######## ntt_addr_gen ########
### Register map, names as in the netlist, ntt_addr_gen

Scale bar: 20 µm.
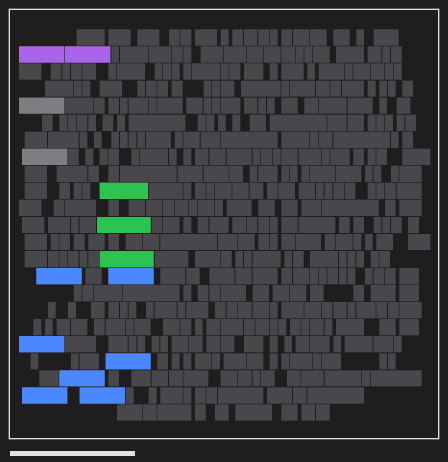

### src/rtl/ntt_addr_gen.sv
// Butterfly address/twiddle sequencer for an in-place NTT: one request per butterfly, stage by stage.
// Define NTT_INTT_EN to add the inverse-order walk (inv input, tf_neg output).
module ntt_addr_gen #(
   parameter int LOG_N = 8,
   parameter int GAP   = 4,
   localparam int SW   = (LOG_N > 1) ? $clog2(LOG_N) : 1
) (
   input  logic             clk,
   input  logic             rst,
   input  logic             start,
`ifdef NTT_INTT_EN
   input  logic             inv,
   output logic             tf_neg,
`endif
   input  logic             out_ready,
   output logic             out_valid,
   output logic [LOG_N-1:0] addr_x,
   output logic [LOG_N-1:0] addr_y,
   output logic [LOG_N-1:0] tf_idx,
   output logic [SW-1:0]    stage,
   output logic             stage_last,
   output logic             busy,
   output logic             done
);

   localparam int GW = (GAP > 1) ? $clog2(GAP) : 1;

   typedef enum logic [1:0] {S_IDLE, S_RUN, S_GAP, S_DONE} state_t;

   state_t           state_q, state_d;
   logic [LOG_N-2:0] b_q, b_d;
   logic [SW-1:0]    stage_q, stage_d;
   logic [GW-1:0]    gapCnt_q, gapCnt_d;
   logic             inv_q, inv_d;

   logic             handshake, bLast, stageFinal;
   logic [SW-1:0]    lenLog;
   logic [LOG_N-1:0] bExt, grp, lenVal, xVal, tfFwd, tfInv;

   assign handshake  = (state_q == S_RUN) && out_ready;
   assign bLast      = (b_q == '1);
   assign stageFinal = (stage_q == SW'(LOG_N - 1));

   always_ff @(posedge clk) begin
      if (rst) begin
         state_q  <= S_IDLE;
         b_q      <= '0;
         stage_q  <= '0;
         gapCnt_q <= '0;
         inv_q    <= 1'b0;
      end else begin
         state_q  <= state_d;
         b_q      <= b_d;
         stage_q  <= stage_d;
         gapCnt_q <= gapCnt_d;
         inv_q    <= inv_d;
      end
   end

   always_comb begin
      state_d  = state_q;
      b_d      = b_q;
      stage_d  = stage_q;
      gapCnt_d = gapCnt_q;
      inv_d    = inv_q;
      case (state_q)
         S_IDLE: begin
            if (start) begin
               state_d = S_RUN;
               b_d     = '0;
               stage_d = '0;
`ifdef NTT_INTT_EN
               inv_d   = inv;
`endif
            end
         end
         S_RUN: begin
            if (handshake) begin
               if (bLast) begin
                  b_d = '0;
                  // The final stage keeps its stage number so DONE still reports it.
                  if (stageFinal) begin
                     state_d = S_DONE;
                  end else begin
                     stage_d  = stage_q + SW'(1);
                     gapCnt_d = '0;
                     if (GAP > 0) state_d = S_GAP;
                  end
               end else begin
                  b_d = b_q + (LOG_N-1)'(1);
               end
            end
         end
         S_GAP: begin
            if (gapCnt_q == GW'(GAP - 1)) state_d = S_RUN;
            else gapCnt_d = gapCnt_q + GW'(1);
         end
         S_DONE:  state_d = S_IDLE;
         default: state_d = S_IDLE;
      endcase
   end

   // Forward walk halves the butterfly span each stage; the inverse walk doubles it.
   always_comb begin
      lenLog = inv_q ? stage_q : (SW'(LOG_N - 1) - stage_q);
      bExt   = {1'b0, b_q};
      grp    = bExt >> lenLog;
      lenVal = LOG_N'(1) << lenLog;
      xVal   = ((grp << lenLog) << 1) | (bExt & (lenVal - LOG_N'(1)));
      tfFwd  = (LOG_N'(1) << stage_q) + grp;
      tfInv  = ({LOG_N{1'b1}} >> stage_q) - grp;
   end

   assign out_valid  = (state_q == S_RUN);
   assign addr_x     = out_valid ? xVal : '0;
   assign addr_y     = out_valid ? (xVal + lenVal) : '0;
   assign tf_idx     = out_valid ? (inv_q ? tfInv : tfFwd) : '0;
   assign stage      = stage_q;
   assign stage_last = out_valid && bLast;
   assign busy       = (state_q == S_RUN) || (state_q == S_GAP);
   assign done       = (state_q == S_DONE);
`ifdef NTT_INTT_EN
   assign tf_neg     = out_valid && inv_q;
`endif

endmodule
### config.mk
export PLATFORM = sky130hd
export DESIGN_NAME = ntt_addr_gen
export DESIGN_NICKNAME = d
export VERILOG_FILES = /design/src/rtl/ntt_addr_gen.sv
export SDC_FILE = /design/constraint.sdc
export NUM_CORES = 1
export LEC_CHECK = 0
export ABC_AREA = 1
export ABC_CLOCK_PERIOD_IN_PS = 3500
export CORE_UTILIZATION = 49
export DETAILED_ROUTE_END_ITERATION = 10
export GPL_ROUTABILITY_DRIVEN = 1
export GPL_TIMING_DRIVEN = 0
export PLACE_DENSITY = 0.77
export SKIP_LAST_GASP = 1
export SLEW_MARGIN = 20
export SYNTH_ARGS = -nofsm -noshare
export SYNTH_HDL_FRONTEND = slang
export SYNTH_SLANG_ARGS = --single-unit
### constraint.sdc
create_clock -name clk -period 3.5 [get_ports clk]
set_input_delay 0.875 -clock clk [delete_from_list [all_inputs] [get_ports clk]]
set_output_delay 0.875 -clock clk [all_outputs]
set_load 0.01 [all_outputs]
######## dmul_seq ########
<file path="src/rtl/dmul_seq_pkg.sv">
// Shared definitions for the sequential multiplier and the dALU it drives:
// ALU opcodes, flag bit positions, FSM states and the fixed operand width.
package dmul_seq_pkg;

    localparam int WIDTH       = 16;
    localparam int CNT_W       = 5;
    localparam int FLAGS_W     = 2;
    localparam int FLAGS_ZERO  = 0;
    localparam int FLAGS_CARRY = 1;

    localparam logic [CNT_W-1:0] ITERATIONS = 5'd16;

    typedef enum logic [3:0] {
        OP_PASS = 4'd0,
        OP_ADD  = 4'd5,
        OP_SHL  = 4'd7
    } alu_op_t;

    typedef enum logic [1:0] {
        IDLE  = 2'd0,
        CALC  = 2'd1,
        SHIFT = 2'd2,
        DONE  = 2'd3
    } state_t;

endpackage

</file>
<file path="src/rtl/dALU.sv">
// Datapath ALU subset used by the multiplier: pass-through, add and shift-left,
// with carry-out and zero flags.
module dALU
    import dmul_seq_pkg::*;
(
    input  alu_op_t             op,
    input  logic [WIDTH-1:0]    a,
    input  logic [WIDTH-1:0]    b,
    output logic [WIDTH-1:0]    result,
    output logic [FLAGS_W-1:0]  flags
);

    logic [WIDTH:0] wide;

    always_comb begin
        wide = '0;
        case (op)
            OP_PASS: wide = {1'b0, a};
            OP_ADD:  wide = {1'b0, a} + {1'b0, b};
            OP_SHL:  wide = {a, 1'b0};
            default: wide = '0;
        endcase
    end

    always_comb begin
        result             = wide[WIDTH-1:0];
        flags              = '0;
        flags[FLAGS_CARRY] = wide[WIDTH];
        flags[FLAGS_ZERO]  = (wide[WIDTH-1:0] == '0);
    end

endmodule

</file>
<file path="src/rtl/dmul_seq.sv">
// Shift-and-add 16x16 unsigned multiplier sequencing one dALU through CALC/SHIFT
// pairs. Define DMUL_EARLY_EXIT_EN to stop as soon as the multiplier runs out of set bits.
module dmul_seq
    import dmul_seq_pkg::*;
(
    input  logic              clk,
    input  logic              rst_n,
    input  logic              in_valid,
    output logic              in_ready,
    input  logic [WIDTH-1:0]  in_a,
    input  logic [WIDTH-1:0]  in_b,
    output logic              out_valid,
    input  logic              out_ready,
    output logic [WIDTH-1:0]  out_prod,
    output logic              out_ovf,
    output logic              out_zero
);

    state_t             state_reg;
    logic [WIDTH-1:0]   m_reg;
    logic [WIDTH-1:0]   q_reg;
    logic [WIDTH-1:0]   p_reg;
    logic               ovf_reg;
    logic [CNT_W-1:0]   cnt_reg;

    alu_op_t            alu_op;
    logic [WIDTH-1:0]   alu_a;
    logic [WIDTH-1:0]   alu_b;
    logic [WIDTH-1:0]   alu_y;
    logic [FLAGS_W-1:0] alu_flags;
    logic               alu_carry;
    logic               unused_alu_zero;

    logic [WIDTH-1:0]   q_shift;
    logic [CNT_W-1:0]   cnt_next;
    logic               shift_ovf;
    logic               shift_term;
    logic               idle_term;

    dALU u_alu (
        .op     (alu_op),
        .a      (alu_a),
        .b      (alu_b),
        .result (alu_y),
        .flags  (alu_flags)
    );

    always_comb begin
        alu_op = OP_PASS;
        alu_a  = '0;
        alu_b  = '0;
        case (state_reg)
            CALC: begin
                alu_op = OP_ADD;
                alu_a  = p_reg;
                alu_b  = m_reg;
            end
            SHIFT: begin
                alu_op = OP_SHL;
                alu_a  = m_reg;
            end
            default: ;
        endcase
    end

    assign alu_carry       = alu_flags[FLAGS_CARRY];
    assign unused_alu_zero = alu_flags[FLAGS_ZERO];
    assign q_shift         = q_reg >> 1;
    assign cnt_next        = cnt_reg + 1'b1;
    // A multiplicand bit pushed out is only an overflow if a later multiplier bit would have used it.
    assign shift_ovf       = ovf_reg | (alu_carry & (q_shift != '0));

`ifdef DMUL_EARLY_EXIT_EN
    assign shift_term = (q_shift == '0);
    assign idle_term  = (in_b == '0);
`else
    assign shift_term = (cnt_next == ITERATIONS);
    assign idle_term  = 1'b0;
`endif

    always_ff @(posedge clk) begin
        if (!rst_n) begin
            state_reg <= IDLE;
            m_reg     <= '0;
            q_reg     <= '0;
            p_reg     <= '0;
            ovf_reg   <= 1'b0;
            cnt_reg   <= '0;
            in_ready  <= 1'b0;
            out_valid <= 1'b0;
            out_prod  <= '0;
            out_ovf   <= 1'b0;
            out_zero  <= 1'b0;
        end else begin
            case (state_reg)
                IDLE: begin
                    if (in_valid && in_ready) begin
                        m_reg    <= in_a;
                        q_reg    <= in_b;
                        p_reg    <= '0;
                        ovf_reg  <= 1'b0;
                        cnt_reg  <= '0;
                        in_ready <= 1'b0;
                        if (idle_term) begin
                            state_reg <= DONE;
                            out_valid <= 1'b1;
                            out_prod  <= '0;
                            out_ovf   <= 1'b0;
                            out_zero  <= 1'b1;
                        end else begin
                            state_reg <= CALC;
                        end
                    end else begin
                        in_ready <= 1'b1;
                    end
                end
                CALC: begin
                    if (q_reg[0]) begin
                        p_reg   <= alu_y;
                        ovf_reg <= ovf_reg | alu_carry;
                    end
                    state_reg <= SHIFT;
                end
                SHIFT: begin
                    m_reg   <= alu_y;
                    q_reg   <= q_shift;
                    cnt_reg <= cnt_next;
                    ovf_reg <= shift_ovf;
                    if (shift_term) begin
                        state_reg <= DONE;
                        out_valid <= 1'b1;
                        out_prod  <= p_reg;
                        out_ovf   <= shift_ovf;
                        out_zero  <= (p_reg == '0);
                    end else begin
                        state_reg <= CALC;
                    end
                end
                DONE: begin
                    if (out_ready) begin
                        out_valid <= 1'b0;
                        in_ready  <= 1'b1;
                        state_reg <= IDLE;
                    end
                end
                default: state_reg <= IDLE;
            endcase
        end
    end

endmodule
</file>
<file path="config.mk">
export PLATFORM = sky130hd
export DESIGN_NAME = dmul_seq
export DESIGN_NICKNAME = d
export VERILOG_FILES = /design/src/rtl/dmul_seq_pkg.sv /design/src/rtl/dALU.sv /design/src/rtl/dmul_seq.sv
export SDC_FILE = /design/constraint.sdc
export NUM_CORES = 1
export LEC_CHECK = 0
export CAP_MARGIN = 20
export CELL_PAD_IN_SITES_DETAIL_PLACEMENT = 0
export CELL_PAD_IN_SITES_GLOBAL_PLACEMENT = 1
export CORE_UTILIZATION = 34
export CTS_BUF_LIST = sky130_fd_sc_hd__clkbuf_2 sky130_fd_sc_hd__clkbuf_4 sky130_fd_sc_hd__clkbuf_8
export DETAILED_ROUTE_END_ITERATION = 10
export PLACE_DENSITY = 0.73
export SYNTH_ARGS = -nofsm -noshare
export SYNTH_HDL_FRONTEND = slang
export SYNTH_SLANG_ARGS = --single-unit
</file>
<file path="constraint.sdc">
create_clock -name clk -period 7.88 [get_ports clk]
set_clock_uncertainty 0.05 [all_clocks]
set_input_delay 1.576 -clock clk [delete_from_list [all_inputs] [get_ports clk]]
set_output_delay 1.576 -clock clk [all_outputs]
set_load 0.03 [all_outputs]
</file>
######## store_display_sched_flat ########
<file path="src/rtl/store_display_sched_if.sv">
// Store-snoop bus plus 7-segment display outputs shared between the core side and the display scheduler.
interface store_display_sched_if #(
  parameter int DEPTH = 4
);
  logic                         mem_write;
  logic [31:0]                  data_adr;
  logic [31:0]                  write_data;
  logic                         pause;
  logic [6:0]                   hex00;
  logic [6:0]                   hex01;
  logic [6:0]                   hex10;
  logic [6:0]                   hex11;
  logic [$clog2(DEPTH+1)-1:0]   fifo_count;
  logic                         busy;
  logic                         overflow;

  modport master (
    output mem_write, data_adr, write_data, pause,
    input  hex00, hex01, hex10, hex11, fifo_count, busy, overflow
  );

  modport slave (
    input  mem_write, data_adr, write_data, pause,
    output hex00, hex01, hex10, hex11, fifo_count, busy, overflow
  );
endinterface

</file>
<file path="src/rtl/store_display_sched.sv">
// Queues snooped stores and shows each {addr,data} byte pair on four 7-seg digits for HOLD_CYCLES; 1-cycle store-to-display.
// A full FIFO drops new stores (sticky overflow) unless a pop frees a slot on the same edge; pause stalls timer and pops.
module store_display_sched #(
  parameter int DEPTH       = 4,
  parameter int HOLD_CYCLES = 50_000_000
) (
  input  logic                 clk,
  input  logic                 reset,
  store_display_sched_if.slave bus
);
  localparam int PW = $clog2(DEPTH);
  localparam int CW = $clog2(DEPTH + 1);
  localparam int TW = $clog2(HOLD_CYCLES + 1);

  typedef struct packed {
    logic [7:0] addr;
    logic [7:0] data;
  } entry_t;

  typedef enum logic {IDLE, HOLD} state_t;

  entry_t          mem [DEPTH];
  entry_t          head;
  logic [PW-1:0]   rd_ptr;
  logic [PW-1:0]   wr_ptr;
  logic [CW-1:0]   count;
  logic [TW-1:0]   timer;
  state_t          state;
  logic            busy_q;
  logic            ovf_q;
  logic [6:0]      h00, h01, h10, h11;
  logic            pop;
  logic            push;
  logic            unused_hi;

  function automatic logic [6:0] seg(input logic [3:0] n);
    logic [6:0] s;
    case (n)
      4'h0: s = 7'h40;  4'h1: s = 7'h79;  4'h2: s = 7'h24;  4'h3: s = 7'h30;
      4'h4: s = 7'h19;  4'h5: s = 7'h12;  4'h6: s = 7'h02;  4'h7: s = 7'h78;
      4'h8: s = 7'h00;  4'h9: s = 7'h10;  4'hA: s = 7'h08;  4'hB: s = 7'h03;
      4'hC: s = 7'h46;  4'hD: s = 7'h21;  4'hE: s = 7'h06;  default: s = 7'h0E;
    endcase
    return s;
  endfunction

  assign unused_hi = ^{bus.data_adr[31:8], bus.write_data[31:8]};
  assign head      = mem[rd_ptr];

  always_comb begin
    pop  = !bus.pause && (count != '0) && ((state == IDLE) || (timer == '0));
    push = bus.mem_write && ((count < CW'(DEPTH)) || pop);
  end

  // Storage is not reset; an empty count makes stale entries unreachable.
  always_ff @(posedge clk) begin
    if (reset && push) begin
      mem[wr_ptr] <= '{addr: bus.data_adr[7:0], data: bus.write_data[7:0]};
    end
  end

  always_ff @(posedge clk) begin
    if (!reset) begin
      rd_ptr <= '0;
      wr_ptr <= '0;
      count  <= '0;
      ovf_q  <= 1'b0;
    end else begin
      if (push) wr_ptr <= wr_ptr + PW'(1);
      if (pop)  rd_ptr <= rd_ptr + PW'(1);
      count <= count + CW'(push) - CW'(pop);
      if (bus.mem_write && !push) ovf_q <= 1'b1;
    end
  end

  always_ff @(posedge clk) begin
    if (!reset) begin
      state  <= IDLE;
      timer  <= '0;
      busy_q <= 1'b0;
      h00    <= 7'h3F;
      h01    <= 7'h3F;
      h10    <= 7'h3F;
      h11    <= 7'h3F;
    end else if (pop) begin
      state  <= HOLD;
      busy_q <= 1'b1;
      timer  <= TW'(HOLD_CYCLES - 1);
      h00    <= seg(head.data[3:0]);
      h01    <= seg(head.data[7:4]);
      h10    <= seg(head.addr[3:0]);
      h11    <= seg(head.addr[7:4]);
    end else if (state == HOLD && !bus.pause) begin
      if (timer != '0) begin
        timer <= timer - TW'(1);
      end else begin
        state  <= IDLE;
        busy_q <= 1'b0;
      end
    end
  end

  assign bus.hex00      = h00;
  assign bus.hex01      = h01;
  assign bus.hex10      = h10;
  assign bus.hex11      = h11;
  assign bus.fifo_count = count;
  assign bus.busy       = busy_q;
  assign bus.overflow   = ovf_q;
endmodule

</file>
<file path="src/flat_wrapper.sv">
// flat-port wrapper written by rule: the top's interface ports become plain ports
module store_display_sched_flat 
#(
  parameter int DEPTH       = 4,
  parameter int HOLD_CYCLES = 50_000_000
)
  (clk, reset, bus_mem_write, bus_data_adr, bus_write_data, bus_pause, bus_hex00, bus_hex01, bus_hex10, bus_hex11, bus_fifo_count, bus_busy, bus_overflow);
  store_display_sched_if #(.DEPTH(DEPTH)) bus_i ();
  input  logic clk;
  input  logic reset;
  input wire logic [$bits(bus_i.mem_write)-1:0] bus_mem_write;
  input wire logic [$bits(bus_i.data_adr)-1:0] bus_data_adr;
  input wire logic [$bits(bus_i.write_data)-1:0] bus_write_data;
  input wire logic [$bits(bus_i.pause)-1:0] bus_pause;
  output wire logic [$bits(bus_i.hex00)-1:0] bus_hex00;
  output wire logic [$bits(bus_i.hex01)-1:0] bus_hex01;
  output wire logic [$bits(bus_i.hex10)-1:0] bus_hex10;
  output wire logic [$bits(bus_i.hex11)-1:0] bus_hex11;
  output wire logic [$bits(bus_i.fifo_count)-1:0] bus_fifo_count;
  output wire logic [$bits(bus_i.busy)-1:0] bus_busy;
  output wire logic [$bits(bus_i.overflow)-1:0] bus_overflow;
  assign bus_i.mem_write = bus_mem_write;
  assign bus_i.data_adr = bus_data_adr;
  assign bus_i.write_data = bus_write_data;
  assign bus_i.pause = bus_pause;
  assign bus_hex00 = bus_i.hex00;
  assign bus_hex01 = bus_i.hex01;
  assign bus_hex10 = bus_i.hex10;
  assign bus_hex11 = bus_i.hex11;
  assign bus_fifo_count = bus_i.fifo_count;
  assign bus_busy = bus_i.busy;
  assign bus_overflow = bus_i.overflow;
  store_display_sched #(.DEPTH(DEPTH), .HOLD_CYCLES(HOLD_CYCLES)) u_core (.clk(clk), .reset(reset), .bus(bus_i));
endmodule
</file>
<file path="config.mk">
export PLATFORM = sky130hd
export DESIGN_NAME = store_display_sched_flat
export DESIGN_NICKNAME = d
export VERILOG_FILES = /design/src/rtl/store_display_sched_if.sv /design/src/rtl/store_display_sched.sv /design/src/flat_wrapper.sv
export SDC_FILE = /design/constraint.sdc
export NUM_CORES = 1
export LEC_CHECK = 0
export ABC_CLOCK_PERIOD_IN_PS = 8700
export CORE_MARGIN = 1
export CORE_UTILIZATION = 31
export DETAILED_ROUTE_END_ITERATION = 12
export GPL_ROUTABILITY_DRIVEN = 0
export SLEW_MARGIN = 20
export SYNTH_ARGS = -nofsm -noshare
export SYNTH_HDL_FRONTEND = slang
export SYNTH_SLANG_ARGS = --single-unit
</file>
<file path="constraint.sdc">
create_clock -name clk -period 8.7 [get_ports clk]
set_input_delay 0.87 -clock clk [delete_from_list [all_inputs] [get_ports clk]]
set_output_delay 0.87 -clock clk [all_outputs]
set_load 0.01 [all_outputs]
</file>
### Cells coloured by class, dmul_seq

Scale bar: 20 µm.
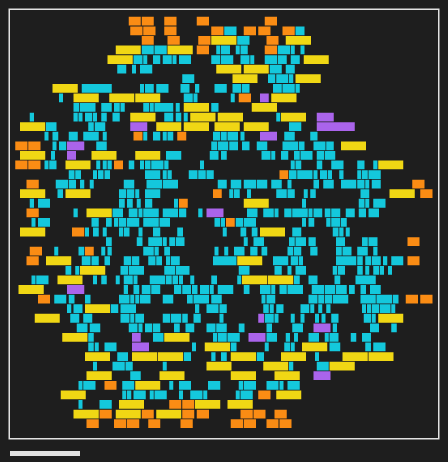
| class | colour | cells | share of their area |
|---|---|---|---|
| clock drivers and dummy loads | purple | 15 | 3.6% |
| remaining buffers and delay cells | orange | 63 | 11% |
| sequential cells | yellow | 76 | 28% |
| combinational and other logic | cyan | 488 | 58% |

==> out/qor.yml, dmul_seq <==
setup_path:
  cp_max_fo: 40
  crit_start: "state_reg[0]$_SDFFE_PN0P_"
cells_and_area:
  layout_top_cells: "nor2_1, dfxtp_1, clkdlybuf4s50_1"
  signal_buffers: 63
  design.seq.count: 76
  final-clk-cell-share_pct: 3.41
drt:
  drt-initial-drc-count: 377
  routed_wl_um: 15200
  route.detailed.drc: 0
  dr.pass1.iters: 5
power:
  power.total_mw: 1.31
  combPwrFrac_pct: 40.0
  sw_frac_of_total_pct: 41.8
  internal_power_mw: 0.765
global_routing:
  grt_max_degree: 57
  gr-usage-met2_pct: 31.9
  met3_usage_pct: 4.79
yosys:
  topCombFamilyByArea: "AND-OR/OR-AND gates"
  ys_cells: 607
  top_cells_by_area: "dfxtp_1, mux2i_1, nor2_1, ha_1, a21oi_1"
  top_cells_by_count: "nor2_1, dfxtp_1, nand2_1"
  synthFlopType: "dfxtp_1"
  syn_area_mm2: 0.00486
  ys_sh_adder_pct: 6.44
  yosys_area_mm2: 0.00486
placement:
  routabilityCongestion: 0.896
floorplan:
  die_area_mm2: 0.0148
  die_x_um: 122
clocking:
  numClockSinks: 76
status:
  status: "complete, no violations"
min_path:
  worst_hold_startpoint: "cnt_reg[4]$_SDFFE_PN0P_"
  min_path_type: "reg -> reg"
sta:
  tns_ps: 0
  worst_slew_pin_slew_ps: 954
  final-hold-violation-count: 0
run:
  drv_cap: 0
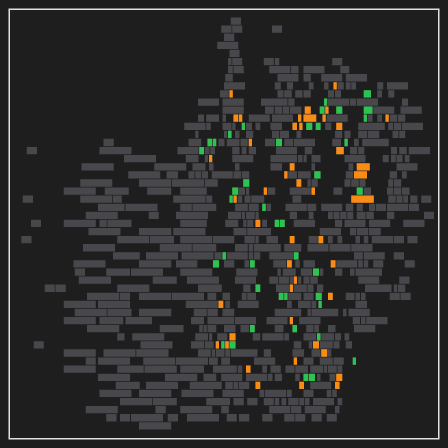
*Selected gate families, store_display_sched_flat*
| family | colour | cells |
|---|---|---|
| nor cells | orange | 46 |
| nand cells | green | 41 |

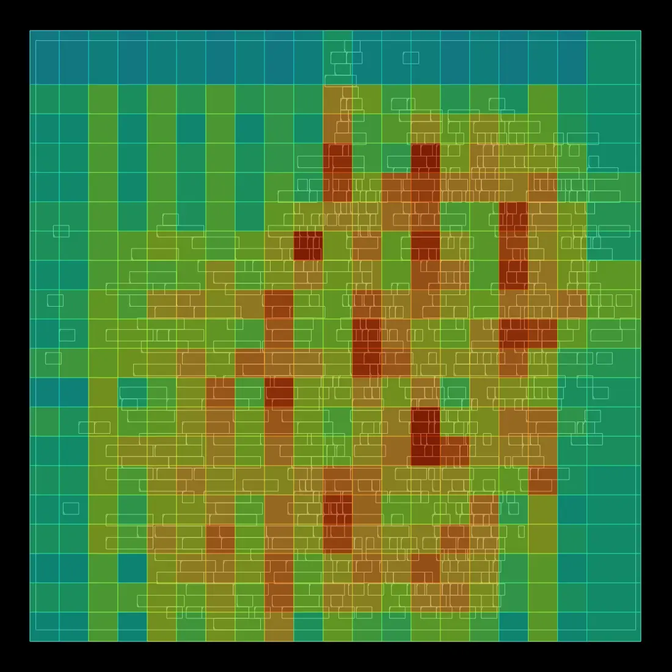
*Routing congestion map, store_display_sched_flat*
WL/cell: 16.9 µm
Post-Route Utilization: 38.5%
Top Usage Layer GRT: met2
aggregate global-route resource usage: 14.9%
met2 usage: 24.7%

==> out/qor.yml, store_display_sched_flat <==
setup_path:
  endpoint: "u_core.bus.fifo_count[2]$_SDFF_PN0_"
  cp.required_ps: 9000
  ff2ff_path_depth: 13
drt:
  highest_layer: "met4"
  vias: 4457
  dr.pass1.iters: 5
floorplan:
  die_h_um: 144
cells_and_area:
  logic_gates: 349
  largest_reg_flops: 64
  comb_share_pct: 36.3
status:
  status: "complete, no violations"
sta:
  grt_setup_unrepaired: "false"
  final.period_utilization_pct: 56.7
  fmax_mhz: 203
global_routing:
  grt_pass1_wl_um: 23400
power:
  switchingPower_mw: 0.869
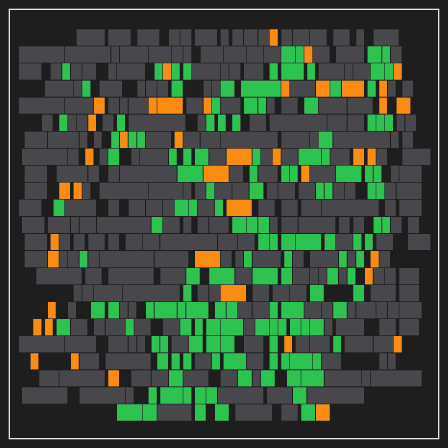
*Selected gate families, ntt_addr_gen*
| family | colour | cells |
|---|---|---|
| nor cells | orange | 42 |
| nand cells | green | 141 |

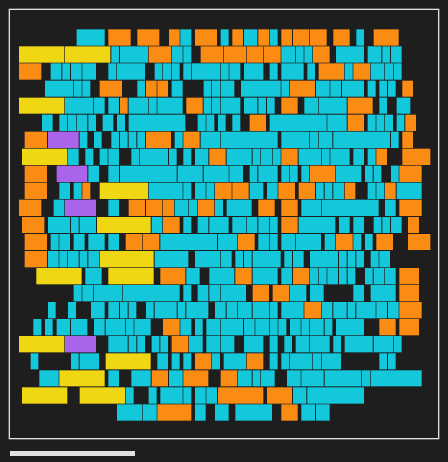
*Cells coloured by class, ntt_addr_gen*
Scale bar: 20 µm.
| class | colour | cells | share of their area |
|---|---|---|---|
| sequential cells | yellow | 14 | 8.8% |
| remaining buffers and delay cells | orange | 93 | 23% |
| clock drivers and dummy loads | purple | 4 | 1.7% |
| combinational and other logic | cyan | 335 | 66% |

Notes on 'Register map, names as in the netlist' of ntt_addr_gen above:
| netlist name | colour | placed flops |
|---|---|---|
| state_q | purple | 2 |
| stage | green | 3 |
| b_q | blue | 7 |

==> out/qor.yml, ntt_addr_gen <==
yosys:
  yosys_area_mm2: 0.00215
  simple_gate_share_pct: 39.1
cells_and_area:
  comb_share_pct: 58.6
  inverters: 50
  instances_no_fill: 496
  final_layout_size_suffix_gt1_share_pct: 38.6
  nonClkBufAreaFrac_pct: 23.0
  finalInstanceArea_mm2: 0.00333
  design.seq.count: 14
  diodes: 0
  top_area_cell_class: "logic gates"
global_routing:
  grt_pass1_wl_um: 11100
  grt_max_degree: 12
  grt_busiest_layer: "met2"
  gr-usage-met2_pct: 57.2
floorplan:
  fp_util_pct: 52.4
  placementRows: 23
status:
  status: "finished with violations"
  violations: "setup timing"
power:
  internal_power_mw: 1.30
  sw_frac_of_total_pct: 51.7
  p_per_area_mw_per_mm2: 808
setup_path:
  crit_cells: 20
  cp-end-kind: "primary output"
sta:
  setup_ws_ps: -512
  finalClockSkew_ps: 2.69
  setup_violations: 9
  holdWs_ps: 471
run:
  drv_cap: 0
drt:
  vias_per_cell: 6.05
min_path:
  whs_path_depth: 2
  min_path_type: "reg -> reg"
  min_to: "gapCnt_q[1]$_SDFFE_PP0P_"
clocking:
  htreeDepth: 1
  clock_tree.root_cell: "clkbuf_8"

==> screenshots <==
Signal wires by layer.
panel A
Scale bar: 20 µm. Only two layers are drawn.
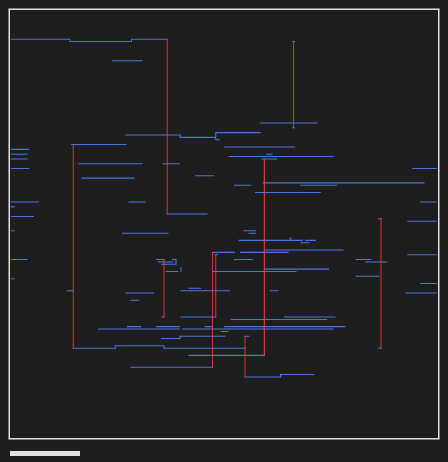
panel B
Scale bar: 20 µm. Only two layers are drawn.
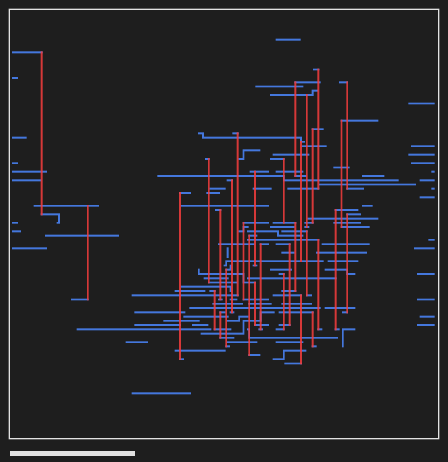
panel C
Scale bar: 50 µm. Only two layers are drawn.
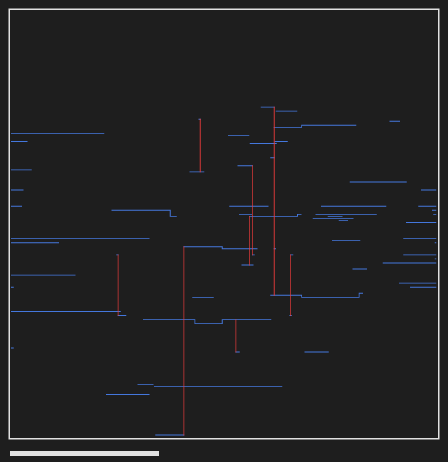
The one with the largest die is panel C.
The one with the smallest die is panel B.
- panel C = store_display_sched_flat
- panel A = dmul_seq
- panel B = ntt_addr_gen


######## lift_sched_ctrl ########
### Register map, names as in the netlist, lift_sched_ctrl

Scale bar: 20 µm.
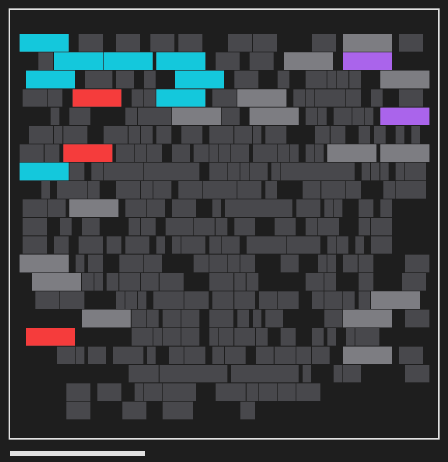

$ cat src/rtl/lift_pkg.sv
// Shared types and helpers for the SCAN elevator controller: state encoding,
// direction constants and above/below floor masks.
package lift_pkg;

   typedef enum logic [1:0] {
      ST_IDLE  = 2'd0,
      ST_MOVE  = 2'd1,
      ST_DOORS = 2'd2
   } state_e;

   localparam logic DIR_DOWN   = 1'b0;
   localparam logic DIR_UP     = 1'b1;
   localparam int   MAX_FLOORS = 16;

   // Floors strictly above f; callers truncate to their own floor count.
   function automatic logic [MAX_FLOORS-1:0] above_mask(input logic [3:0] f);
      logic [MAX_FLOORS-1:0] m;
      for (int i = 0; i < MAX_FLOORS; i++) begin
         m[i] = (i > int'(f));
      end
      return m;
   endfunction

   function automatic logic [MAX_FLOORS-1:0] below_mask(input logic [3:0] f);
      logic [MAX_FLOORS-1:0] m;
      for (int i = 0; i < MAX_FLOORS; i++) begin
         m[i] = (i < int'(f));
      end
      return m;
   endfunction

   // Bits needed to hold 0..n-1, never less than one.
   function automatic int cnt_w(input int n);
      return (n < 2) ? 1 : $clog2(n);
   endfunction

endpackage

$ cat src/rtl/lift_timer.sv
// Loadable down-counter that stops at zero; used for travel, door and idle timing.
module lift_timer
   import lift_pkg::*;
#(
   parameter int WIDTH = 4
) (
   input  logic             clk,
   input  logic             rst,
   input  logic             load,
   input  logic [WIDTH-1:0] value,
   input  logic             en,
   output logic             zero
);

   logic [WIDTH-1:0] count_q, count_d;

   always_comb begin
      // NOTE: default assignment first so no path leaves count_d unassigned (no latch).
      count_d = count_q;
      if (load) begin
         count_d = value;
      end else if (en && (count_q != '0)) begin
         count_d = count_q - 1'b1;
      end
   end

   // NOTE: non-blocking (<=) in clocked blocks so every flop samples pre-edge values.
   always_ff @(posedge clk) begin
      if (rst) begin
         count_q <= '0;
      end else begin
         count_q <= count_d;
      end
   end

   assign zero = (count_q == '0);

endmodule

$ cat src/rtl/lift_sched_ctrl.sv
// N-floor SCAN elevator controller with travel timing and re-openable door dwell.
// Optional idle return to HOME_FLOOR is built when LIFT_HOME_RETURN_EN is defined.
module lift_sched_ctrl
   import lift_pkg::*;
#(
   parameter int N_FLOORS   = 8,
   parameter int FLOOR_W    = $clog2(N_FLOORS),
   parameter int TRAVEL_CYC = 4,
   parameter int DOOR_CYC   = 4,
   parameter int HOME_FLOOR = 0,
   parameter int IDLE_CYC   = 16
) (
   input  logic                clk,
   input  logic                rst,
   input  logic [N_FLOORS-1:0] call_req,
   output logic [FLOOR_W-1:0]  floor,
   output logic [N_FLOORS-1:0] floor_led,
   output logic                dir_up,
   output logic                moving,
   output logic                door_open,
   output logic [N_FLOORS-1:0] pending
);

   localparam int TRAVEL_W = cnt_w(TRAVEL_CYC);
   localparam int DOOR_W   = cnt_w(DOOR_CYC);
   localparam logic [TRAVEL_W-1:0] TRAVEL_LOAD = TRAVEL_W'(TRAVEL_CYC - 1);
   localparam logic [DOOR_W-1:0]   DOOR_LOAD   = DOOR_W'(DOOR_CYC - 1);

   state_e               state_q, state_d;
   logic [FLOOR_W-1:0]   floor_q, floor_d;
   logic                 dir_up_q, dir_up_d;
   logic [N_FLOORS-1:0]  pending_q, pending_d;
   logic [N_FLOORS-1:0]  floor_led_q, floor_led_d;
   logic                 moving_q, moving_d;
   logic                 door_open_q, door_open_d;

   logic [N_FLOORS-1:0]  req, here, above, below, ahead, behind;
   logic [N_FLOORS-1:0]  step_oh, clear_mask, latch_mask, home_set;
   logic [FLOOR_W-1:0]   floor_step;
   logic                 at_end, reopen;
   logic                 travel_load, travel_zero, door_load, door_zero;

   // Decisions see this cycle's buttons too, so a call acts without waiting a cycle.
   assign req    = pending_q | call_req;
   assign here   = N_FLOORS'(1) << floor_q;
   assign above  = N_FLOORS'(above_mask(4'(floor_q)));
   assign below  = N_FLOORS'(below_mask(4'(floor_q)));
   assign ahead  = req & ((dir_up_q == DIR_UP) ? above : below);
   assign behind = req & ((dir_up_q == DIR_UP) ? below : above);

   assign at_end     = (dir_up_q == DIR_UP) ? (floor_q == FLOOR_W'(N_FLOORS - 1))
                                            : (floor_q == '0);
   assign floor_step = (dir_up_q == DIR_UP) ? floor_q + 1'b1 : floor_q - 1'b1;
   assign step_oh    = N_FLOORS'(1) << floor_step;

   // With doors open, the current-floor button only holds the doors; it is never latched.
   assign reopen     = (state_q == ST_DOORS) && |(call_req & here);
   assign latch_mask = (state_q == ST_DOORS) ? ~here : '1;

`ifdef LIFT_HOME_RETURN_EN
   localparam int IDLE_W = cnt_w(IDLE_CYC);
   logic idle_qual, idle_zero;

   assign idle_qual = (state_q == ST_IDLE) && (pending_q == '0) && (call_req == '0)
                      && (floor_q != FLOOR_W'(HOME_FLOOR));

   lift_timer #(.WIDTH(IDLE_W)) u_idle_timer (
      .clk   (clk),
      .rst   (rst),
      .load  (!idle_qual),
      .value (IDLE_W'(IDLE_CYC - 1)),
      .en    (idle_qual),
      .zero  (idle_zero)
   );

   assign home_set = (idle_qual && idle_zero) ? (N_FLOORS'(1) << HOME_FLOOR) : '0;
`else
   assign home_set = '0;
`endif

   lift_timer #(.WIDTH(TRAVEL_W)) u_travel_timer (
      .clk   (clk),
      .rst   (rst),
      .load  (travel_load),
      .value (TRAVEL_LOAD),
      .en    (state_q == ST_MOVE),
      .zero  (travel_zero)
   );

   lift_timer #(.WIDTH(DOOR_W)) u_door_timer (
      .clk   (clk),
      .rst   (rst),
      .load  (door_load),
      .value (DOOR_LOAD),
      .en    (state_q == ST_DOORS),
      .zero  (door_zero)
   );

   always_ff @(posedge clk) begin
      if (rst) begin
         state_q     <= ST_IDLE;
         floor_q     <= '0;
         dir_up_q    <= DIR_UP;
         pending_q   <= '0;
         floor_led_q <= N_FLOORS'(1);
         moving_q    <= 1'b0;
         door_open_q <= 1'b0;
      end else begin
         state_q     <= state_d;
         floor_q     <= floor_d;
         dir_up_q    <= dir_up_d;
         pending_q   <= pending_d;
         floor_led_q <= floor_led_d;
         moving_q    <= moving_d;
         door_open_q <= door_open_d;
      end
   end

   always_comb begin
      state_d     = state_q;
      floor_d     = floor_q;
      dir_up_d    = dir_up_q;
      clear_mask  = '0;
      travel_load = 1'b0;
      door_load   = 1'b0;
      unique case (state_q)
         ST_IDLE: begin
            if (|(req & here)) begin
               state_d    = ST_DOORS;
               clear_mask = here;
               door_load  = 1'b1;
            end else if (|ahead) begin
               state_d     = ST_MOVE;
               travel_load = 1'b1;
            end else if (|behind) begin
               state_d     = ST_MOVE;
               dir_up_d    = ~dir_up_q;
               travel_load = 1'b1;
            end
         end
         ST_MOVE: begin
            if (travel_zero && !at_end) begin
               floor_d = floor_step;
               if (|(req & step_oh)) begin
                  state_d    = ST_DOORS;
                  clear_mask = step_oh;
                  door_load  = 1'b1;
               end else begin
                  travel_load = 1'b1;
               end
            end
         end
         ST_DOORS: begin
            if (reopen) begin
               door_load = 1'b1;
            end else if (door_zero) begin
               if (|ahead) begin
                  state_d     = ST_MOVE;
                  travel_load = 1'b1;
               end else if (|behind) begin
                  state_d     = ST_MOVE;
                  dir_up_d    = ~dir_up_q;
                  travel_load = 1'b1;
               end else begin
                  state_d = ST_IDLE;
               end
            end
         end
         default: state_d = ST_IDLE;
      endcase
      // A served floor's clear wins over a same-cycle call for it.
      pending_d = (pending_q | (call_req & latch_mask) | home_set) & ~clear_mask;
   end

   always_comb begin
      moving_d    = (state_d == ST_MOVE);
      door_open_d = (state_d == ST_DOORS);
      floor_led_d = N_FLOORS'(1) << floor_d;
   end

   assign floor     = floor_q;
   assign floor_led = floor_led_q;
   assign dir_up    = dir_up_q;
   assign moving    = moving_q;
   assign door_open = door_open_q;
   assign pending   = pending_q;

   // SCAN only moves toward a pending call, so an end floor can never be overrun.
   a_no_overrun: assert property (@(posedge clk) disable iff (rst)
      (state_q == ST_MOVE) |-> !at_end);

   a_config: assert property (@(posedge clk)
      (N_FLOORS >= 2) && (N_FLOORS <= MAX_FLOORS) && (TRAVEL_CYC >= 1) && (DOOR_CYC >= 1)
      && (HOME_FLOOR >= 0) && (HOME_FLOOR < N_FLOORS) && (IDLE_CYC >= 1));

endmodule

$ cat config.mk
export PLATFORM = sky130hd
export DESIGN_NAME = lift_sched_ctrl
export DESIGN_NICKNAME = d
export VERILOG_FILES = /design/src/rtl/lift_pkg.sv /design/src/rtl/lift_timer.sv /design/src/rtl/lift_sched_ctrl.sv
export SDC_FILE = /design/constraint.sdc
export NUM_CORES = 1
export LEC_CHECK = 0
export CORE_UTILIZATION = 54
export DETAILED_ROUTE_END_ITERATION = 6
export HOLD_SLACK_MARGIN = 0.03
export PLACE_DENSITY_LB_ADDON = 0.2
export SLEW_MARGIN = 20
export SYNTH_ARGS = -nofsm -noshare
export SYNTH_HDL_FRONTEND = slang
export SYNTH_SLANG_ARGS = --single-unit
$ cat constraint.sdc
create_clock -name clk -period 3.2 [get_ports clk]
set_input_delay 0.96 -clock clk [delete_from_list [all_inputs] [get_ports clk]]
set_output_delay 0.96 -clock clk [all_outputs]
set_load 0.02 [all_outputs]
######## lighthouse_sensor_arbiter ########
[config.mk]
export PLATFORM = sky130hd
export DESIGN_NAME = lighthouse_sensor_arbiter
export DESIGN_NICKNAME = d
export VERILOG_FILES = /design/src/rtl/lighthouse_sensor_arbiter.sv
export SDC_FILE = /design/constraint.sdc
export NUM_CORES = 1
export LEC_CHECK = 0
export ABC_AREA = 1
export ABC_CLOCK_PERIOD_IN_PS = 8900
export CAP_MARGIN = 20
export CORE_MARGIN = 4
export CORE_UTILIZATION = 51
export CTS_CLUSTER_DIAMETER = 50
export DETAILED_ROUTE_END_ITERATION = 12
export GPL_TIMING_DRIVEN = 0
export PLACE_DENSITY = 0.77
export SLEW_MARGIN = 20
export SYNTH_ARGS = -nofsm -noshare
export SYNTH_HDL_FRONTEND = slang
export SYNTH_SLANG_ARGS = --single-unit
[constraint.sdc]
create_clock -name clk -period 8.9 [get_ports clk]
set_input_delay 1.335 -clock clk [delete_from_list [all_inputs] [get_ports clk]]
set_output_delay 1.335 -clock clk [all_outputs]
set_load 0.005 [all_outputs]
[src/rtl/lighthouse_sensor_arbiter.sv]
// Round-robin arbiter that funnels snapshotted lighthouse sweep records from
// NUM_SENSORS decoders into one tagged valid/ready stream, counting lost strobes.
module lighthouse_sensor_arbiter #(
    parameter int NUM_SENSORS = 4,
    parameter int WIDTH       = 24,
    parameter int ID_BITS     = 2,
    parameter int DROP_BITS   = 16
) (
    input  logic                           clk,
    input  logic                           reset,
    input  logic [NUM_SENSORS*WIDTH-1:0]   sync0,
    input  logic [NUM_SENSORS*WIDTH-1:0]   sync1,
    input  logic [NUM_SENSORS*WIDTH-1:0]   sweep,
    input  logic [NUM_SENSORS-1:0]         sweep_strobe,
    output logic [ID_BITS+3*WIDTH-1:0]     out_data,
    output logic                           out_valid,
    input  logic                           out_ready,
    output logic [NUM_SENSORS-1:0]         overflow,
    input  logic                           clear_overflow,
    output logic [DROP_BITS-1:0]           drop_count
);

    localparam int REC_W = 3 * WIDTH;
    localparam int OUT_W = ID_BITS + REC_W;
    localparam int CNT_W = DROP_BITS + 4;
    localparam logic [CNT_W-1:0] DROP_MAX = {{4{1'b0}}, {DROP_BITS{1'b1}}};

    typedef enum logic {
        ST_EMPTY = 1'b0,
        ST_FULL  = 1'b1
    } state_t;

    state_t                 state_r, state_next_s;
    logic [NUM_SENSORS-1:0] pending_r, pending_next_s;
    logic [REC_W-1:0]       snap_r [NUM_SENSORS];
    logic [ID_BITS-1:0]     rr_last_r, rr_last_next_s;
    logic [OUT_W-1:0]       out_data_r, out_data_next_s;
    logic [NUM_SENSORS-1:0] overflow_r, overflow_next_s;
    logic [DROP_BITS-1:0]   drop_count_r, drop_count_next_s;

    logic                   found_hi_s, found_lo_s, any_pending_s, load_s;
    logic [ID_BITS-1:0]     win_hi_s, win_lo_s, winner_s;
    logic [REC_W-1:0]       win_snap_s;
    logic [NUM_SENSORS-1:0] capture_s, drop_s, granted_s;
    logic [CNT_W-1:0]       drop_num_s, drop_base_s, drop_sum_s;

    // Winner search: first pending channel above rr_last, else lowest pending channel (wrap).
    always_comb begin
        found_hi_s = 1'b0;
        found_lo_s = 1'b0;
        win_hi_s   = '0;
        win_lo_s   = '0;
        win_snap_s = '0;
        for (int i = 0; i < NUM_SENSORS; i++) begin
            if (pending_r[i] && !found_lo_s) begin
                found_lo_s = 1'b1;
                win_lo_s   = ID_BITS'(i);
            end else begin
                found_lo_s = found_lo_s;
            end
            if (pending_r[i] && !found_hi_s && (ID_BITS'(i) > rr_last_r)) begin
                found_hi_s = 1'b1;
                win_hi_s   = ID_BITS'(i);
            end else begin
                found_hi_s = found_hi_s;
            end
        end
        winner_s      = found_hi_s ? win_hi_s : win_lo_s;
        any_pending_s = found_lo_s;
        for (int i = 0; i < NUM_SENSORS; i++) begin
            if (ID_BITS'(i) == winner_s) begin
                win_snap_s = snap_r[i];
            end else begin
                win_snap_s = win_snap_s;
            end
        end
        load_s = any_pending_s && ((state_r == ST_EMPTY) || out_ready);
    end

    // Per-channel capture/drop decision; a granted channel may be refilled in the same cycle.
    always_comb begin
        capture_s      = '0;
        drop_s         = '0;
        granted_s      = '0;
        pending_next_s = pending_r;
        drop_num_s     = '0;
        for (int i = 0; i < NUM_SENSORS; i++) begin
            granted_s[i] = load_s && (winner_s == ID_BITS'(i));
            if (sweep_strobe[i] && (!pending_r[i] || granted_s[i])) begin
                capture_s[i] = 1'b1;
            end else if (sweep_strobe[i]) begin
                drop_s[i] = 1'b1;
            end else begin
                capture_s[i] = 1'b0;
            end
            if (capture_s[i]) begin
                pending_next_s[i] = 1'b1;
            end else if (granted_s[i]) begin
                pending_next_s[i] = 1'b0;
            end else begin
                pending_next_s[i] = pending_r[i];
            end
            drop_num_s = drop_num_s + CNT_W'(drop_s[i]);
        end
    end

    // Sticky overflow and saturating drop counter; clear acts on the old value only.
    always_comb begin
        if (clear_overflow) begin
            drop_base_s     = '0;
            overflow_next_s = drop_s;
        end else begin
            drop_base_s     = CNT_W'(drop_count_r);
            overflow_next_s = overflow_r | drop_s;
        end
        drop_sum_s = drop_base_s + drop_num_s;
        if (drop_sum_s > DROP_MAX) begin
            drop_count_next_s = '1;
        end else begin
            drop_count_next_s = drop_sum_s[DROP_BITS-1:0];
        end
    end

    // Output stage next-state: load on empty or handshake, hold data while stalled.
    always_comb begin
        state_next_s    = state_r;
        out_data_next_s = out_data_r;
        rr_last_next_s  = rr_last_r;
        case (state_r)
            ST_EMPTY: begin
                if (load_s) begin
                    state_next_s    = ST_FULL;
                    out_data_next_s = {winner_s, win_snap_s};
                    rr_last_next_s  = winner_s;
                end else begin
                    state_next_s = ST_EMPTY;
                end
            end
            ST_FULL: begin
                if (load_s) begin
                    state_next_s    = ST_FULL;
                    out_data_next_s = {winner_s, win_snap_s};
                    rr_last_next_s  = winner_s;
                end else if (out_ready) begin
                    state_next_s = ST_EMPTY;
                end else begin
                    state_next_s = ST_FULL;
                end
            end
            default: begin
                state_next_s = ST_EMPTY;
            end
        endcase
    end

    // Control and output registers.
    always_ff @(posedge clk) begin
        if (reset) begin
            state_r      <= ST_EMPTY;
            pending_r    <= '0;
            rr_last_r    <= ID_BITS'(NUM_SENSORS - 1);
            out_data_r   <= '0;
            overflow_r   <= '0;
            drop_count_r <= '0;
        end else begin
            state_r      <= state_next_s;
            pending_r    <= pending_next_s;
            rr_last_r    <= rr_last_next_s;
            out_data_r   <= out_data_next_s;
            overflow_r   <= overflow_next_s;
            drop_count_r <= drop_count_next_s;
        end
    end

    // Snapshot registers, one per channel.
    always_ff @(posedge clk) begin
        for (int i = 0; i < NUM_SENSORS; i++) begin
            if (reset) begin
                snap_r[i] <= '0;
            end else if (capture_s[i]) begin
                snap_r[i] <= {sync0[i*WIDTH +: WIDTH], sync1[i*WIDTH +: WIDTH],
                              sweep[i*WIDTH +: WIDTH]};
            end else begin
                snap_r[i] <= snap_r[i];
            end
        end
    end

    assign out_valid  = (state_r == ST_FULL);
    assign out_data   = out_data_r;
    assign overflow   = overflow_r;
    assign drop_count = drop_count_r;

endmodule

######## pid_controller ########
**src/rtl/pid_controller.sv**
```systemverilog
// pid_controller: sequential fixed-point PID with a single shared multiplier.
// Each accepted error sample walks IDLE -> P -> I -> D -> SUM and produces a
// saturated unsigned drive command with conditional-integration anti-windup.
module pid_controller #(
    parameter int DATA_WIDTH = 16,
    parameter int OUT_WIDTH  = 10,
    parameter int FRAC_BITS  = 4,
    parameter int INT_LIMIT  = 1048576
) (
    input  logic                         clk_div,
    input  logic                         reset,
    input  logic                         sample_valid,
    input  logic signed [DATA_WIDTH-1:0] error,
    input  logic        [7:0]            Kp,
    input  logic        [7:0]            Ki,
    input  logic        [6:0]            Kd,
    output logic                         busy,
    output logic                         out_valid,
    output logic        [OUT_WIDTH-1:0]  ctrl_out
);

    // Gain operand is 9-bit signed (zero-extended gain), data operand is the
    // 17-bit signed error/difference; the full product is kept for the terms.
    localparam int OPB_W  = DATA_WIDTH + 1;
    localparam int PROD_W = OPB_W + 9;
    localparam int INT_W  = 32;
    localparam int SUM_W  = 34;

    localparam logic signed [INT_W:0]   LIM_POS = (INT_W + 1)'(INT_LIMIT);
    localparam logic signed [INT_W:0]   LIM_NEG = -LIM_POS;
    localparam logic signed [SUM_W-1:0] OUT_MAX = SUM_W'((64'd1 << OUT_WIDTH) - 64'd1);

    typedef enum logic [2:0] {
        S_IDLE = 3'd0,
        S_P    = 3'd1,
        S_I    = 3'd2,
        S_D    = 3'd3,
        S_SUM  = 3'd4
    } state_t;

    state_t                         r_state;
    logic signed [DATA_WIDTH-1:0]   r_err;
    logic signed [DATA_WIDTH-1:0]   r_prev_err;
    logic        [7:0]              r_kp;
    logic        [7:0]              r_ki;
    logic        [6:0]              r_kd;
    logic signed [PROD_W-1:0]       r_p_term;
    logic signed [PROD_W-1:0]       r_d_term;
    logic signed [INT_W-1:0]        r_integ;
    logic                           r_first_flag;
    logic                           r_sat_hi;
    logic                           r_sat_lo;
    logic                           r_busy;
    logic                           r_out_valid;
    logic        [OUT_WIDTH-1:0]    r_ctrl_out;

    logic signed [8:0]              w_mul_a;
    logic signed [OPB_W-1:0]        w_mul_b;
    logic signed [PROD_W-1:0]       w_mul_p;
    logic signed [INT_W:0]          w_int_sum;
    logic signed [INT_W-1:0]        w_int_next;
    logic                           w_int_skip;
    logic signed [SUM_W-1:0]        w_sum;
    logic signed [SUM_W-1:0]        w_s;

    // Shared multiplier operand selection by state, plus integrator and sum datapath.
    always_comb begin
        w_mul_a = 9'sd0;
        w_mul_b = '0;
        case (r_state)
            S_P: begin
                w_mul_a = {1'b0, r_kp};
                w_mul_b = {r_err[DATA_WIDTH-1], r_err};
            end
            S_I: begin
                w_mul_a = {1'b0, r_ki};
                w_mul_b = {r_err[DATA_WIDTH-1], r_err};
            end
            S_D: begin
                w_mul_a = {2'b00, r_kd};
                w_mul_b = {r_err[DATA_WIDTH-1], r_err} - {r_prev_err[DATA_WIDTH-1], r_prev_err};
            end
            default: begin
                w_mul_a = 9'sd0;
                w_mul_b = '0;
            end
        endcase
        w_mul_p = w_mul_a * w_mul_b;

        // Integrator update is saturated, never wrapped.
        w_int_sum = {r_integ[INT_W-1], r_integ}
                  + {{(INT_W + 1 - PROD_W){w_mul_p[PROD_W-1]}}, w_mul_p};
        if (w_int_sum > LIM_POS) begin
            w_int_next = LIM_POS[INT_W-1:0];
        end else if (w_int_sum < LIM_NEG) begin
            w_int_next = LIM_NEG[INT_W-1:0];
        end else begin
            w_int_next = w_int_sum[INT_W-1:0];
        end

        // Freeze the integrator while the output is pinned in the same direction.
        w_int_skip = (r_sat_hi && !r_err[DATA_WIDTH-1] && (r_err != '0))
                  || (r_sat_lo && r_err[DATA_WIDTH-1]);

        w_sum = {{(SUM_W - PROD_W){r_p_term[PROD_W-1]}}, r_p_term}
              + {{(SUM_W - INT_W){r_integ[INT_W-1]}}, r_integ}
              + {{(SUM_W - PROD_W){r_d_term[PROD_W-1]}}, r_d_term};
        w_s   = w_sum >>> FRAC_BITS;
    end

    // Sample sequencer: state, latched operands, PID state and registered outputs.
    always_ff @(posedge clk_div) begin
        if (reset) begin
            r_state      <= S_IDLE;
            r_err        <= '0;
            r_prev_err   <= '0;
            r_kp         <= 8'd0;
            r_ki         <= 8'd0;
            r_kd         <= 7'd0;
            r_p_term     <= '0;
            r_d_term     <= '0;
            r_integ      <= '0;
            r_first_flag <= 1'b1;
            r_sat_hi     <= 1'b0;
            r_sat_lo     <= 1'b0;
            r_busy       <= 1'b0;
            r_out_valid  <= 1'b0;
            r_ctrl_out   <= '0;
        end else begin
            r_out_valid <= 1'b0;
            case (r_state)
                S_IDLE: begin
                    if (sample_valid) begin
                        r_err   <= error;
                        r_kp    <= Kp;
                        r_ki    <= Ki;
                        r_kd    <= Kd;
                        r_busy  <= 1'b1;
                        r_state <= S_P;
                    end else begin
                        r_state <= S_IDLE;
                    end
                end
                S_P: begin
                    r_p_term <= w_mul_p;
                    r_state  <= S_I;
                end
                S_I: begin
                    if (!w_int_skip) begin
                        r_integ <= w_int_next;
                    end else begin
                        r_integ <= r_integ;
                    end
                    r_state <= S_D;
                end
                S_D: begin
                    if (r_first_flag) begin
                        r_d_term <= '0;
                    end else begin
                        r_d_term <= w_mul_p;
                    end
                    r_state <= S_SUM;
                end
                S_SUM: begin
                    if (w_s < 0) begin
                        r_ctrl_out <= '0;
                    end else if (w_s > OUT_MAX) begin
                        r_ctrl_out <= OUT_MAX[OUT_WIDTH-1:0];
                    end else begin
                        r_ctrl_out <= w_s[OUT_WIDTH-1:0];
                    end
                    r_sat_hi     <= (w_s > OUT_MAX);
                    r_sat_lo     <= (w_s < 0);
                    r_prev_err   <= r_err;
                    r_first_flag <= 1'b0;
                    r_out_valid  <= 1'b1;
                    r_busy       <= 1'b0;
                    r_state      <= S_IDLE;
                end
                default: begin
                    r_busy  <= 1'b0;
                    r_state <= S_IDLE;
                end
            endcase
        end
    end

    assign busy      = r_busy;
    assign out_valid = r_out_valid;
    assign ctrl_out  = r_ctrl_out;

endmodule

```
**config.mk**
```make
export PLATFORM = sky130hd
export DESIGN_NAME = pid_controller
export DESIGN_NICKNAME = d
export VERILOG_FILES = /design/src/rtl/pid_controller.sv
export SDC_FILE = /design/constraint.sdc
export NUM_CORES = 1
export LEC_CHECK = 0
export ABC_AREA = 1
export CORE_ASPECT_RATIO = 0.9
export CORE_MARGIN = 3
export CORE_UTILIZATION = 58
export DETAILED_ROUTE_END_ITERATION = 16
export PLACE_DENSITY = 0.79
export SLEW_MARGIN = 5
export SYNTH_ARGS = -nofsm -noshare
export SYNTH_HDL_FRONTEND = slang
export SYNTH_SLANG_ARGS = --single-unit
```
**constraint.sdc**
```tcl
create_clock -name clk_div -period 8.2 [get_ports clk_div]
set_clock_uncertainty 0.15 [all_clocks]
set_input_delay 1.64 -clock clk_div [delete_from_list [all_inputs] [get_ports clk_div]]
set_output_delay 1.64 -clock clk_div [all_outputs]
set_load 0.01 [all_outputs]
```

## Gallery

Routing congestion map.
(a)
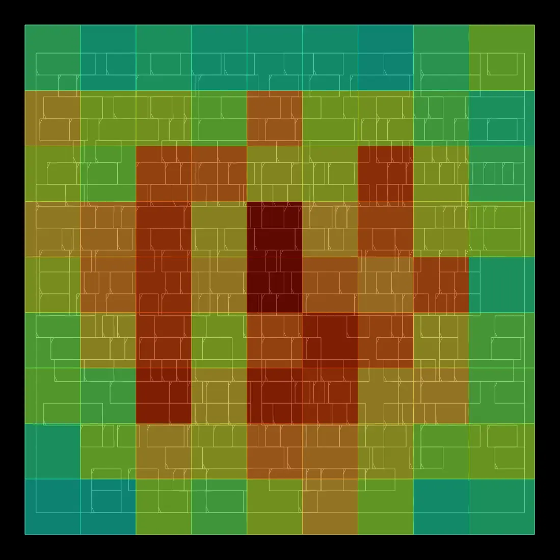
(b)
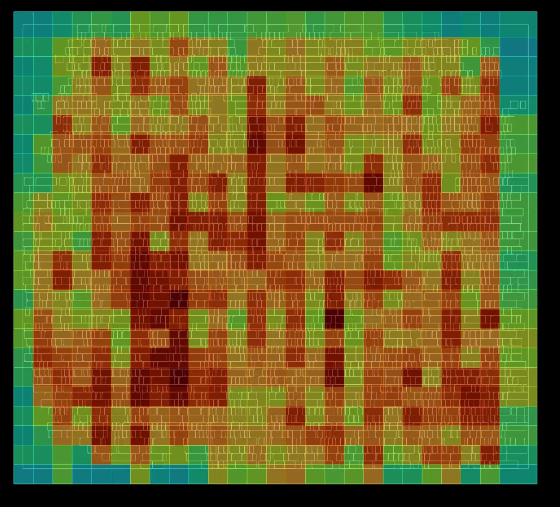
(c)
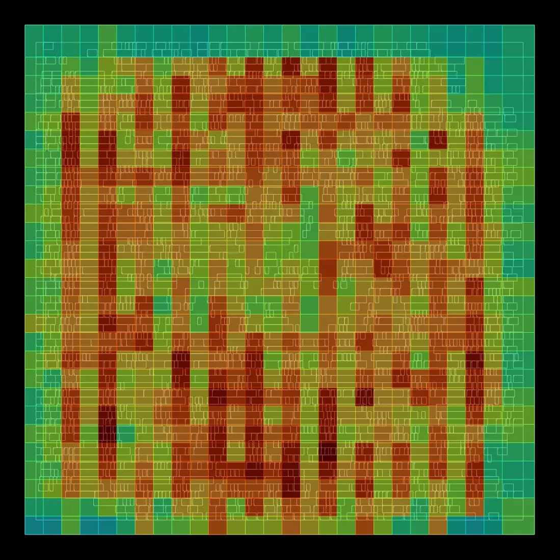
lift_sched_ctrl is (a).
pid_controller is (b).
lighthouse_sensor_arbiter is (c).

### Signal wires by layer, lighthouse_sensor_arbiter

Scale bar: 50 µm. Only two layers are drawn.
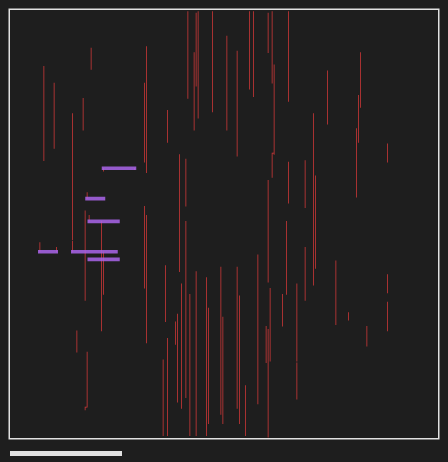
| layer | colour | wire length |
|---|---|---|
| metal 4 | red | 2550 µm |
| metal 5 | purple | 73.6 µm |

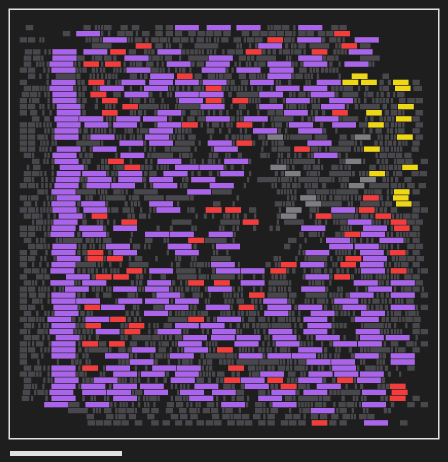
*Register map, names as in the netlist, lighthouse_sensor_arbiter*
Scale bar: 50 µm.
| netlist name | colour | placed flops | where |
|---|---|---|---|
| out_data | red | 74 | spread over the die |
| snap_r | purple | 288 | spread over the die |
| drop_count | yellow | 16 | top right |
not coloured: 11

==> out/qor.yml, lighthouse_sensor_arbiter <==
status:
  status: "complete, no violations"
floorplan:
  tapcell.inserted: 442
yosys:
  yosysWarnings: 0
  ys_async_sr_fraction_pct: 0
  topCombFamilyByArea: "simple AND/OR/NAND/NOR gates"
  ys_sh_adder_pct: 0.423
  synthFlopType: "edfxtp_1"
  most_common_cell: "nor2_1"
setup_path:
  timing.rr.start: "out_valid$_SDFF_PP0_"
  slowest_stage: "o21ai_2"
  reg2reg_to: "drop_count[9]$_SDFF_PP0_"
  cp_cell_sequence: "clkdlybuf4s50_1, o21ai_2, inv_2, a21oi_1, nand2_1, inv_1, fa_1, inv_1, fa_1, inv_1, fa_1, nand3_1, nor2_2, nand2_2, nor2_2, nand3_1, nor3_2, nand3_2, buf_6, a21oi_1"
  cp.required_ps: 9350
  cp-start-kind: "primary input"
  worstSetupPathType: "in -> reg"
sta:
  fmax_mhz: 190
  relSlewSlack_pct: 38.7
clocking:
  ctsResizeCount: 0
  clkSlewWorstSetupHoldPaths_ps: 60
  cts_tree: "built"
global_routing:
  gr-usage-met1_pct: 35.9
  met3_usage_pct: 7.47
  grt_max_degree: 40
run:
  warnings: 26
power:
  pwr.group.clock_mw: 1.80
  power.total_mw: 5.11
  switchingPower_mw: 1.44
  p_per_area_mw_per_mm2: 218
  powerComb_mw: 1.07
cells_and_area:
  signal_buffers: 503
  final_layout_size_suffix_gt1_share_pct: 6.06
  instances_no_fill: 2820
drt:
  wl_met3_um: 6210
  routedWlPerCell_um: 20.1
  highest_layer: "met5"
  routed_wl_um: 56500
placement:
  routabilityCongestion: 0.988
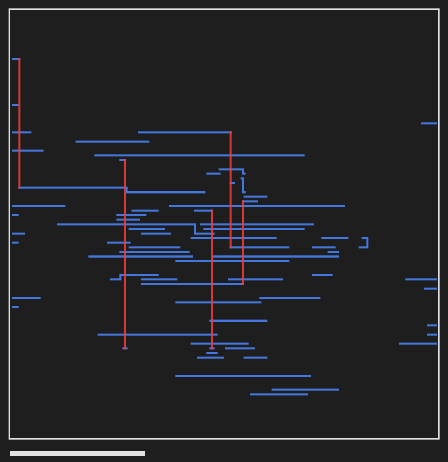
*Signal wires by layer, lift_sched_ctrl*
Scale bar: 20 µm. Only two layers are drawn.
| layer | colour | wire length |
|---|---|---|
| metal 3 | blue | 489 µm |
| metal 4 | red | 96.6 µm |

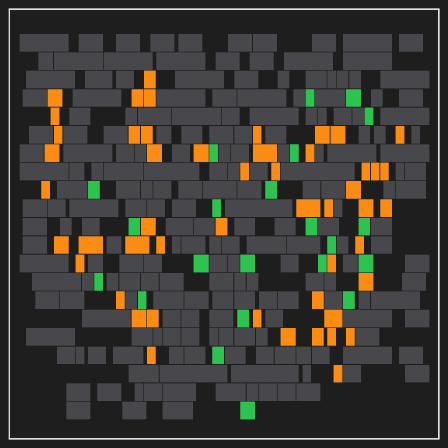
*Selected gate families, lift_sched_ctrl*
| family | colour | cells |
|---|---|---|
| nor cells | orange | 50 |
| nand cells | green | 22 |

## Picture notes: 'Register map, names as in the netlist' of lift_sched_ctrl
| netlist name | colour | placed flops |
|---|---|---|
| floor_led | cyan | 8 |
| state_q | purple | 2 |
| floor | red | 3 |

==> out/qor.yml, lift_sched_ctrl <==
power:
  max-vdd-ir-drop_mv: 0.354
  p_per_area_mw_per_mm2: 649
clocking:
  cts.hold.buffers_added: 0
yosys:
  syn_area_mm2: 0.00203
  netlist_instances: 240
setup_path:
  crit_cells: 7
  endpoint: "pending[6]$_SDFF_PP0_"
drt:
  wl_met3_um: 488
  dr.pass1.iters: 5
  vias_per_cell: 6.35
  met2_length_um: 2480
  drt-initial-drc-count: 205
global_routing:
  grt_busiest_layer: "met2"
  gr-usage-met1_pct: 36.3
  grt_pass1_vias: 1912
  gr-usage-met2_pct: 45.6
cells_and_area:
  final_layout_top_logic_cell: "clkdlybuf4s50_1"
  area_growth_pct: 22.5
sta:
  min_period_ps: 2790
  holdWs_ps: 535
status:
  status: "complete, no violations"
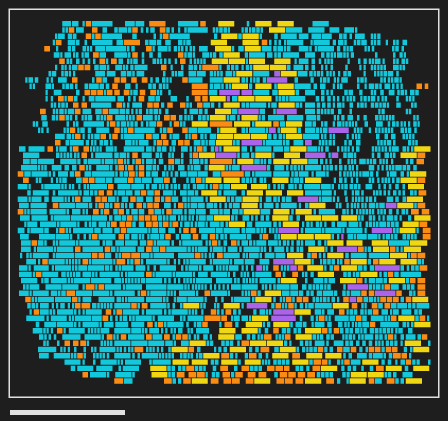
*Cells coloured by class, pid_controller*
Scale bar: 50 µm.
| class | colour | cells | share of their area |
|---|---|---|---|
| sequential cells | yellow | 157 | 15% |
| combinational and other logic | cyan | 2248 | 69% |
| remaining buffers and delay cells | orange | 329 | 13% |
| clock drivers and dummy loads | purple | 32 | 2.9% |

==> out/qor.yml, pid_controller <==
yosys:
  synth.avg_cell_area_um2: 6.84
  mux_share_pct: 0
sta:
  setup_ws_ps: -873
  setup_violations: 32
  tns_ps: -21310
setup_path:
  crit_cells: 51
  cp_top_family: "adder cells"
  reg2reg_to: "r_integ[10]$_SDFFE_PP0P_"
status:
  status: "finished with violations"
  violations: "setup timing"
drt:
  met2_length_um: 25500
  routedWlPerCell_um: 17.6
cells_and_area:
  comb_share_pct: 60.1
  nClkBuffers: 20
  instances_no_fill: 3126
  design.seq.count: 157
  diodes: 0
global_routing:
  grt_usage_pct: 33.6
  met3_usage_pct: 5.15
  grt_pass1_wl_um: 84900
clocking:
  clkSlewWorstSetupHoldPaths_ps: 60
power:
  internal_power_mw: 1.69
min_path:
  min_path_type: "reg -> reg"
placement:
  pre_cts_ws_ps: -760
floorplan:
  fp_util_pct: 59.6

######## dff_pipe ########
### Routing congestion map, dff_pipe

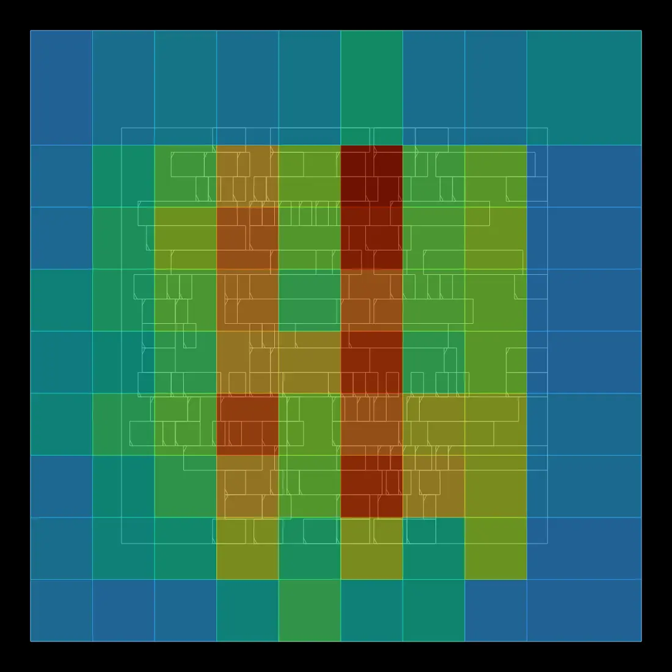

<file path="config.mk">
export PLATFORM = sky130hd
export DESIGN_NAME = dff_pipe
export DESIGN_NICKNAME = d
export VERILOG_FILES = /design/src/rtl/dff_pipe_stage.sv /design/src/rtl/dff_pipe.sv
export SDC_FILE = /design/constraint.sdc
export NUM_CORES = 1
export LEC_CHECK = 0
export ABC_AREA = 1
export CAP_MARGIN = 40
export CORE_MARGIN = 10
export CORE_UTILIZATION = 38
export CTS_BUF_LIST = sky130_fd_sc_hd__clkbuf_8
export CTS_CLUSTER_DIAMETER = 120
export DETAILED_ROUTE_END_ITERATION = 12
export GPL_TIMING_DRIVEN = 0
export HOLD_SLACK_MARGIN = 0.02
export PLACE_DENSITY = 0.71
export SLEW_MARGIN = 25
export SYNTH_ARGS = -nofsm -noshare
export SYNTH_HDL_FRONTEND = slang
export SYNTH_SLANG_ARGS = --single-unit
</file>
<file path="constraint.sdc">
create_clock -name clk -period 1.5 [get_ports clk]
set_input_delay 0.3 -clock clk [delete_from_list [all_inputs] [get_ports clk]]
set_output_delay 0.3 -clock clk [all_outputs]
set_load 0.02 [all_outputs]
</file>
<file path="src/rtl/dff_pipe_stage.sv">
// -----------------------------------------------------------------------------
// dff_pipe_stage
//   One register stage of the dff_pipe retiming pipeline: a valid flag and a
//   data word, plus this stage's slice of the combinational ready chain.
//
// Ports
//   clk         rising-edge clock
//   rst         synchronous active-high reset (clears valid, loads reset_data)
//   flush       synchronous clear, identical effect to rst
//   reset_data  word loaded into the data register on rst/flush
//   up_valid    valid from the upstream stage (or pipeline input)
//   up_data     data from the upstream stage (or pipeline input)
//   adv_down    advance enable of the downstream stage (out_ready for the last)
//   adv         this stage's advance enable: it may take a new word this edge
//   valid       registered valid flag
//   data        registered data word
// -----------------------------------------------------------------------------
module dff_pipe_stage #(
   parameter int DATA_WIDTH = 8
) (
   input  logic                  clk,
   input  logic                  rst,
   input  logic                  flush,
   input  logic [DATA_WIDTH-1:0] reset_data,
   input  logic                  up_valid,
   input  logic [DATA_WIDTH-1:0] up_data,
   input  logic                  adv_down,
   output logic                  adv,
   output logic                  valid,
   output logic [DATA_WIDTH-1:0] data
);

   logic                  valid_reg;
   logic [DATA_WIDTH-1:0] data_reg;

   // An empty stage can always take a word; a full one only if its content
   // moves on. This is what lets bubbles collapse under back-pressure.
   assign adv   = adv_down | ~valid_reg;
   assign valid = valid_reg;
   assign data  = data_reg;

   always_ff @(posedge clk) begin
      if (rst || flush) begin
         valid_reg <= 1'b0;
         data_reg  <= reset_data;
      end else if (adv) begin
         valid_reg <= up_valid;
         // A bubble only clears the valid flag; the data word is kept so the
         // output register never shows garbage between words.
         if (up_valid) begin
            data_reg <= up_data;
         end
      end
   end

endmodule

</file>
<file path="src/rtl/dff_pipe.sv">
// -----------------------------------------------------------------------------
// dff_pipe
//   DEPTH-stage registered pipeline with a valid/ready handshake at every
//   stage, runtime reset value, synchronous flush and an occupancy count.
//   Bubbles collapse: a stalled output still lets upstream stages fill.
//   Latency without stalls is DEPTH-1 edges after acceptance; throughput is
//   one word per cycle.
//
// Ports
//   clk         rising-edge clock
//   rst         synchronous active-high reset
//   flush       synchronous clear of all stages (rst wins if both asserted)
//   reset_data  word loaded into every stage on rst/flush
//   in_valid    upstream offers in_data
//   in_ready    pipeline accepts in_data this cycle (independent of in_valid)
//   in_data     input word
//   out_valid   last stage holds a word
//   out_ready   downstream accepts out_data this cycle
//   out_data    last-stage data register, straight from the flop
//   count       number of valid stages, 0..DEPTH (registered)
// -----------------------------------------------------------------------------
module dff_pipe #(
   parameter int DATA_WIDTH = 8,
   parameter int DEPTH      = 2,
   parameter int CNT_WIDTH  = $clog2(DEPTH + 1)
) (
   input  logic                  clk,
   input  logic                  rst,
   input  logic                  flush,
   input  logic [DATA_WIDTH-1:0] reset_data,
   input  logic                  in_valid,
   output logic                  in_ready,
   input  logic [DATA_WIDTH-1:0] in_data,
   output logic                  out_valid,
   input  logic                  out_ready,
   output logic [DATA_WIDTH-1:0] out_data,
   output logic [CNT_WIDTH-1:0]  count
);

   if (DEPTH < 1) begin : g_bad_depth
      $error("dff_pipe: DEPTH must be at least 1");
   end

   // Stage 0 is fed from the input, stage DEPTH-1 drives the output. Each
   // stage's adv depends on the stage after it, forming the ready chain.
   for (genvar gi = 0; gi < DEPTH; gi++) begin : g_stage
      logic                  stage_adv;
      logic                  adv_down;
      logic                  up_valid;
      logic [DATA_WIDTH-1:0] up_data;
      logic                  stage_valid;
      logic [DATA_WIDTH-1:0] stage_data;

      if (gi == DEPTH - 1) begin : g_last
         assign adv_down = out_ready;
      end else begin : g_mid
         assign adv_down = g_stage[gi+1].stage_adv;
      end

      if (gi == 0) begin : g_first
         assign up_valid = in_valid;
         assign up_data  = in_data;
      end else begin : g_follow
         assign up_valid = g_stage[gi-1].stage_valid;
         assign up_data  = g_stage[gi-1].stage_data;
      end

      dff_pipe_stage #(
         .DATA_WIDTH (DATA_WIDTH)
      ) u_stage (
         .clk        (clk),
         .rst        (rst),
         .flush      (flush),
         .reset_data (reset_data),
         .up_valid   (up_valid),
         .up_data    (up_data),
         .adv_down   (adv_down),
         .adv        (stage_adv),
         .valid      (stage_valid),
         .data       (stage_data)
      );
   end

   assign in_ready  = g_stage[0].stage_adv;
   assign out_valid = g_stage[DEPTH-1].stage_valid;
   assign out_data  = g_stage[DEPTH-1].stage_data;

   // Occupancy counter: tracks handshakes rather than summing valid flags.
   logic                 in_xfer;
   logic                 out_xfer;
   logic [CNT_WIDTH-1:0] count_reg;
   logic [CNT_WIDTH-1:0] count_next;

   assign in_xfer  = in_valid & in_ready;
   assign out_xfer = out_valid & out_ready;

   always_comb begin
      count_next = count_reg;
      if (in_xfer && !out_xfer) begin
         count_next = count_reg + 1'b1;
      end else if (out_xfer && !in_xfer) begin
         count_next = count_reg - 1'b1;
      end
   end

   always_ff @(posedge clk) begin
      if (rst || flush) begin
         count_reg <= '0;
      end else begin
         count_reg <= count_next;
      end
   end

   assign count = count_reg;

endmodule
</file>
######## snake_step_ctrl ########
$ cat src/rtl/snake_pkg.sv
// =============================================================================
// Module  : snake_pkg
// Brief   : Heading and run-state encodings shared by the snake step control.
// Revision: 1.0
// =============================================================================
`default_nettype none

package snake_pkg;

    localparam logic [1:0] DIR_UP    = 2'd0;
    localparam logic [1:0] DIR_LEFT  = 2'd1;
    localparam logic [1:0] DIR_DOWN  = 2'd2;
    localparam logic [1:0] DIR_RIGHT = 2'd3;

    localparam logic [1:0] c_ST_IDLE  = 2'd0;
    localparam logic [1:0] c_ST_RUN   = 2'd1;
    localparam logic [1:0] c_ST_PAUSE = 2'd2;
    localparam logic [1:0] c_ST_DEAD  = 2'd3;

    // Opposite headings differ only in the upper encoding bit.
    function automatic logic [1:0] dir_reverse(input logic [1:0] d);
        return d ^ 2'b10;
    endfunction

endpackage

`default_nettype wire

$ cat src/rtl/snake_step_ctrl_step_timer.sv
// =============================================================================
// Module  : step_timer
// Brief   : Step period counter with saturating speed-up and registered step.
// Revision: 1.0
// =============================================================================
`default_nettype none

module step_timer #(
    parameter int unsigned TICK_DIV   = 2500000,
    parameter int unsigned MIN_DIV    = 500000,
    parameter int unsigned SPEED_STEP = 100000
) (
    input  logic        clk,
    input  logic        rst,
    input  logic        enable,
    input  logic        hold,
    input  logic        speed_up,
    output logic        step,
    output logic        wrap,
    output logic [31:0] period
);

    localparam logic [31:0] c_TICK  = 32'(TICK_DIV);
    localparam logic [31:0] c_MIN   = 32'(MIN_DIV);
    localparam logic [31:0] c_SPEED = 32'(SPEED_STEP);
    localparam logic [31:0] c_FLOOR = c_MIN + c_SPEED;

    logic [31:0] r_cnt;
    logic [31:0] r_period;
    logic        r_step;
    logic        w_wrap;

    assign w_wrap = enable && !hold && (r_cnt >= r_period - 32'd1);

    always_ff @(posedge clk) begin
        if (rst) begin
            r_cnt    <= 32'd0;
            r_period <= c_TICK;
            r_step   <= 1'b0;
        end else begin
            r_step <= w_wrap;
            if (enable && !hold) begin
                r_cnt <= w_wrap ? 32'd0 : r_cnt + 32'd1;
            end
            // Compare against the floor first so the subtraction never wraps.
            if (enable && speed_up) begin
                r_period <= (r_period >= c_FLOOR) ? r_period - c_SPEED : c_MIN;
            end
        end
    end

    assign step   = r_step;
    assign wrap   = w_wrap;
    assign period = r_period;

endmodule

`default_nettype wire

$ cat src/rtl/snake_step_ctrl.sv
// =============================================================================
// Module  : snake_step_ctrl
// Brief   : Heading filter/queue, run FSM and step cadence for the snake.
//           STEP_CMD_QUEUE_EN selects a 2-entry heading FIFO over one pending slot.
// Revision: 1.0
// =============================================================================
`default_nettype none

module snake_step_ctrl
    import snake_pkg::*;
#(
    parameter int unsigned TICK_DIV   = 2500000,
    parameter int unsigned MIN_DIV    = 500000,
    parameter int unsigned SPEED_STEP = 100000
) (
    input  logic        clk,
    input  logic        rst,
    input  logic        start,
    input  logic        pause,
    input  logic        game_over,
    input  logic        speed_up,
    input  logic        left,
    input  logic        right,
    input  logic        up,
    input  logic        down,
    output logic [1:0]  dir,
    output logic        step,
    output logic [1:0]  run_state,
    output logic [31:0] period
);

    logic [1:0] r_state;
    logic [1:0] r_dir;
    logic       w_wrap;
    logic       w_capture;
    logic       w_cand_v;
    logic [1:0] w_cand;
    logic [1:0] w_ref;
    logic       w_accept;
    logic       w_next_v;
    logic [1:0] w_next;

    always_ff @(posedge clk) begin
        if (rst) begin
            r_state <= c_ST_IDLE;
        end else begin
            case (r_state)
                c_ST_IDLE:  if (start) r_state <= c_ST_RUN;
                c_ST_RUN:   if (game_over) r_state <= c_ST_DEAD;
                            else if (pause) r_state <= c_ST_PAUSE;
                c_ST_PAUSE: if (game_over) r_state <= c_ST_DEAD;
                            else if (pause) r_state <= c_ST_RUN;
                default:    r_state <= c_ST_DEAD;
            endcase
        end
    end

    step_timer #(
        .TICK_DIV  (TICK_DIV),
        .MIN_DIV   (MIN_DIV),
        .SPEED_STEP(SPEED_STEP)
    ) u_step_timer (
        .clk     (clk),
        .rst     (rst),
        .enable  ((r_state == c_ST_RUN) || (r_state == c_ST_PAUSE)),
        .hold    ((r_state != c_ST_RUN) || game_over),
        .speed_up(speed_up),
        .step    (step),
        .wrap    (w_wrap),
        .period  (period)
    );

    // A game_over cycle freezes capture as well as the step.
    assign w_capture = (r_state == c_ST_RUN) && !game_over;

    always_comb begin
        w_cand_v = left | right | up | down;
        if (left)       w_cand = DIR_LEFT;
        else if (right) w_cand = DIR_RIGHT;
        else if (up)    w_cand = DIR_UP;
        else            w_cand = DIR_DOWN;
    end

    assign w_accept = w_capture && w_cand_v && (w_cand != w_ref) &&
                      (w_cand != dir_reverse(w_ref));

`ifdef STEP_CMD_QUEUE_EN
    logic [1:0] r_q0;
    logic [1:0] r_q1;
    logic [1:0] r_qcnt;
    logic       w_pop;
    logic       w_push;

    assign w_ref  = (r_qcnt == 2'd2) ? r_q1 : (r_qcnt == 2'd1) ? r_q0 : r_dir;
    assign w_pop  = w_wrap && (r_qcnt != 2'd0);
    assign w_push = w_accept && ((r_qcnt != 2'd2) || w_pop);

    always_ff @(posedge clk) begin
        if (rst) begin
            r_q0   <= DIR_RIGHT;
            r_q1   <= DIR_RIGHT;
            r_qcnt <= 2'd0;
        end else begin
            case ({w_push, w_pop})
                2'b11: begin
                    if (r_qcnt == 2'd1) begin
                        r_q0 <= w_cand;
                    end else begin
                        r_q0 <= r_q1;
                        r_q1 <= w_cand;
                    end
                end
                2'b01: begin
                    r_q0   <= r_q1;
                    r_qcnt <= r_qcnt - 2'd1;
                end
                2'b10: begin
                    if (r_qcnt == 2'd0) r_q0 <= w_cand;
                    else                r_q1 <= w_cand;
                    r_qcnt <= r_qcnt + 2'd1;
                end
                default: ;
            endcase
        end
    end

    assign w_next_v = w_pop;
    assign w_next   = r_q0;
`else
    logic [1:0] r_pend;
    logic       r_pend_v;

    assign w_ref = r_dir;
    // A press taken in a wrap cycle was filtered against the outgoing heading,
    // so it is re-checked against the heading it will actually replace.
    assign w_next_v = w_wrap && r_pend_v && (r_pend != r_dir) &&
                      (r_pend != dir_reverse(r_dir));
    assign w_next   = r_pend;

    always_ff @(posedge clk) begin
        if (rst) begin
            r_pend   <= DIR_RIGHT;
            r_pend_v <= 1'b0;
        end else if (w_accept) begin
            r_pend   <= w_cand;
            r_pend_v <= 1'b1;
        end else if (w_wrap) begin
            r_pend_v <= 1'b0;
        end
    end
`endif

    always_ff @(posedge clk) begin
        if (rst) begin
            r_dir <= DIR_RIGHT;
        end else if (w_next_v) begin
            r_dir <= w_next;
        end
    end

    assign dir       = r_dir;
    assign run_state = r_state;

endmodule

`default_nettype wire

$ cat config.mk
export PLATFORM = sky130hd
export DESIGN_NAME = snake_step_ctrl
export DESIGN_NICKNAME = d
export VERILOG_FILES = /design/src/rtl/snake_pkg.sv /design/src/rtl/snake_step_ctrl_step_timer.sv /design/src/rtl/snake_step_ctrl.sv
export SDC_FILE = /design/constraint.sdc
export NUM_CORES = 1
export LEC_CHECK = 0
export CORE_ASPECT_RATIO = 2
export CORE_MARGIN = 2
export CORE_UTILIZATION = 35
export CTS_CLUSTER_SIZE = 14
export DETAILED_ROUTE_END_ITERATION = 12
export PLACE_DENSITY = 0.57
export SYNTH_ARGS = -nofsm -noshare
export SYNTH_HDL_FRONTEND = slang
export SYNTH_SLANG_ARGS = --single-unit
$ cat constraint.sdc
create_clock -name clk -period 8.6 [get_ports clk]
set_input_delay 1.29 -clock clk [delete_from_list [all_inputs] [get_ports clk]]
set_output_delay 1.29 -clock clk [all_outputs]
set_load 0.01 [all_outputs]
######## ram_port_arbiter ########
### config.mk
export PLATFORM = sky130hd
export DESIGN_NAME = ram_port_arbiter
export DESIGN_NICKNAME = d
export VERILOG_FILES = /design/src/rtl/ram_arb_pkg.sv /design/src/rtl/ram_arb_select.sv /design/src/rtl/ram_port_arbiter.sv
export SDC_FILE = /design/constraint.sdc
export NUM_CORES = 1
export LEC_CHECK = 0
export CELL_PAD_IN_SITES_DETAIL_PLACEMENT = 1
export CELL_PAD_IN_SITES_GLOBAL_PLACEMENT = 1
export CORE_MARGIN = 2
export CORE_UTILIZATION = 33
export CTS_CLUSTER_SIZE = 28
export DETAILED_ROUTE_END_ITERATION = 7
export PLACE_DENSITY = 0.86
export SLEW_MARGIN = 10
export SYNTH_ARGS = -nofsm -noshare
export SYNTH_HDL_FRONTEND = slang
export SYNTH_SLANG_ARGS = --single-unit
### constraint.sdc
create_clock -name CLK_BASE -period 4.6 [get_ports CLK_BASE]
set_input_delay 0.46 -clock CLK_BASE [delete_from_list [all_inputs] [get_ports CLK_BASE]]
set_output_delay 0.46 -clock CLK_BASE [all_outputs]
set_load 0.01 [all_outputs]
### src/rtl/ram_arb_pkg.sv
// Shared types and helpers for the RAM port arbiter: FSM state encoding,
// wait-counter width and the round-robin search used by the winner selector.
package ram_arb_pkg;

   typedef enum logic [1:0] {
      IDLE   = 2'd0,
      ISSUE  = 2'd1,
      RDWAIT = 2'd2
   } arb_state_t;

   localparam int WAIT_CNT_WIDTH = 8;
   localparam int MAX_PORTS      = 8;

   // First set bit of req_mask strictly after ptr, wrapping modulo num_ports.
   function automatic logic [2:0] rr_pick(input logic [MAX_PORTS-1:0] req_mask,
                                          input logic [2:0]           ptr,
                                          input int                   num_ports);
      logic [2:0] pick;
      logic [2:0] idx;
      logic       found;
      pick  = '0;
      found = 1'b0;
      for (int k = 1; k <= MAX_PORTS; k++) begin
         idx = 3'((int'(ptr) + k) % num_ports);
         if (k <= num_ports && !found && req_mask[idx]) begin
            pick  = idx;
            found = 1'b1;
         end
      end
      return pick;
   endfunction

endpackage

### src/rtl/ram_arb_select.sv
// Combinational winner selection: starving ports first (round-robin), then
// optional port-0 priority, then plain round-robin after rr_ptr.
module ram_arb_select
   import ram_arb_pkg::*;
#(
   parameter int NUM_PORTS  = 3,
   parameter int PRIO_PORT0 = 1,
   parameter int MAX_WAIT   = 8
) (
   input  logic [NUM_PORTS-1:0]                req,
   input  logic [NUM_PORTS*WAIT_CNT_WIDTH-1:0] wait_cnt,
   input  logic [$clog2(NUM_PORTS)-1:0]        rr_ptr,
   output logic [$clog2(NUM_PORTS)-1:0]        winner
);

   localparam int PW = $clog2(NUM_PORTS);
   localparam logic [WAIT_CNT_WIDTH-1:0] MAX_WAIT_C = WAIT_CNT_WIDTH'(MAX_WAIT);

   logic [MAX_PORTS-1:0] req_ext;
   logic [MAX_PORTS-1:0] starve_ext;

   always_comb begin
      req_ext    = '0;
      starve_ext = '0;
      req_ext[NUM_PORTS-1:0] = req;
      for (int i = 0; i < NUM_PORTS; i++) begin
         starve_ext[i] = req[i] && (wait_cnt[i*WAIT_CNT_WIDTH +: WAIT_CNT_WIDTH] >= MAX_WAIT_C);
      end
      winner = '0;
      if (|starve_ext) begin
         winner = PW'(rr_pick(starve_ext, 3'(rr_ptr), NUM_PORTS));
      end else if ((PRIO_PORT0 != 0) && req[0]) begin
         winner = '0;
      end else begin
         winner = PW'(rr_pick(req_ext, 3'(rr_ptr), NUM_PORTS));
      end
   end

endmodule

### src/rtl/ram_port_arbiter.sv
// Shares one downstream RAM command port among NUM_PORTS requesters with one
// transaction in flight; request fields are latched at grant, acks/data routed to the owner.
module ram_port_arbiter
   import ram_arb_pkg::*;
#(
   parameter int NUM_PORTS  = 3,
   parameter int ADDR_WIDTH = 23,
   parameter int DATA_WIDTH = 32,
   parameter int BE_WIDTH   = DATA_WIDTH/8,
   parameter int PRIO_PORT0 = 1,
   parameter int MAX_WAIT   = 8
) (
   input  logic                             CLK_BASE,
   input  logic                             RESET_n,
   input  logic [NUM_PORTS-1:0]             REQ,
   input  logic [NUM_PORTS-1:0]             REQ_WE,
   input  logic [NUM_PORTS*ADDR_WIDTH-1:0]  REQ_ADDR,
   input  logic [NUM_PORTS*DATA_WIDTH-1:0]  REQ_WDATA,
   input  logic [NUM_PORTS*BE_WIDTH-1:0]    REQ_BE,
   output logic [NUM_PORTS-1:0]             REQ_ACK,
   output logic [NUM_PORTS-1:0]             RD_VALID,
   output logic [DATA_WIDTH-1:0]            RDATA,
   output logic                             M_REQ,
   output logic                             M_WE,
   output logic [ADDR_WIDTH-1:0]            M_ADDR,
   output logic [DATA_WIDTH-1:0]            M_WDATA,
   output logic [BE_WIDTH-1:0]              M_BE,
   input  logic                             M_ACK,
   input  logic                             M_RVALID,
   input  logic [DATA_WIDTH-1:0]            M_RDATA,
   output logic                             BUSY,
   output logic [$clog2(NUM_PORTS)-1:0]     OWNER
);

   localparam int PW = $clog2(NUM_PORTS);
   localparam logic [PW-1:0] RR_RESET = PW'(NUM_PORTS-1);
   localparam int WC = WAIT_CNT_WIDTH;

   arb_state_t                 state;
   arb_state_t                 state_nxt;
   logic [PW-1:0]              rr_ptr;
   logic [PW-1:0]              winner;
   logic [NUM_PORTS*WC-1:0]    wait_cnt;
   logic [NUM_PORTS-1:0]       req_elig;
   logic                       grant;

   // The port being acked this cycle still shows its old REQ level; hide it.
   assign req_elig = REQ & ~REQ_ACK;
   assign grant    = (state == IDLE) && (|req_elig);
   assign BUSY     = (state != IDLE);

   ram_arb_select #(
      .NUM_PORTS  (NUM_PORTS),
      .PRIO_PORT0 (PRIO_PORT0),
      .MAX_WAIT   (MAX_WAIT)
   ) u_select (
      .req      (req_elig),
      .wait_cnt (wait_cnt),
      .rr_ptr   (rr_ptr),
      .winner   (winner)
   );

   always_comb begin
      state_nxt = state;
      case (state)
         IDLE:    if (grant)    state_nxt = ISSUE;
         ISSUE:   if (M_ACK)    state_nxt = M_WE ? IDLE : RDWAIT;
         RDWAIT:  if (M_RVALID) state_nxt = IDLE;
         default:               state_nxt = IDLE;
      endcase
   end

   always_ff @(posedge CLK_BASE or negedge RESET_n) begin
      if (!RESET_n) begin
         state    <= IDLE;
         M_REQ    <= 1'b0;
         M_WE     <= 1'b0;
         M_ADDR   <= '0;
         M_WDATA  <= '0;
         M_BE     <= '0;
         OWNER    <= '0;
         rr_ptr   <= RR_RESET;
         wait_cnt <= '0;
         REQ_ACK  <= '0;
         RD_VALID <= '0;
         RDATA    <= '0;
      end else begin
         state    <= state_nxt;
         REQ_ACK  <= '0;
         RD_VALID <= '0;
         case (state)
            IDLE: begin
               if (grant) begin
                  M_REQ   <= 1'b1;
                  M_WE    <= REQ_WE[winner];
                  M_ADDR  <= REQ_ADDR[int'(winner)*ADDR_WIDTH +: ADDR_WIDTH];
                  M_WDATA <= REQ_WDATA[int'(winner)*DATA_WIDTH +: DATA_WIDTH];
                  M_BE    <= REQ_BE[int'(winner)*BE_WIDTH +: BE_WIDTH];
                  OWNER   <= winner;
                  rr_ptr  <= winner;
                  for (int i = 0; i < NUM_PORTS; i++) begin
                     if (i == int'(winner)) begin
                        wait_cnt[i*WC +: WC] <= '0;
                     end else if (req_elig[i] && (wait_cnt[i*WC +: WC] != {WC{1'b1}})) begin
                        wait_cnt[i*WC +: WC] <= wait_cnt[i*WC +: WC] + 1'b1;
                     end
                  end
               end
            end
            ISSUE: begin
               if (M_ACK) begin
                  M_REQ          <= 1'b0;
                  REQ_ACK[OWNER] <= 1'b1;
               end
            end
            RDWAIT: begin
               if (M_RVALID) begin
                  RDATA           <= M_RDATA;
                  RD_VALID[OWNER] <= 1'b1;
               end
            end
            default: ;
         endcase
      end
   end

endmodule


==> layout pictures side by side <==
Register map, names as in the netlist.
image #1
Scale bar: 20 µm.
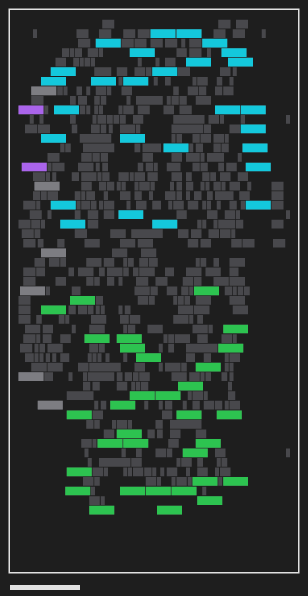
image #2
Scale bar: 20 µm.
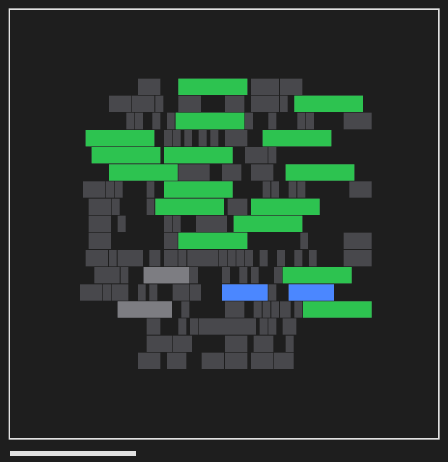
image #3
Scale bar: 50 µm.
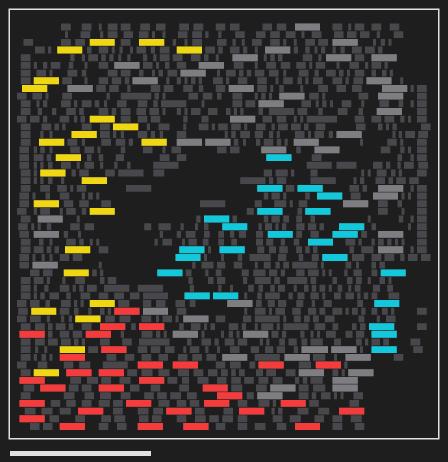
| picture | from |
|---|---|
| image #3 | ram_port_arbiter |
| image #1 | snake_step_ctrl |
| image #2 | dff_pipe |
- largest die: image #3
- fewest cells: image #2

### Routing congestion map, ram_port_arbiter

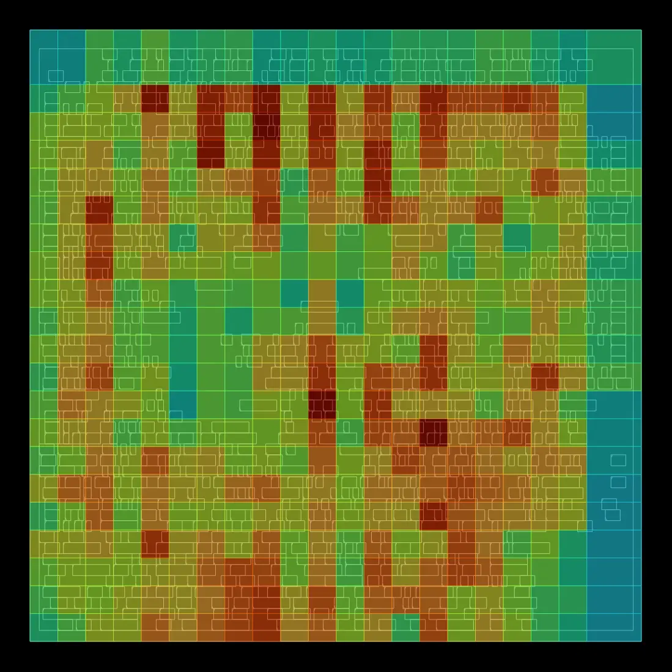
aggregate global-route resource usage: 24.1%
Post-Route Utilization: 52.6%
met2 usage: 40.3%

==> out/qor.yml, ram_port_arbiter <==
status:
  status: "complete, no violations"
setup_path:
  ff2ff_path_depth: 10
  cp_slowest_stage_delay_ps: 660
  timing.rr.start: "rr_ptr[1]$_DFFE_PN1P_"
  critPathArrivalTime_ps: 4150
cells_and_area:
  signal_buffers: 333
  instances_no_fill: 1377
  layout_top_cells: "clkdlybuf4s50_1, nand2_1, dfrtp_1"
yosys:
  most_common_cell: "nand2_1"
  synth_top_area_share_pct: 44.2
  top_cells_by_area: "dfrtp_1, nand2_1, a311o_1, a21oi_1, mux2_2"
  top_cells_by_count: "nand2_1, dfrtp_1, a21oi_1"
power:
  powerComb_mw: 4.29
  internal_power_mw: 4.43
clocking:
  clock_path_buffers: 2
  clock_tree.root_cell: "clkbuf_16"
  clkSlewWorstSetupHoldPaths_ps: 60
global_routing:
  grt_overflow: 0
placement:
  routabilityCongestion: 0.810
  dpl.hpwl_um: 19500
sta:
  relSlewSlack_pct: 27.3
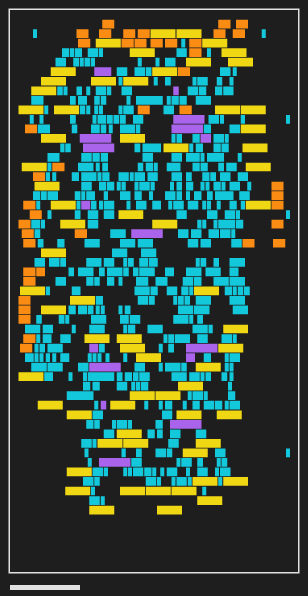
*Cells coloured by class, snake_step_ctrl*
Scale bar: 20 µm.
| class | colour | cells | share of their area |
|---|---|---|---|
| sequential cells | yellow | 67 | 28% |
| clock drivers and dummy loads | purple | 16 | 5.8% |
| combinational and other logic | cyan | 428 | 58% |
| remaining buffers and delay cells | orange | 42 | 8.6% |

==> out/qor.yml, snake_step_ctrl <==
cells_and_area:
  signal_buffers: 42
  diodes: 0
  nClkBuffers: 10
  utilization_pct: 41.8
  comb_area_mm2: 0.00278
  instances_no_fill: 700
  largest_reg_flops: 32
  layout_top_cells: "nor2_1, dfxtp_1, nand2_1"
setup_path:
  cp_max_fo: 29
  path_buffers: 0
  ff2ff_path_depth: 13
  cp.required_ps: 8780
  reg2reg_to: "u_step_timer.r_cnt[13]$_SDFFE_PP0P_"
  cp-end-kind: "flop"
global_routing:
  grt_usage_pct: 17.9
power:
  pwr-share-seq_pct: 38.0
  power-top-group: "sequential cells"
  pwr.group.clock_mw: 0.345
  p_per_area_mw_per_mm2: 204
drt:
  routedWlPerCell_um: 15.8
  vias_per_cell: 5.28
yosys:
  synth_flops: 67
  postSynthSeqShare_pct: 31.3
  yosys_area_mm2: 0.00428
  synthFlopType: "dfxtp_1"
  synth.avg_cell_area_um2: 8.31
sta:
  final-hold-violation-count: 0
  final.period_utilization_pct: 48.8
  min_period_ps: 4200
  relSlewSlack_pct: 42.0
floorplan:
  die_x_um: 82.2
  io-pin-count: 47
clocking:
  cts_tree: "built"
  htreeDepth: 3
  clk_latency_ps: 330
status:
  status: "complete, no violations"
min_path:
  min_path_type: "reg -> reg"
placement:
  pre_cts_ws_ps: 4360
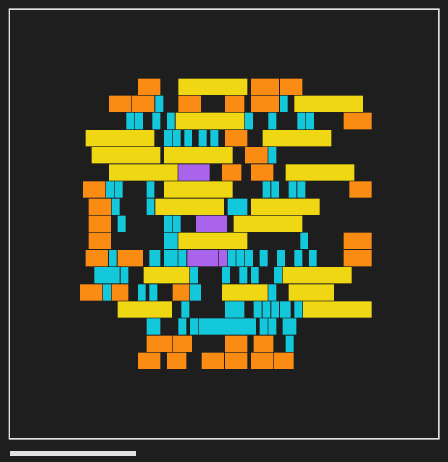
*Cells coloured by class, dff_pipe*
Scale bar: 20 µm.
| class | colour | cells | share of their area |
|---|---|---|---|
| combinational and other logic | cyan | 69 | 24% |
| clock drivers and dummy loads | purple | 4 | 3.5% |
| remaining buffers and delay cells | orange | 35 | 28% |
| sequential cells | yellow | 20 | 44% |

## Picture notes: 'Routing congestion map' of dff_pipe
Post-Route Utilization: 59.7%
WL/cell: 12.8 µm
M1 GR Usage: 9.41%
Top Usage Layer GRT: met2

==> out/qor.yml, dff_pipe <==
status:
  status: "complete, no violations"
clocking:
  clk_latency_ps: 250
  cts_tree: "built"
cells_and_area:
  nClkBuffers: 3
  layout_top_cells: "nand2_1, clkdlybuf4s50_1, edfxtp_1"
setup_path:
  critPathArrivalTime_ps: 1170
  worstSetupPathType: "reg -> out"
  reg2reg_to: "count[1]$_SDFFE_PN0P_"
  crit_start: "g_stage[1].u_stage.data[7]$_DFFE_PP_"
drt:
  highest_layer: "met4"
  met1_length_um: 785
power:
  sw_frac_of_total_pct: 23.4
  pwr-share-seq_pct: 54.1
yosys:
  synthFlopType: "edfxtp_1"
  yosysTopAreaCell: "edfxtp_1"
  syn_nets: 113
  simple_gate_share_pct: 25.6
  topCombFamilyByArea: "simple AND/OR/NAND/NOR gates"
  syn_area_um2: 873
  mux_share_pct: 0
floorplan:
  io-pin-count: 33
  placementRows: 17
global_routing:
  gr-usage-met2_pct: 17.0
  grt_max_degree: 12
sta:
  setup_ws_ps: 34.5
  slew_violations: 0
  final.period_utilization_pct: 97.7
placement:
  place.port_buffers: 32
  pre_cts_ws_ps: -413

######## sar_scan_sequencer ########
### Selected gate families, sar_scan_sequencer

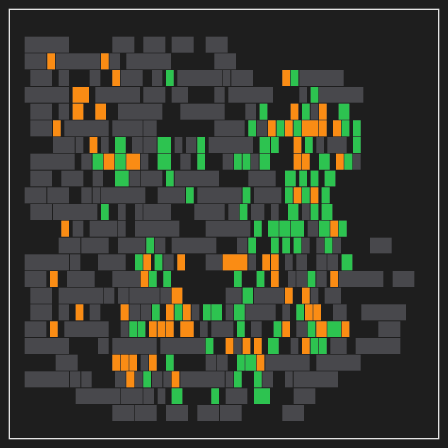

`src/rtl/sar_scan_sequencer.sv`:
```
// Scan controller for the 3-bit SAR converter: walks the enabled mux channels,
// settles, runs one start/end handshake per channel and banks each result.
module sar_scan_sequencer #(
  parameter int NCH     = 4,
  parameter int DW      = 3,
  parameter int SETTLE  = 2,
  parameter int TIMEOUT = 32,
  parameter int SELW    = $clog2(NCH)
) (
  input  logic              clock,
  input  logic              reset,
  input  logic              enable,
  input  logic              continuous,
  input  logic [NCH-1:0]    chanMask,
  input  logic              nEndCnv,
  input  logic [DW-1:0]     dataIn,
  output logic              nStartCnv,
  output logic [SELW-1:0]   muxSel,
  output logic [NCH*DW-1:0] resultData,
  output logic [NCH-1:0]    resultValid,
  output logic              sampleStrobe,
  output logic [SELW-1:0]   sampleChan,
  output logic              busy,
  output logic              sweepDone,
  output logic              timeoutErr
);

  localparam logic [2:0] S_IDLE      = 3'd0;
  localparam logic [2:0] S_SETTLE    = 3'd1;
  localparam logic [2:0] S_START     = 3'd2;
  localparam logic [2:0] S_WAIT_BUSY = 3'd3;
  localparam logic [2:0] S_WAIT_DONE = 3'd4;
  localparam logic [2:0] S_CAPTURE   = 3'd5;
  localparam logic [2:0] S_NEXT      = 3'd6;

  // One counter serves both the settle delay and the handshake timeout.
  localparam int             CNTMAX    = (SETTLE > TIMEOUT) ? SETTLE : TIMEOUT;
  localparam int             CW        = $clog2(CNTMAX + 1);
  localparam logic [CW-1:0]  SETTLE_C  = CW'(SETTLE);
  localparam logic [CW-1:0]  TIMEOUT_C = CW'(TIMEOUT - 1);

  logic [2:0]      state;
  logic [NCH-1:0]  mask_q;
  logic [SELW-1:0] chan;
  logic [CW-1:0]   cnt;
  logic [SELW-1:0] first_chan;
  logic [SELW-1:0] nxt_chan;
  logic            nxt_found;

  // NOTE: every variable gets a default before the loops so no latch is inferred.
  always_comb begin
    first_chan = '0;
    nxt_chan   = '0;
    nxt_found  = 1'b0;
    for (int i = NCH - 1; i >= 0; i--) begin
      if (chanMask[i]) first_chan = SELW'(i);
    end
    for (int i = NCH - 1; i >= 0; i--) begin
      if (mask_q[i] && (i > int'(chan))) begin
        nxt_found = 1'b1;
        nxt_chan  = SELW'(i);
      end
    end
  end

  assign muxSel = chan;
  assign busy   = (state != S_IDLE);

  always_ff @(posedge clock) begin
    if (reset) begin
      // NOTE: the result bank is reset too, so software never reads stale data after reset.
      state        <= S_IDLE;
      mask_q       <= '0;
      chan         <= '0;
      cnt          <= '0;
      nStartCnv    <= 1'b1;
      resultData   <= '0;
      resultValid  <= '0;
      sampleStrobe <= 1'b0;
      sampleChan   <= '0;
      sweepDone    <= 1'b0;
      timeoutErr   <= 1'b0;
    end else begin
      nStartCnv    <= 1'b1;
      sampleStrobe <= 1'b0;
      sweepDone    <= 1'b0;
      case (state)
        S_IDLE: begin
          if (enable && (|chanMask)) begin
            mask_q     <= chanMask;
            timeoutErr <= 1'b0;
            chan       <= first_chan;
            cnt        <= '0;
            state      <= S_SETTLE;
          end
        end
        S_SETTLE: begin
          if (cnt == SETTLE_C) begin
            nStartCnv <= 1'b0;
            state     <= S_START;
          end else begin
            cnt <= cnt + CW'(1);
          end
        end
        S_START: begin
          cnt   <= '0;
          state <= S_WAIT_BUSY;
        end
        S_WAIT_BUSY: begin
          // The handshake is tested first so it wins over a coincident timeout.
          if (nEndCnv) begin
            cnt   <= '0;
            state <= S_WAIT_DONE;
          end else if (cnt == TIMEOUT_C) begin
            timeoutErr <= 1'b1;
            state      <= S_NEXT;
          end else begin
            cnt <= cnt + CW'(1);
          end
        end
        S_WAIT_DONE: begin
          if (!nEndCnv) begin
            state <= S_CAPTURE;
          end else if (cnt == TIMEOUT_C) begin
            timeoutErr <= 1'b1;
            state      <= S_NEXT;
          end else begin
            cnt <= cnt + CW'(1);
          end
        end
        S_CAPTURE: begin
          resultData[int'(chan)*DW +: DW] <= dataIn;
          resultValid[chan]               <= 1'b1;
          sampleStrobe                    <= 1'b1;
          sampleChan                      <= chan;
          state                           <= S_NEXT;
        end
        S_NEXT: begin
          if (nxt_found) begin
            chan  <= nxt_chan;
            cnt   <= '0;
            state <= S_SETTLE;
          end else begin
            sweepDone <= 1'b1;
            if (continuous && enable && (|chanMask)) begin
              mask_q     <= chanMask;
              timeoutErr <= 1'b0;
              chan       <= first_chan;
              cnt        <= '0;
              state      <= S_SETTLE;
            end else begin
              state <= S_IDLE;
            end
          end
        end
        default: state <= S_IDLE;
      endcase
    end
  end

endmodule

```
`config.mk`:
```
export PLATFORM = sky130hd
export DESIGN_NAME = sar_scan_sequencer
export DESIGN_NICKNAME = d
export VERILOG_FILES = /design/src/rtl/sar_scan_sequencer.sv
export SDC_FILE = /design/constraint.sdc
export NUM_CORES = 1
export LEC_CHECK = 0
export ABC_AREA = 1
export CAP_MARGIN = 10
export CORE_MARGIN = 2
export CORE_UTILIZATION = 45
export DETAILED_ROUTE_END_ITERATION = 8
export HOLD_SLACK_MARGIN = 0.1
export PLACE_DENSITY = 0.78
export SKIP_LAST_GASP = 1
export SLEW_MARGIN = 10
export SYNTH_ARGS = -nofsm -noshare
export SYNTH_HDL_FRONTEND = slang
export SYNTH_SLANG_ARGS = --single-unit
```
`constraint.sdc`:
```
create_clock -name clock -period 3.4 [get_ports clock]
set_input_delay 0.51 -clock clock [delete_from_list [all_inputs] [get_ports clock]]
set_output_delay 0.51 -clock clock [all_outputs]
set_load 0.005 [all_outputs]
```
######## pc_next_unit ########
File: config.mk
export PLATFORM = sky130hd
export DESIGN_NAME = pc_next_unit
export DESIGN_NICKNAME = d
export VERILOG_FILES = /design/src/rtl/pc_next_unit.sv
export SDC_FILE = /design/constraint.sdc
export NUM_CORES = 1
export LEC_CHECK = 0
export CAP_MARGIN = 20
export CORE_UTILIZATION = 30
export CTS_CLUSTER_DIAMETER = 40
export DETAILED_ROUTE_END_ITERATION = 6
export PLACE_DENSITY_LB_ADDON = 0.12
export SLEW_MARGIN = 30
export SYNTH_ARGS = -nofsm -noshare
export SYNTH_HDL_FRONTEND = slang
export SYNTH_SLANG_ARGS = --single-unit
File: constraint.sdc
create_clock -name clk -period 2.14 [get_ports clk]
set_clock_uncertainty 0.2 [all_clocks]
set_input_delay 0.428 -clock clk [delete_from_list [all_inputs] [get_ports clk]]
set_output_delay 0.428 -clock clk [all_outputs]
set_load 0.02 [all_outputs]
File: src/rtl/pc_next_unit.sv
// ============================================================================
// pc_next_unit : fetch-stage PC register with prioritised redirects and a
//                one-entry pending redirect buffer for stalls.
// Revision     : 1.0
// ============================================================================
`default_nettype none

module pc_next_unit #(
   parameter int               WIDTH        = 32,
   parameter int               NUM_REDIRECT = 2,
   parameter logic [WIDTH-1:0] RESET_PC     = '0,
   parameter logic [WIDTH-1:0] INC          = WIDTH'(4)
) (
   input  logic                          clk,
   input  logic                          rstN,
   input  logic                          pcWrite,
   input  logic [NUM_REDIRECT-1:0]       redirectValid,
   input  logic [NUM_REDIRECT*WIDTH-1:0] redirectTarget,
   output logic [WIDTH-1:0]              pc,
   output logic [WIDTH-1:0]              pcPlus,
   output logic                          pendingValid,
   output logic                          flush
);

   logic [WIDTH-1:0] pc_q, pc_d;
   logic [WIDTH-1:0] pend_target_q, pend_target_d;
   logic             pend_valid_q, pend_valid_d;
   logic             flush_q, flush_d;

   logic [WIDTH-1:0] w_sel_target;
   logic             w_any_redirect;

   // Scan from the highest index down so the lowest-index request wins.
   always_comb begin
      w_sel_target = '0;
      for (int i = NUM_REDIRECT - 1; i >= 0; i--) begin
         if (redirectValid[i]) begin
            w_sel_target = redirectTarget[i*WIDTH +: WIDTH];
         end
      end
   end

   assign w_any_redirect = |redirectValid;

   always_comb begin
      pc_d          = pc_q;
      pend_target_d = pend_target_q;
      pend_valid_d  = pend_valid_q;
      flush_d       = 1'b0;
      if (pcWrite) begin
         if (pend_valid_q) begin
            // The buffered redirect is older than anything arriving now.
            pc_d         = pend_target_q;
            pend_valid_d = 1'b0;
            flush_d      = 1'b1;
         end else if (w_any_redirect) begin
            pc_d    = w_sel_target;
            flush_d = 1'b1;
         end else begin
            pc_d = pc_q + INC;
         end
      end else if (!pend_valid_q && w_any_redirect) begin
         pend_target_d = w_sel_target;
         pend_valid_d  = 1'b1;
      end
   end

   always_ff @(posedge clk) begin
      if (!rstN) begin
         pc_q          <= RESET_PC;
         pend_target_q <= '0;
         pend_valid_q  <= 1'b0;
         flush_q       <= 1'b0;
      end else begin
         pc_q          <= pc_d;
         pend_target_q <= pend_target_d;
         pend_valid_q  <= pend_valid_d;
         flush_q       <= flush_d;
      end
   end

   assign pc           = pc_q;
   assign pcPlus       = pc_q + INC;
   assign pendingValid = pend_valid_q;
   assign flush        = flush_q;

endmodule

`default_nettype wire

######## mult_controller ########
<file path="src/rtl/mult_controller.sv">
// mult_controller: sequencer for a shift/add multiplier datapath.
// One start runs LOAD, 2**WIDTH_C CALC steps, then holds DONE.
module mult_controller #(
  parameter int WIDTH_C = 4
) (
  input  logic clk,
  input  logic reset,
  input  logic start_valid,
  output logic start_ready,
  input  logic multiplier_lsb,
  input  logic count_check,
  output logic load,
  output logic count_clear,
  output logic add_shift,
  output logic shift,
  output logic busy,
  output logic result_valid,
  input  logic result_ready
);

  if (WIDTH_C < 1) begin : g_width_chk
    $error("mult_controller: WIDTH_C must be at least 1");
  end

  typedef enum logic [1:0] {
    IDLE = 2'd0,
    LOAD = 2'd1,
    CALC = 2'd2,
    DONE = 2'd3
  } state_t;

  state_t state_q;
  state_t state_d;
  logic   calc_q;

  always_comb begin
    state_d = IDLE;
    unique case (state_q)
      IDLE:    state_d = start_valid  ? LOAD : IDLE;
      LOAD:    state_d = CALC;
      CALC:    state_d = count_check  ? DONE : CALC;
      DONE:    state_d = result_ready ? IDLE : DONE;
      default: state_d = IDLE;
    endcase
  end

  // Moore outputs are registered from the next state.
  always_ff @(posedge clk or negedge reset) begin
    if (!reset) begin
      state_q      <= IDLE;
      start_ready  <= 1'b1;
      load         <= 1'b0;
      count_clear  <= 1'b0;
      busy         <= 1'b0;
      result_valid <= 1'b0;
      calc_q       <= 1'b0;
    end else begin
      state_q      <= state_d;
      start_ready  <= (state_d == IDLE);
      load         <= (state_d == LOAD);
      count_clear  <= (state_d == LOAD);
      busy         <= (state_d == LOAD) || (state_d == CALC);
      result_valid <= (state_d == DONE);
      calc_q       <= (state_d == CALC);
    end
  end

  // Step type follows the live multiplier LSB.
  assign add_shift = calc_q &  multiplier_lsb;
  assign shift     = calc_q & ~multiplier_lsb;

endmodule

</file>
<file path="config.mk">
export PLATFORM = sky130hd
export DESIGN_NAME = mult_controller
export DESIGN_NICKNAME = d
export VERILOG_FILES = /design/src/rtl/mult_controller.sv
export SDC_FILE = /design/constraint.sdc
export NUM_CORES = 1
export LEC_CHECK = 0
export CAP_MARGIN = 20
export CORE_AREA = 2 2 39 41
export CTS_BUF_LIST = sky130_fd_sc_hd__clkbuf_4 sky130_fd_sc_hd__clkbuf_8
export CTS_CLUSTER_SIZE = 8
export DETAILED_ROUTE_END_ITERATION = 8
export DIE_AREA = 0 0 41 43
export GPL_TIMING_DRIVEN = 0
export PLACE_DENSITY = 0.54
export SETUP_SLACK_MARGIN = 0.02
export SLEW_MARGIN = 20
export SYNTH_ARGS = -nofsm -noshare
export SYNTH_HDL_FRONTEND = slang
export SYNTH_SLANG_ARGS = --single-unit
</file>
<file path="constraint.sdc">
create_clock -name clk -period 1.5 [get_ports clk]
set_input_delay 0.3 -clock clk [delete_from_list [all_inputs] [get_ports clk]]
set_output_delay 0.3 -clock clk [all_outputs]
set_load 0.1 [all_outputs]
</file>

==> screenshots <==
Signal wires by layer.
Plate I
Scale bar: 20 µm. Only two layers are drawn.
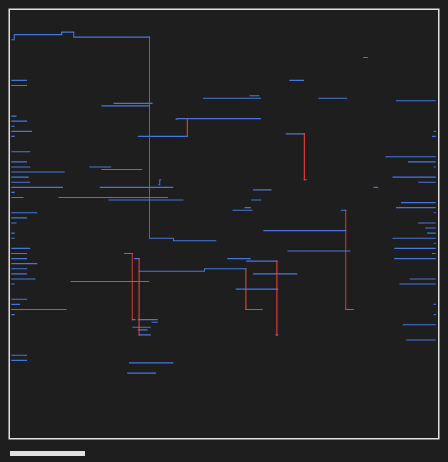
Plate II
Scale bar: 20 µm. Only two layers are drawn.
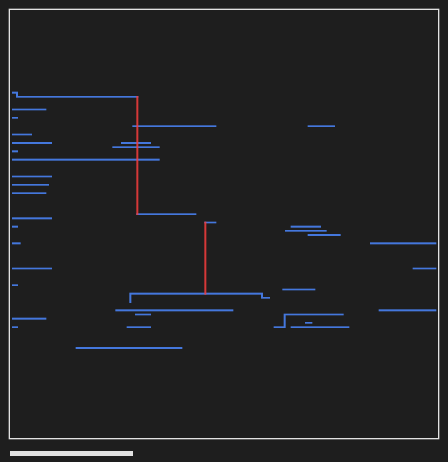
Plate III
Scale bar: 10 µm. Only two layers are drawn.
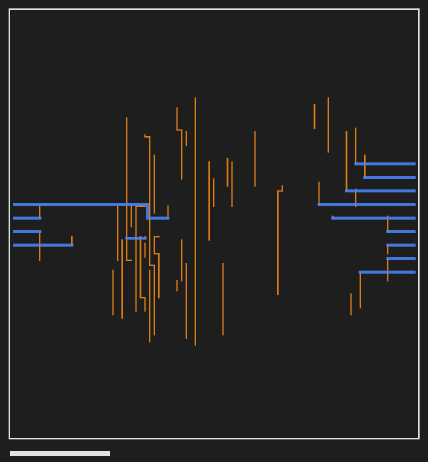
| from | picture |
|---|---|
| sar_scan_sequencer | Plate II |
| mult_controller | Plate III |
| pc_next_unit | Plate I |
- least wire: Plate III

Key to Plate I:
| layer | colour | wire length |
|---|---|---|
| metal 4 | red | 166 µm |
| metal 3 | blue | 716 µm |

### Routing congestion map, pc_next_unit

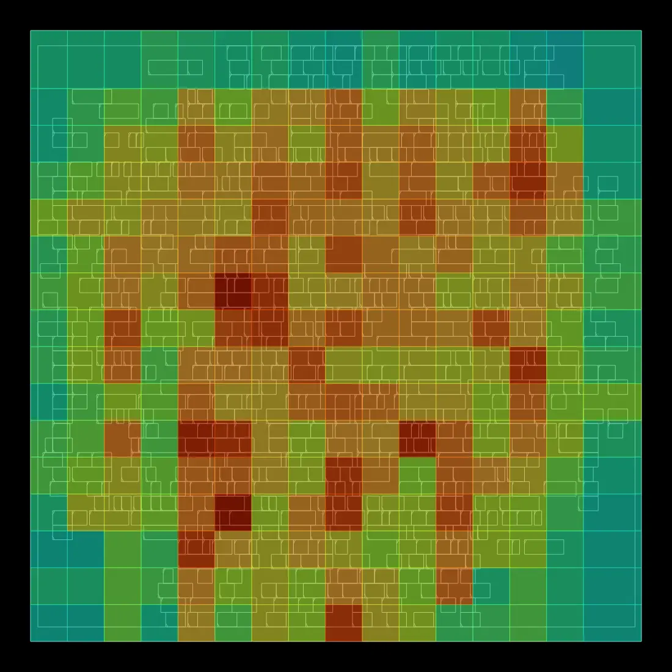
aggregate global-route resource usage: 22.9%
met3 usage: 4.24%
met2 usage: 39.1%
Top Usage Layer GRT: met2
Post-Route Utilization: 58.7%

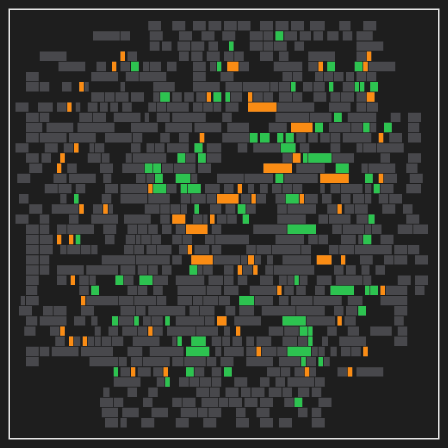
*Selected gate families, pc_next_unit*
| family | colour | cells |
|---|---|---|
| nor cells | orange | 59 |
| nand cells | green | 76 |

==> out/qor.yml, pc_next_unit <==
sta:
  relSlewSlack_pct: 76.0
  setup_violations: 25
  setup_ws_ps: -468
  final.period_utilization_pct: 122
status:
  status: "finished with violations"
  violations: "setup timing"
cells_and_area:
  inverters: 12
  final_layout_size_suffix_gt1_share_pct: 39.1
  fillers: 1082
  seq_share_pct: 19.0
  diodes: 0
  design.seq.count: 66
global_routing:
  antenna_found_initial: 0
yosys:
  mux_share_pct: 3.70
  ys_sh_aoi_pct: 26.7
drt:
  ant_nets: 0
setup_path:
  reg2reg_to: "pc[28]$_SDFFE_PN0P_"
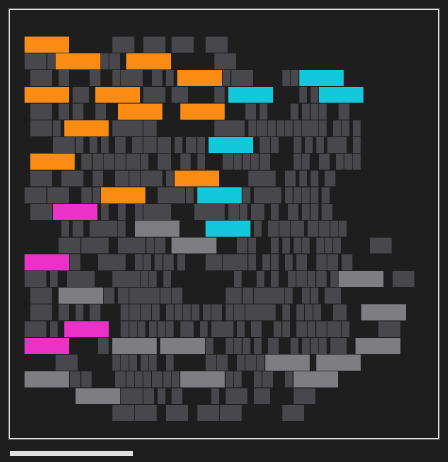
*Register map, names as in the netlist, sar_scan_sequencer*
Scale bar: 20 µm.
| netlist name | colour | placed flops |
|---|---|---|
| resultValid | magenta | 4 |
| cnt | cyan | 6 |
| resultData | orange | 12 |
not coloured: 14

About 'Selected gate families' of sar_scan_sequencer:
| family | colour | cells |
|---|---|---|
| nand cells | green | 89 |
| nor cells | orange | 63 |

==> out/qor.yml, sar_scan_sequencer <==
placement:
  dpl.hpwl_um: 3350
cells_and_area:
  reg.largest.list: "resultData: 12 flops, cnt: 6 flops, resultValid: 4 flops"
  finalInstanceArea_mm2: 0.00245
  fillers: 382
  diodes: 0
  nClkBuffers: 6
  area_growth_pct: 26.6
global_routing:
  grt_pass1_vias: 1799
yosys:
  yosysWarnings: 0
  topCombFamilyByArea: "simple AND/OR/NAND/NOR gates"
  yosys_area_mm2: 0.00193
  synth_flops: 36
  syn_nets: 314
  synth_top_area_share_pct: 37.3
sta:
  min_period_ps: 2070
drt:
  dr.pass1.iters: 4
setup_path:
  crit_start: "state[2]$_SDFFE_PP0P_"
  ff2ff_path_depth: 10
clocking:
  htreeDepth: 2
  numCtsBuffers: 5
status:
  status: "complete, no violations"
floorplan:
  die_x_um: 69.5
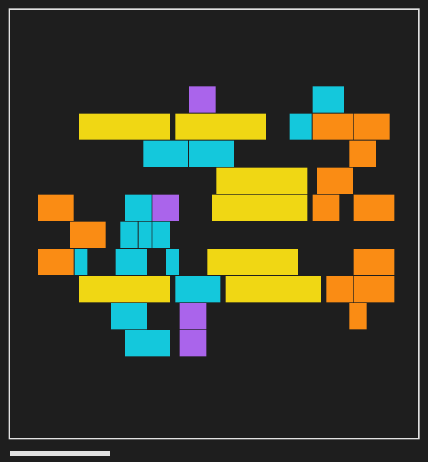
*Cells coloured by class, mult_controller*
Scale bar: 10 µm.
| class | colour | cells | share of their area |
|---|---|---|---|
| clock drivers and dummy loads | purple | 4 | 6.8% |
| remaining buffers and delay cells | orange | 13 | 28% |
| sequential cells | yellow | 7 | 40% |
| combinational and other logic | cyan | 14 | 25% |

==> out/qor.yml, mult_controller <==
status:
  status: "complete, no violations"
yosys:
  synthFlopType: "dfrtp_1"
  ys_async_sr_fraction_pct: 100
  mux_share_pct: 3.40
  ys_cells: 22
  synth_flops: 7
  yosysTopAreaCell: "dfrtp_1"
cells_and_area:
  design.seq.count: 7
  fillers: 135
  comb_share_pct: 22.7
min_path:
  min_path_type: "in -> async"
drt:
  route.detailed.drc: 0
  drt-initial-drc-count: 2
  routed_wl_um: 497
run:
  drv_cap: 0
global_routing:
  grt_usage_pct: 6.79
  grt_busiest_layer: "met2"
  met3_usage_pct: 3.14
placement:
  place.port_buffers: 12
  dp_cells: 50
clocking:
  clock_path_buffers: 2
  cts_setup_buffers: 0
sta:
  setup_ws_ps: 33.0
  fmax_mhz: 682
  finalClockSkew_ps: 1.67
  relSlewSlack_pct: 64.1
setup_path:
  r2r_slack_ps: 280


==> notes/layouts.md <==
Pictures saved along the way, in no particular order.

Cells coloured by class.
shot_01.png
Scale bar: 20 µm.
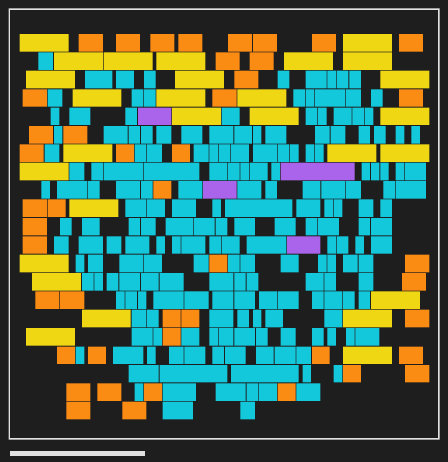
shot_02.png
Scale bar: 50 µm.
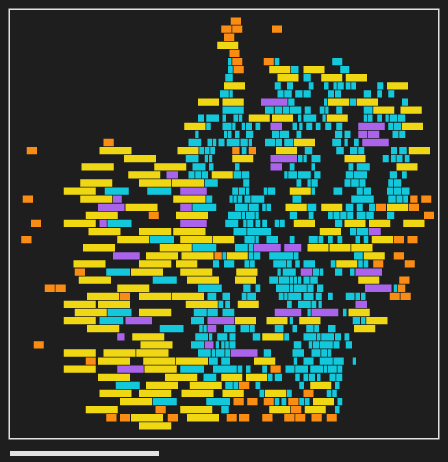
shot_03.png
Scale bar: 20 µm.
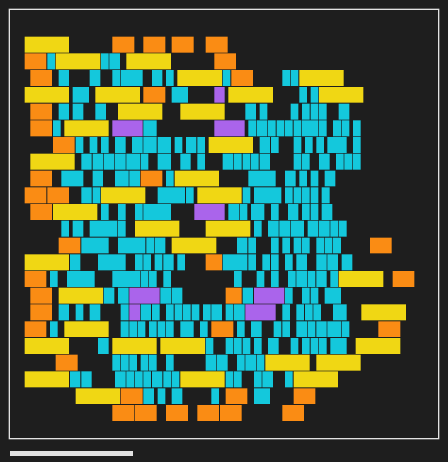
shot_04.png
Scale bar: 20 µm.
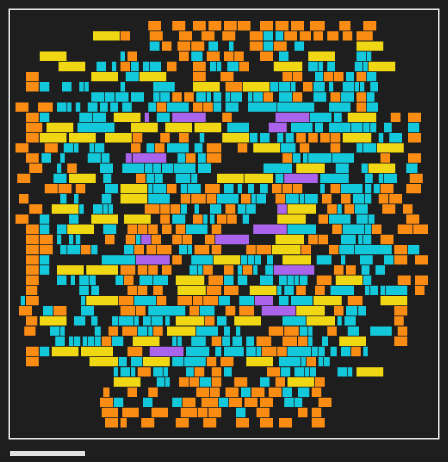
shot_05.png
Scale bar: 50 µm.
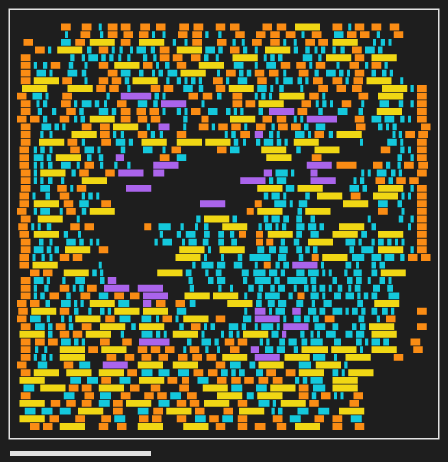
shot_06.png
Scale bar: 50 µm.
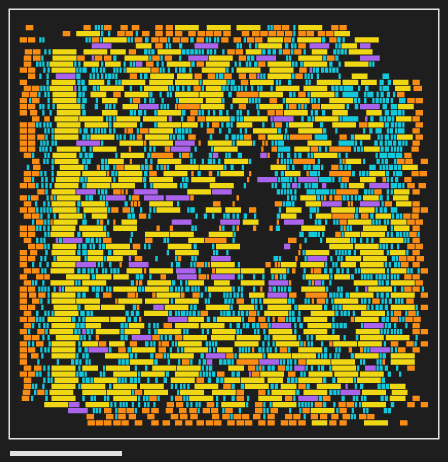
shot_02.png -> store_display_sched_flat
shot_06.png -> lighthouse_sensor_arbiter
shot_04.png -> pc_next_unit
shot_03.png -> sar_scan_sequencer
shot_01.png -> lift_sched_ctrl
shot_05.png -> ram_port_arbiter
- largest die: shot_06.png
- most cells: shot_06.png


==> gallery <==
Signal wires by layer.
picture 1
Scale bar: 20 µm. Only two layers are drawn.
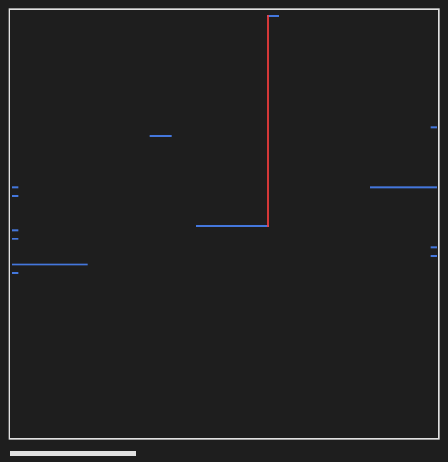
picture 2
Scale bar: 20 µm. Only two layers are drawn.
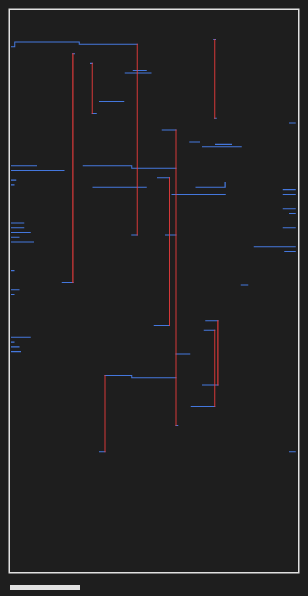
picture 3
Scale bar: 50 µm. Only two layers are drawn.
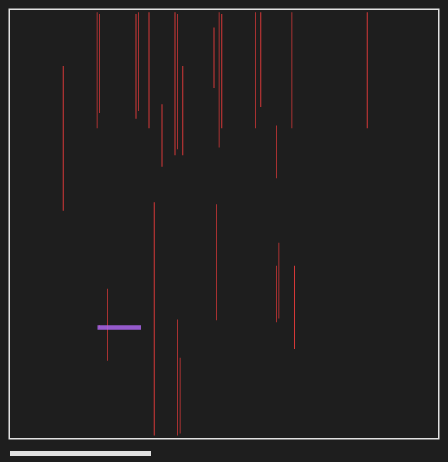
picture 4
Scale bar: 50 µm. Only two layers are drawn.
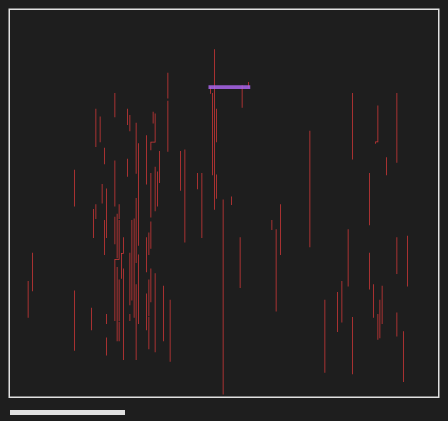
- dff_pipe = picture 1
- snake_step_ctrl = picture 2
- ram_port_arbiter = picture 3
- pid_controller = picture 4
The one with the largest die is picture 4.

No activity file was given, so power comes from the tool's default toggle rates.
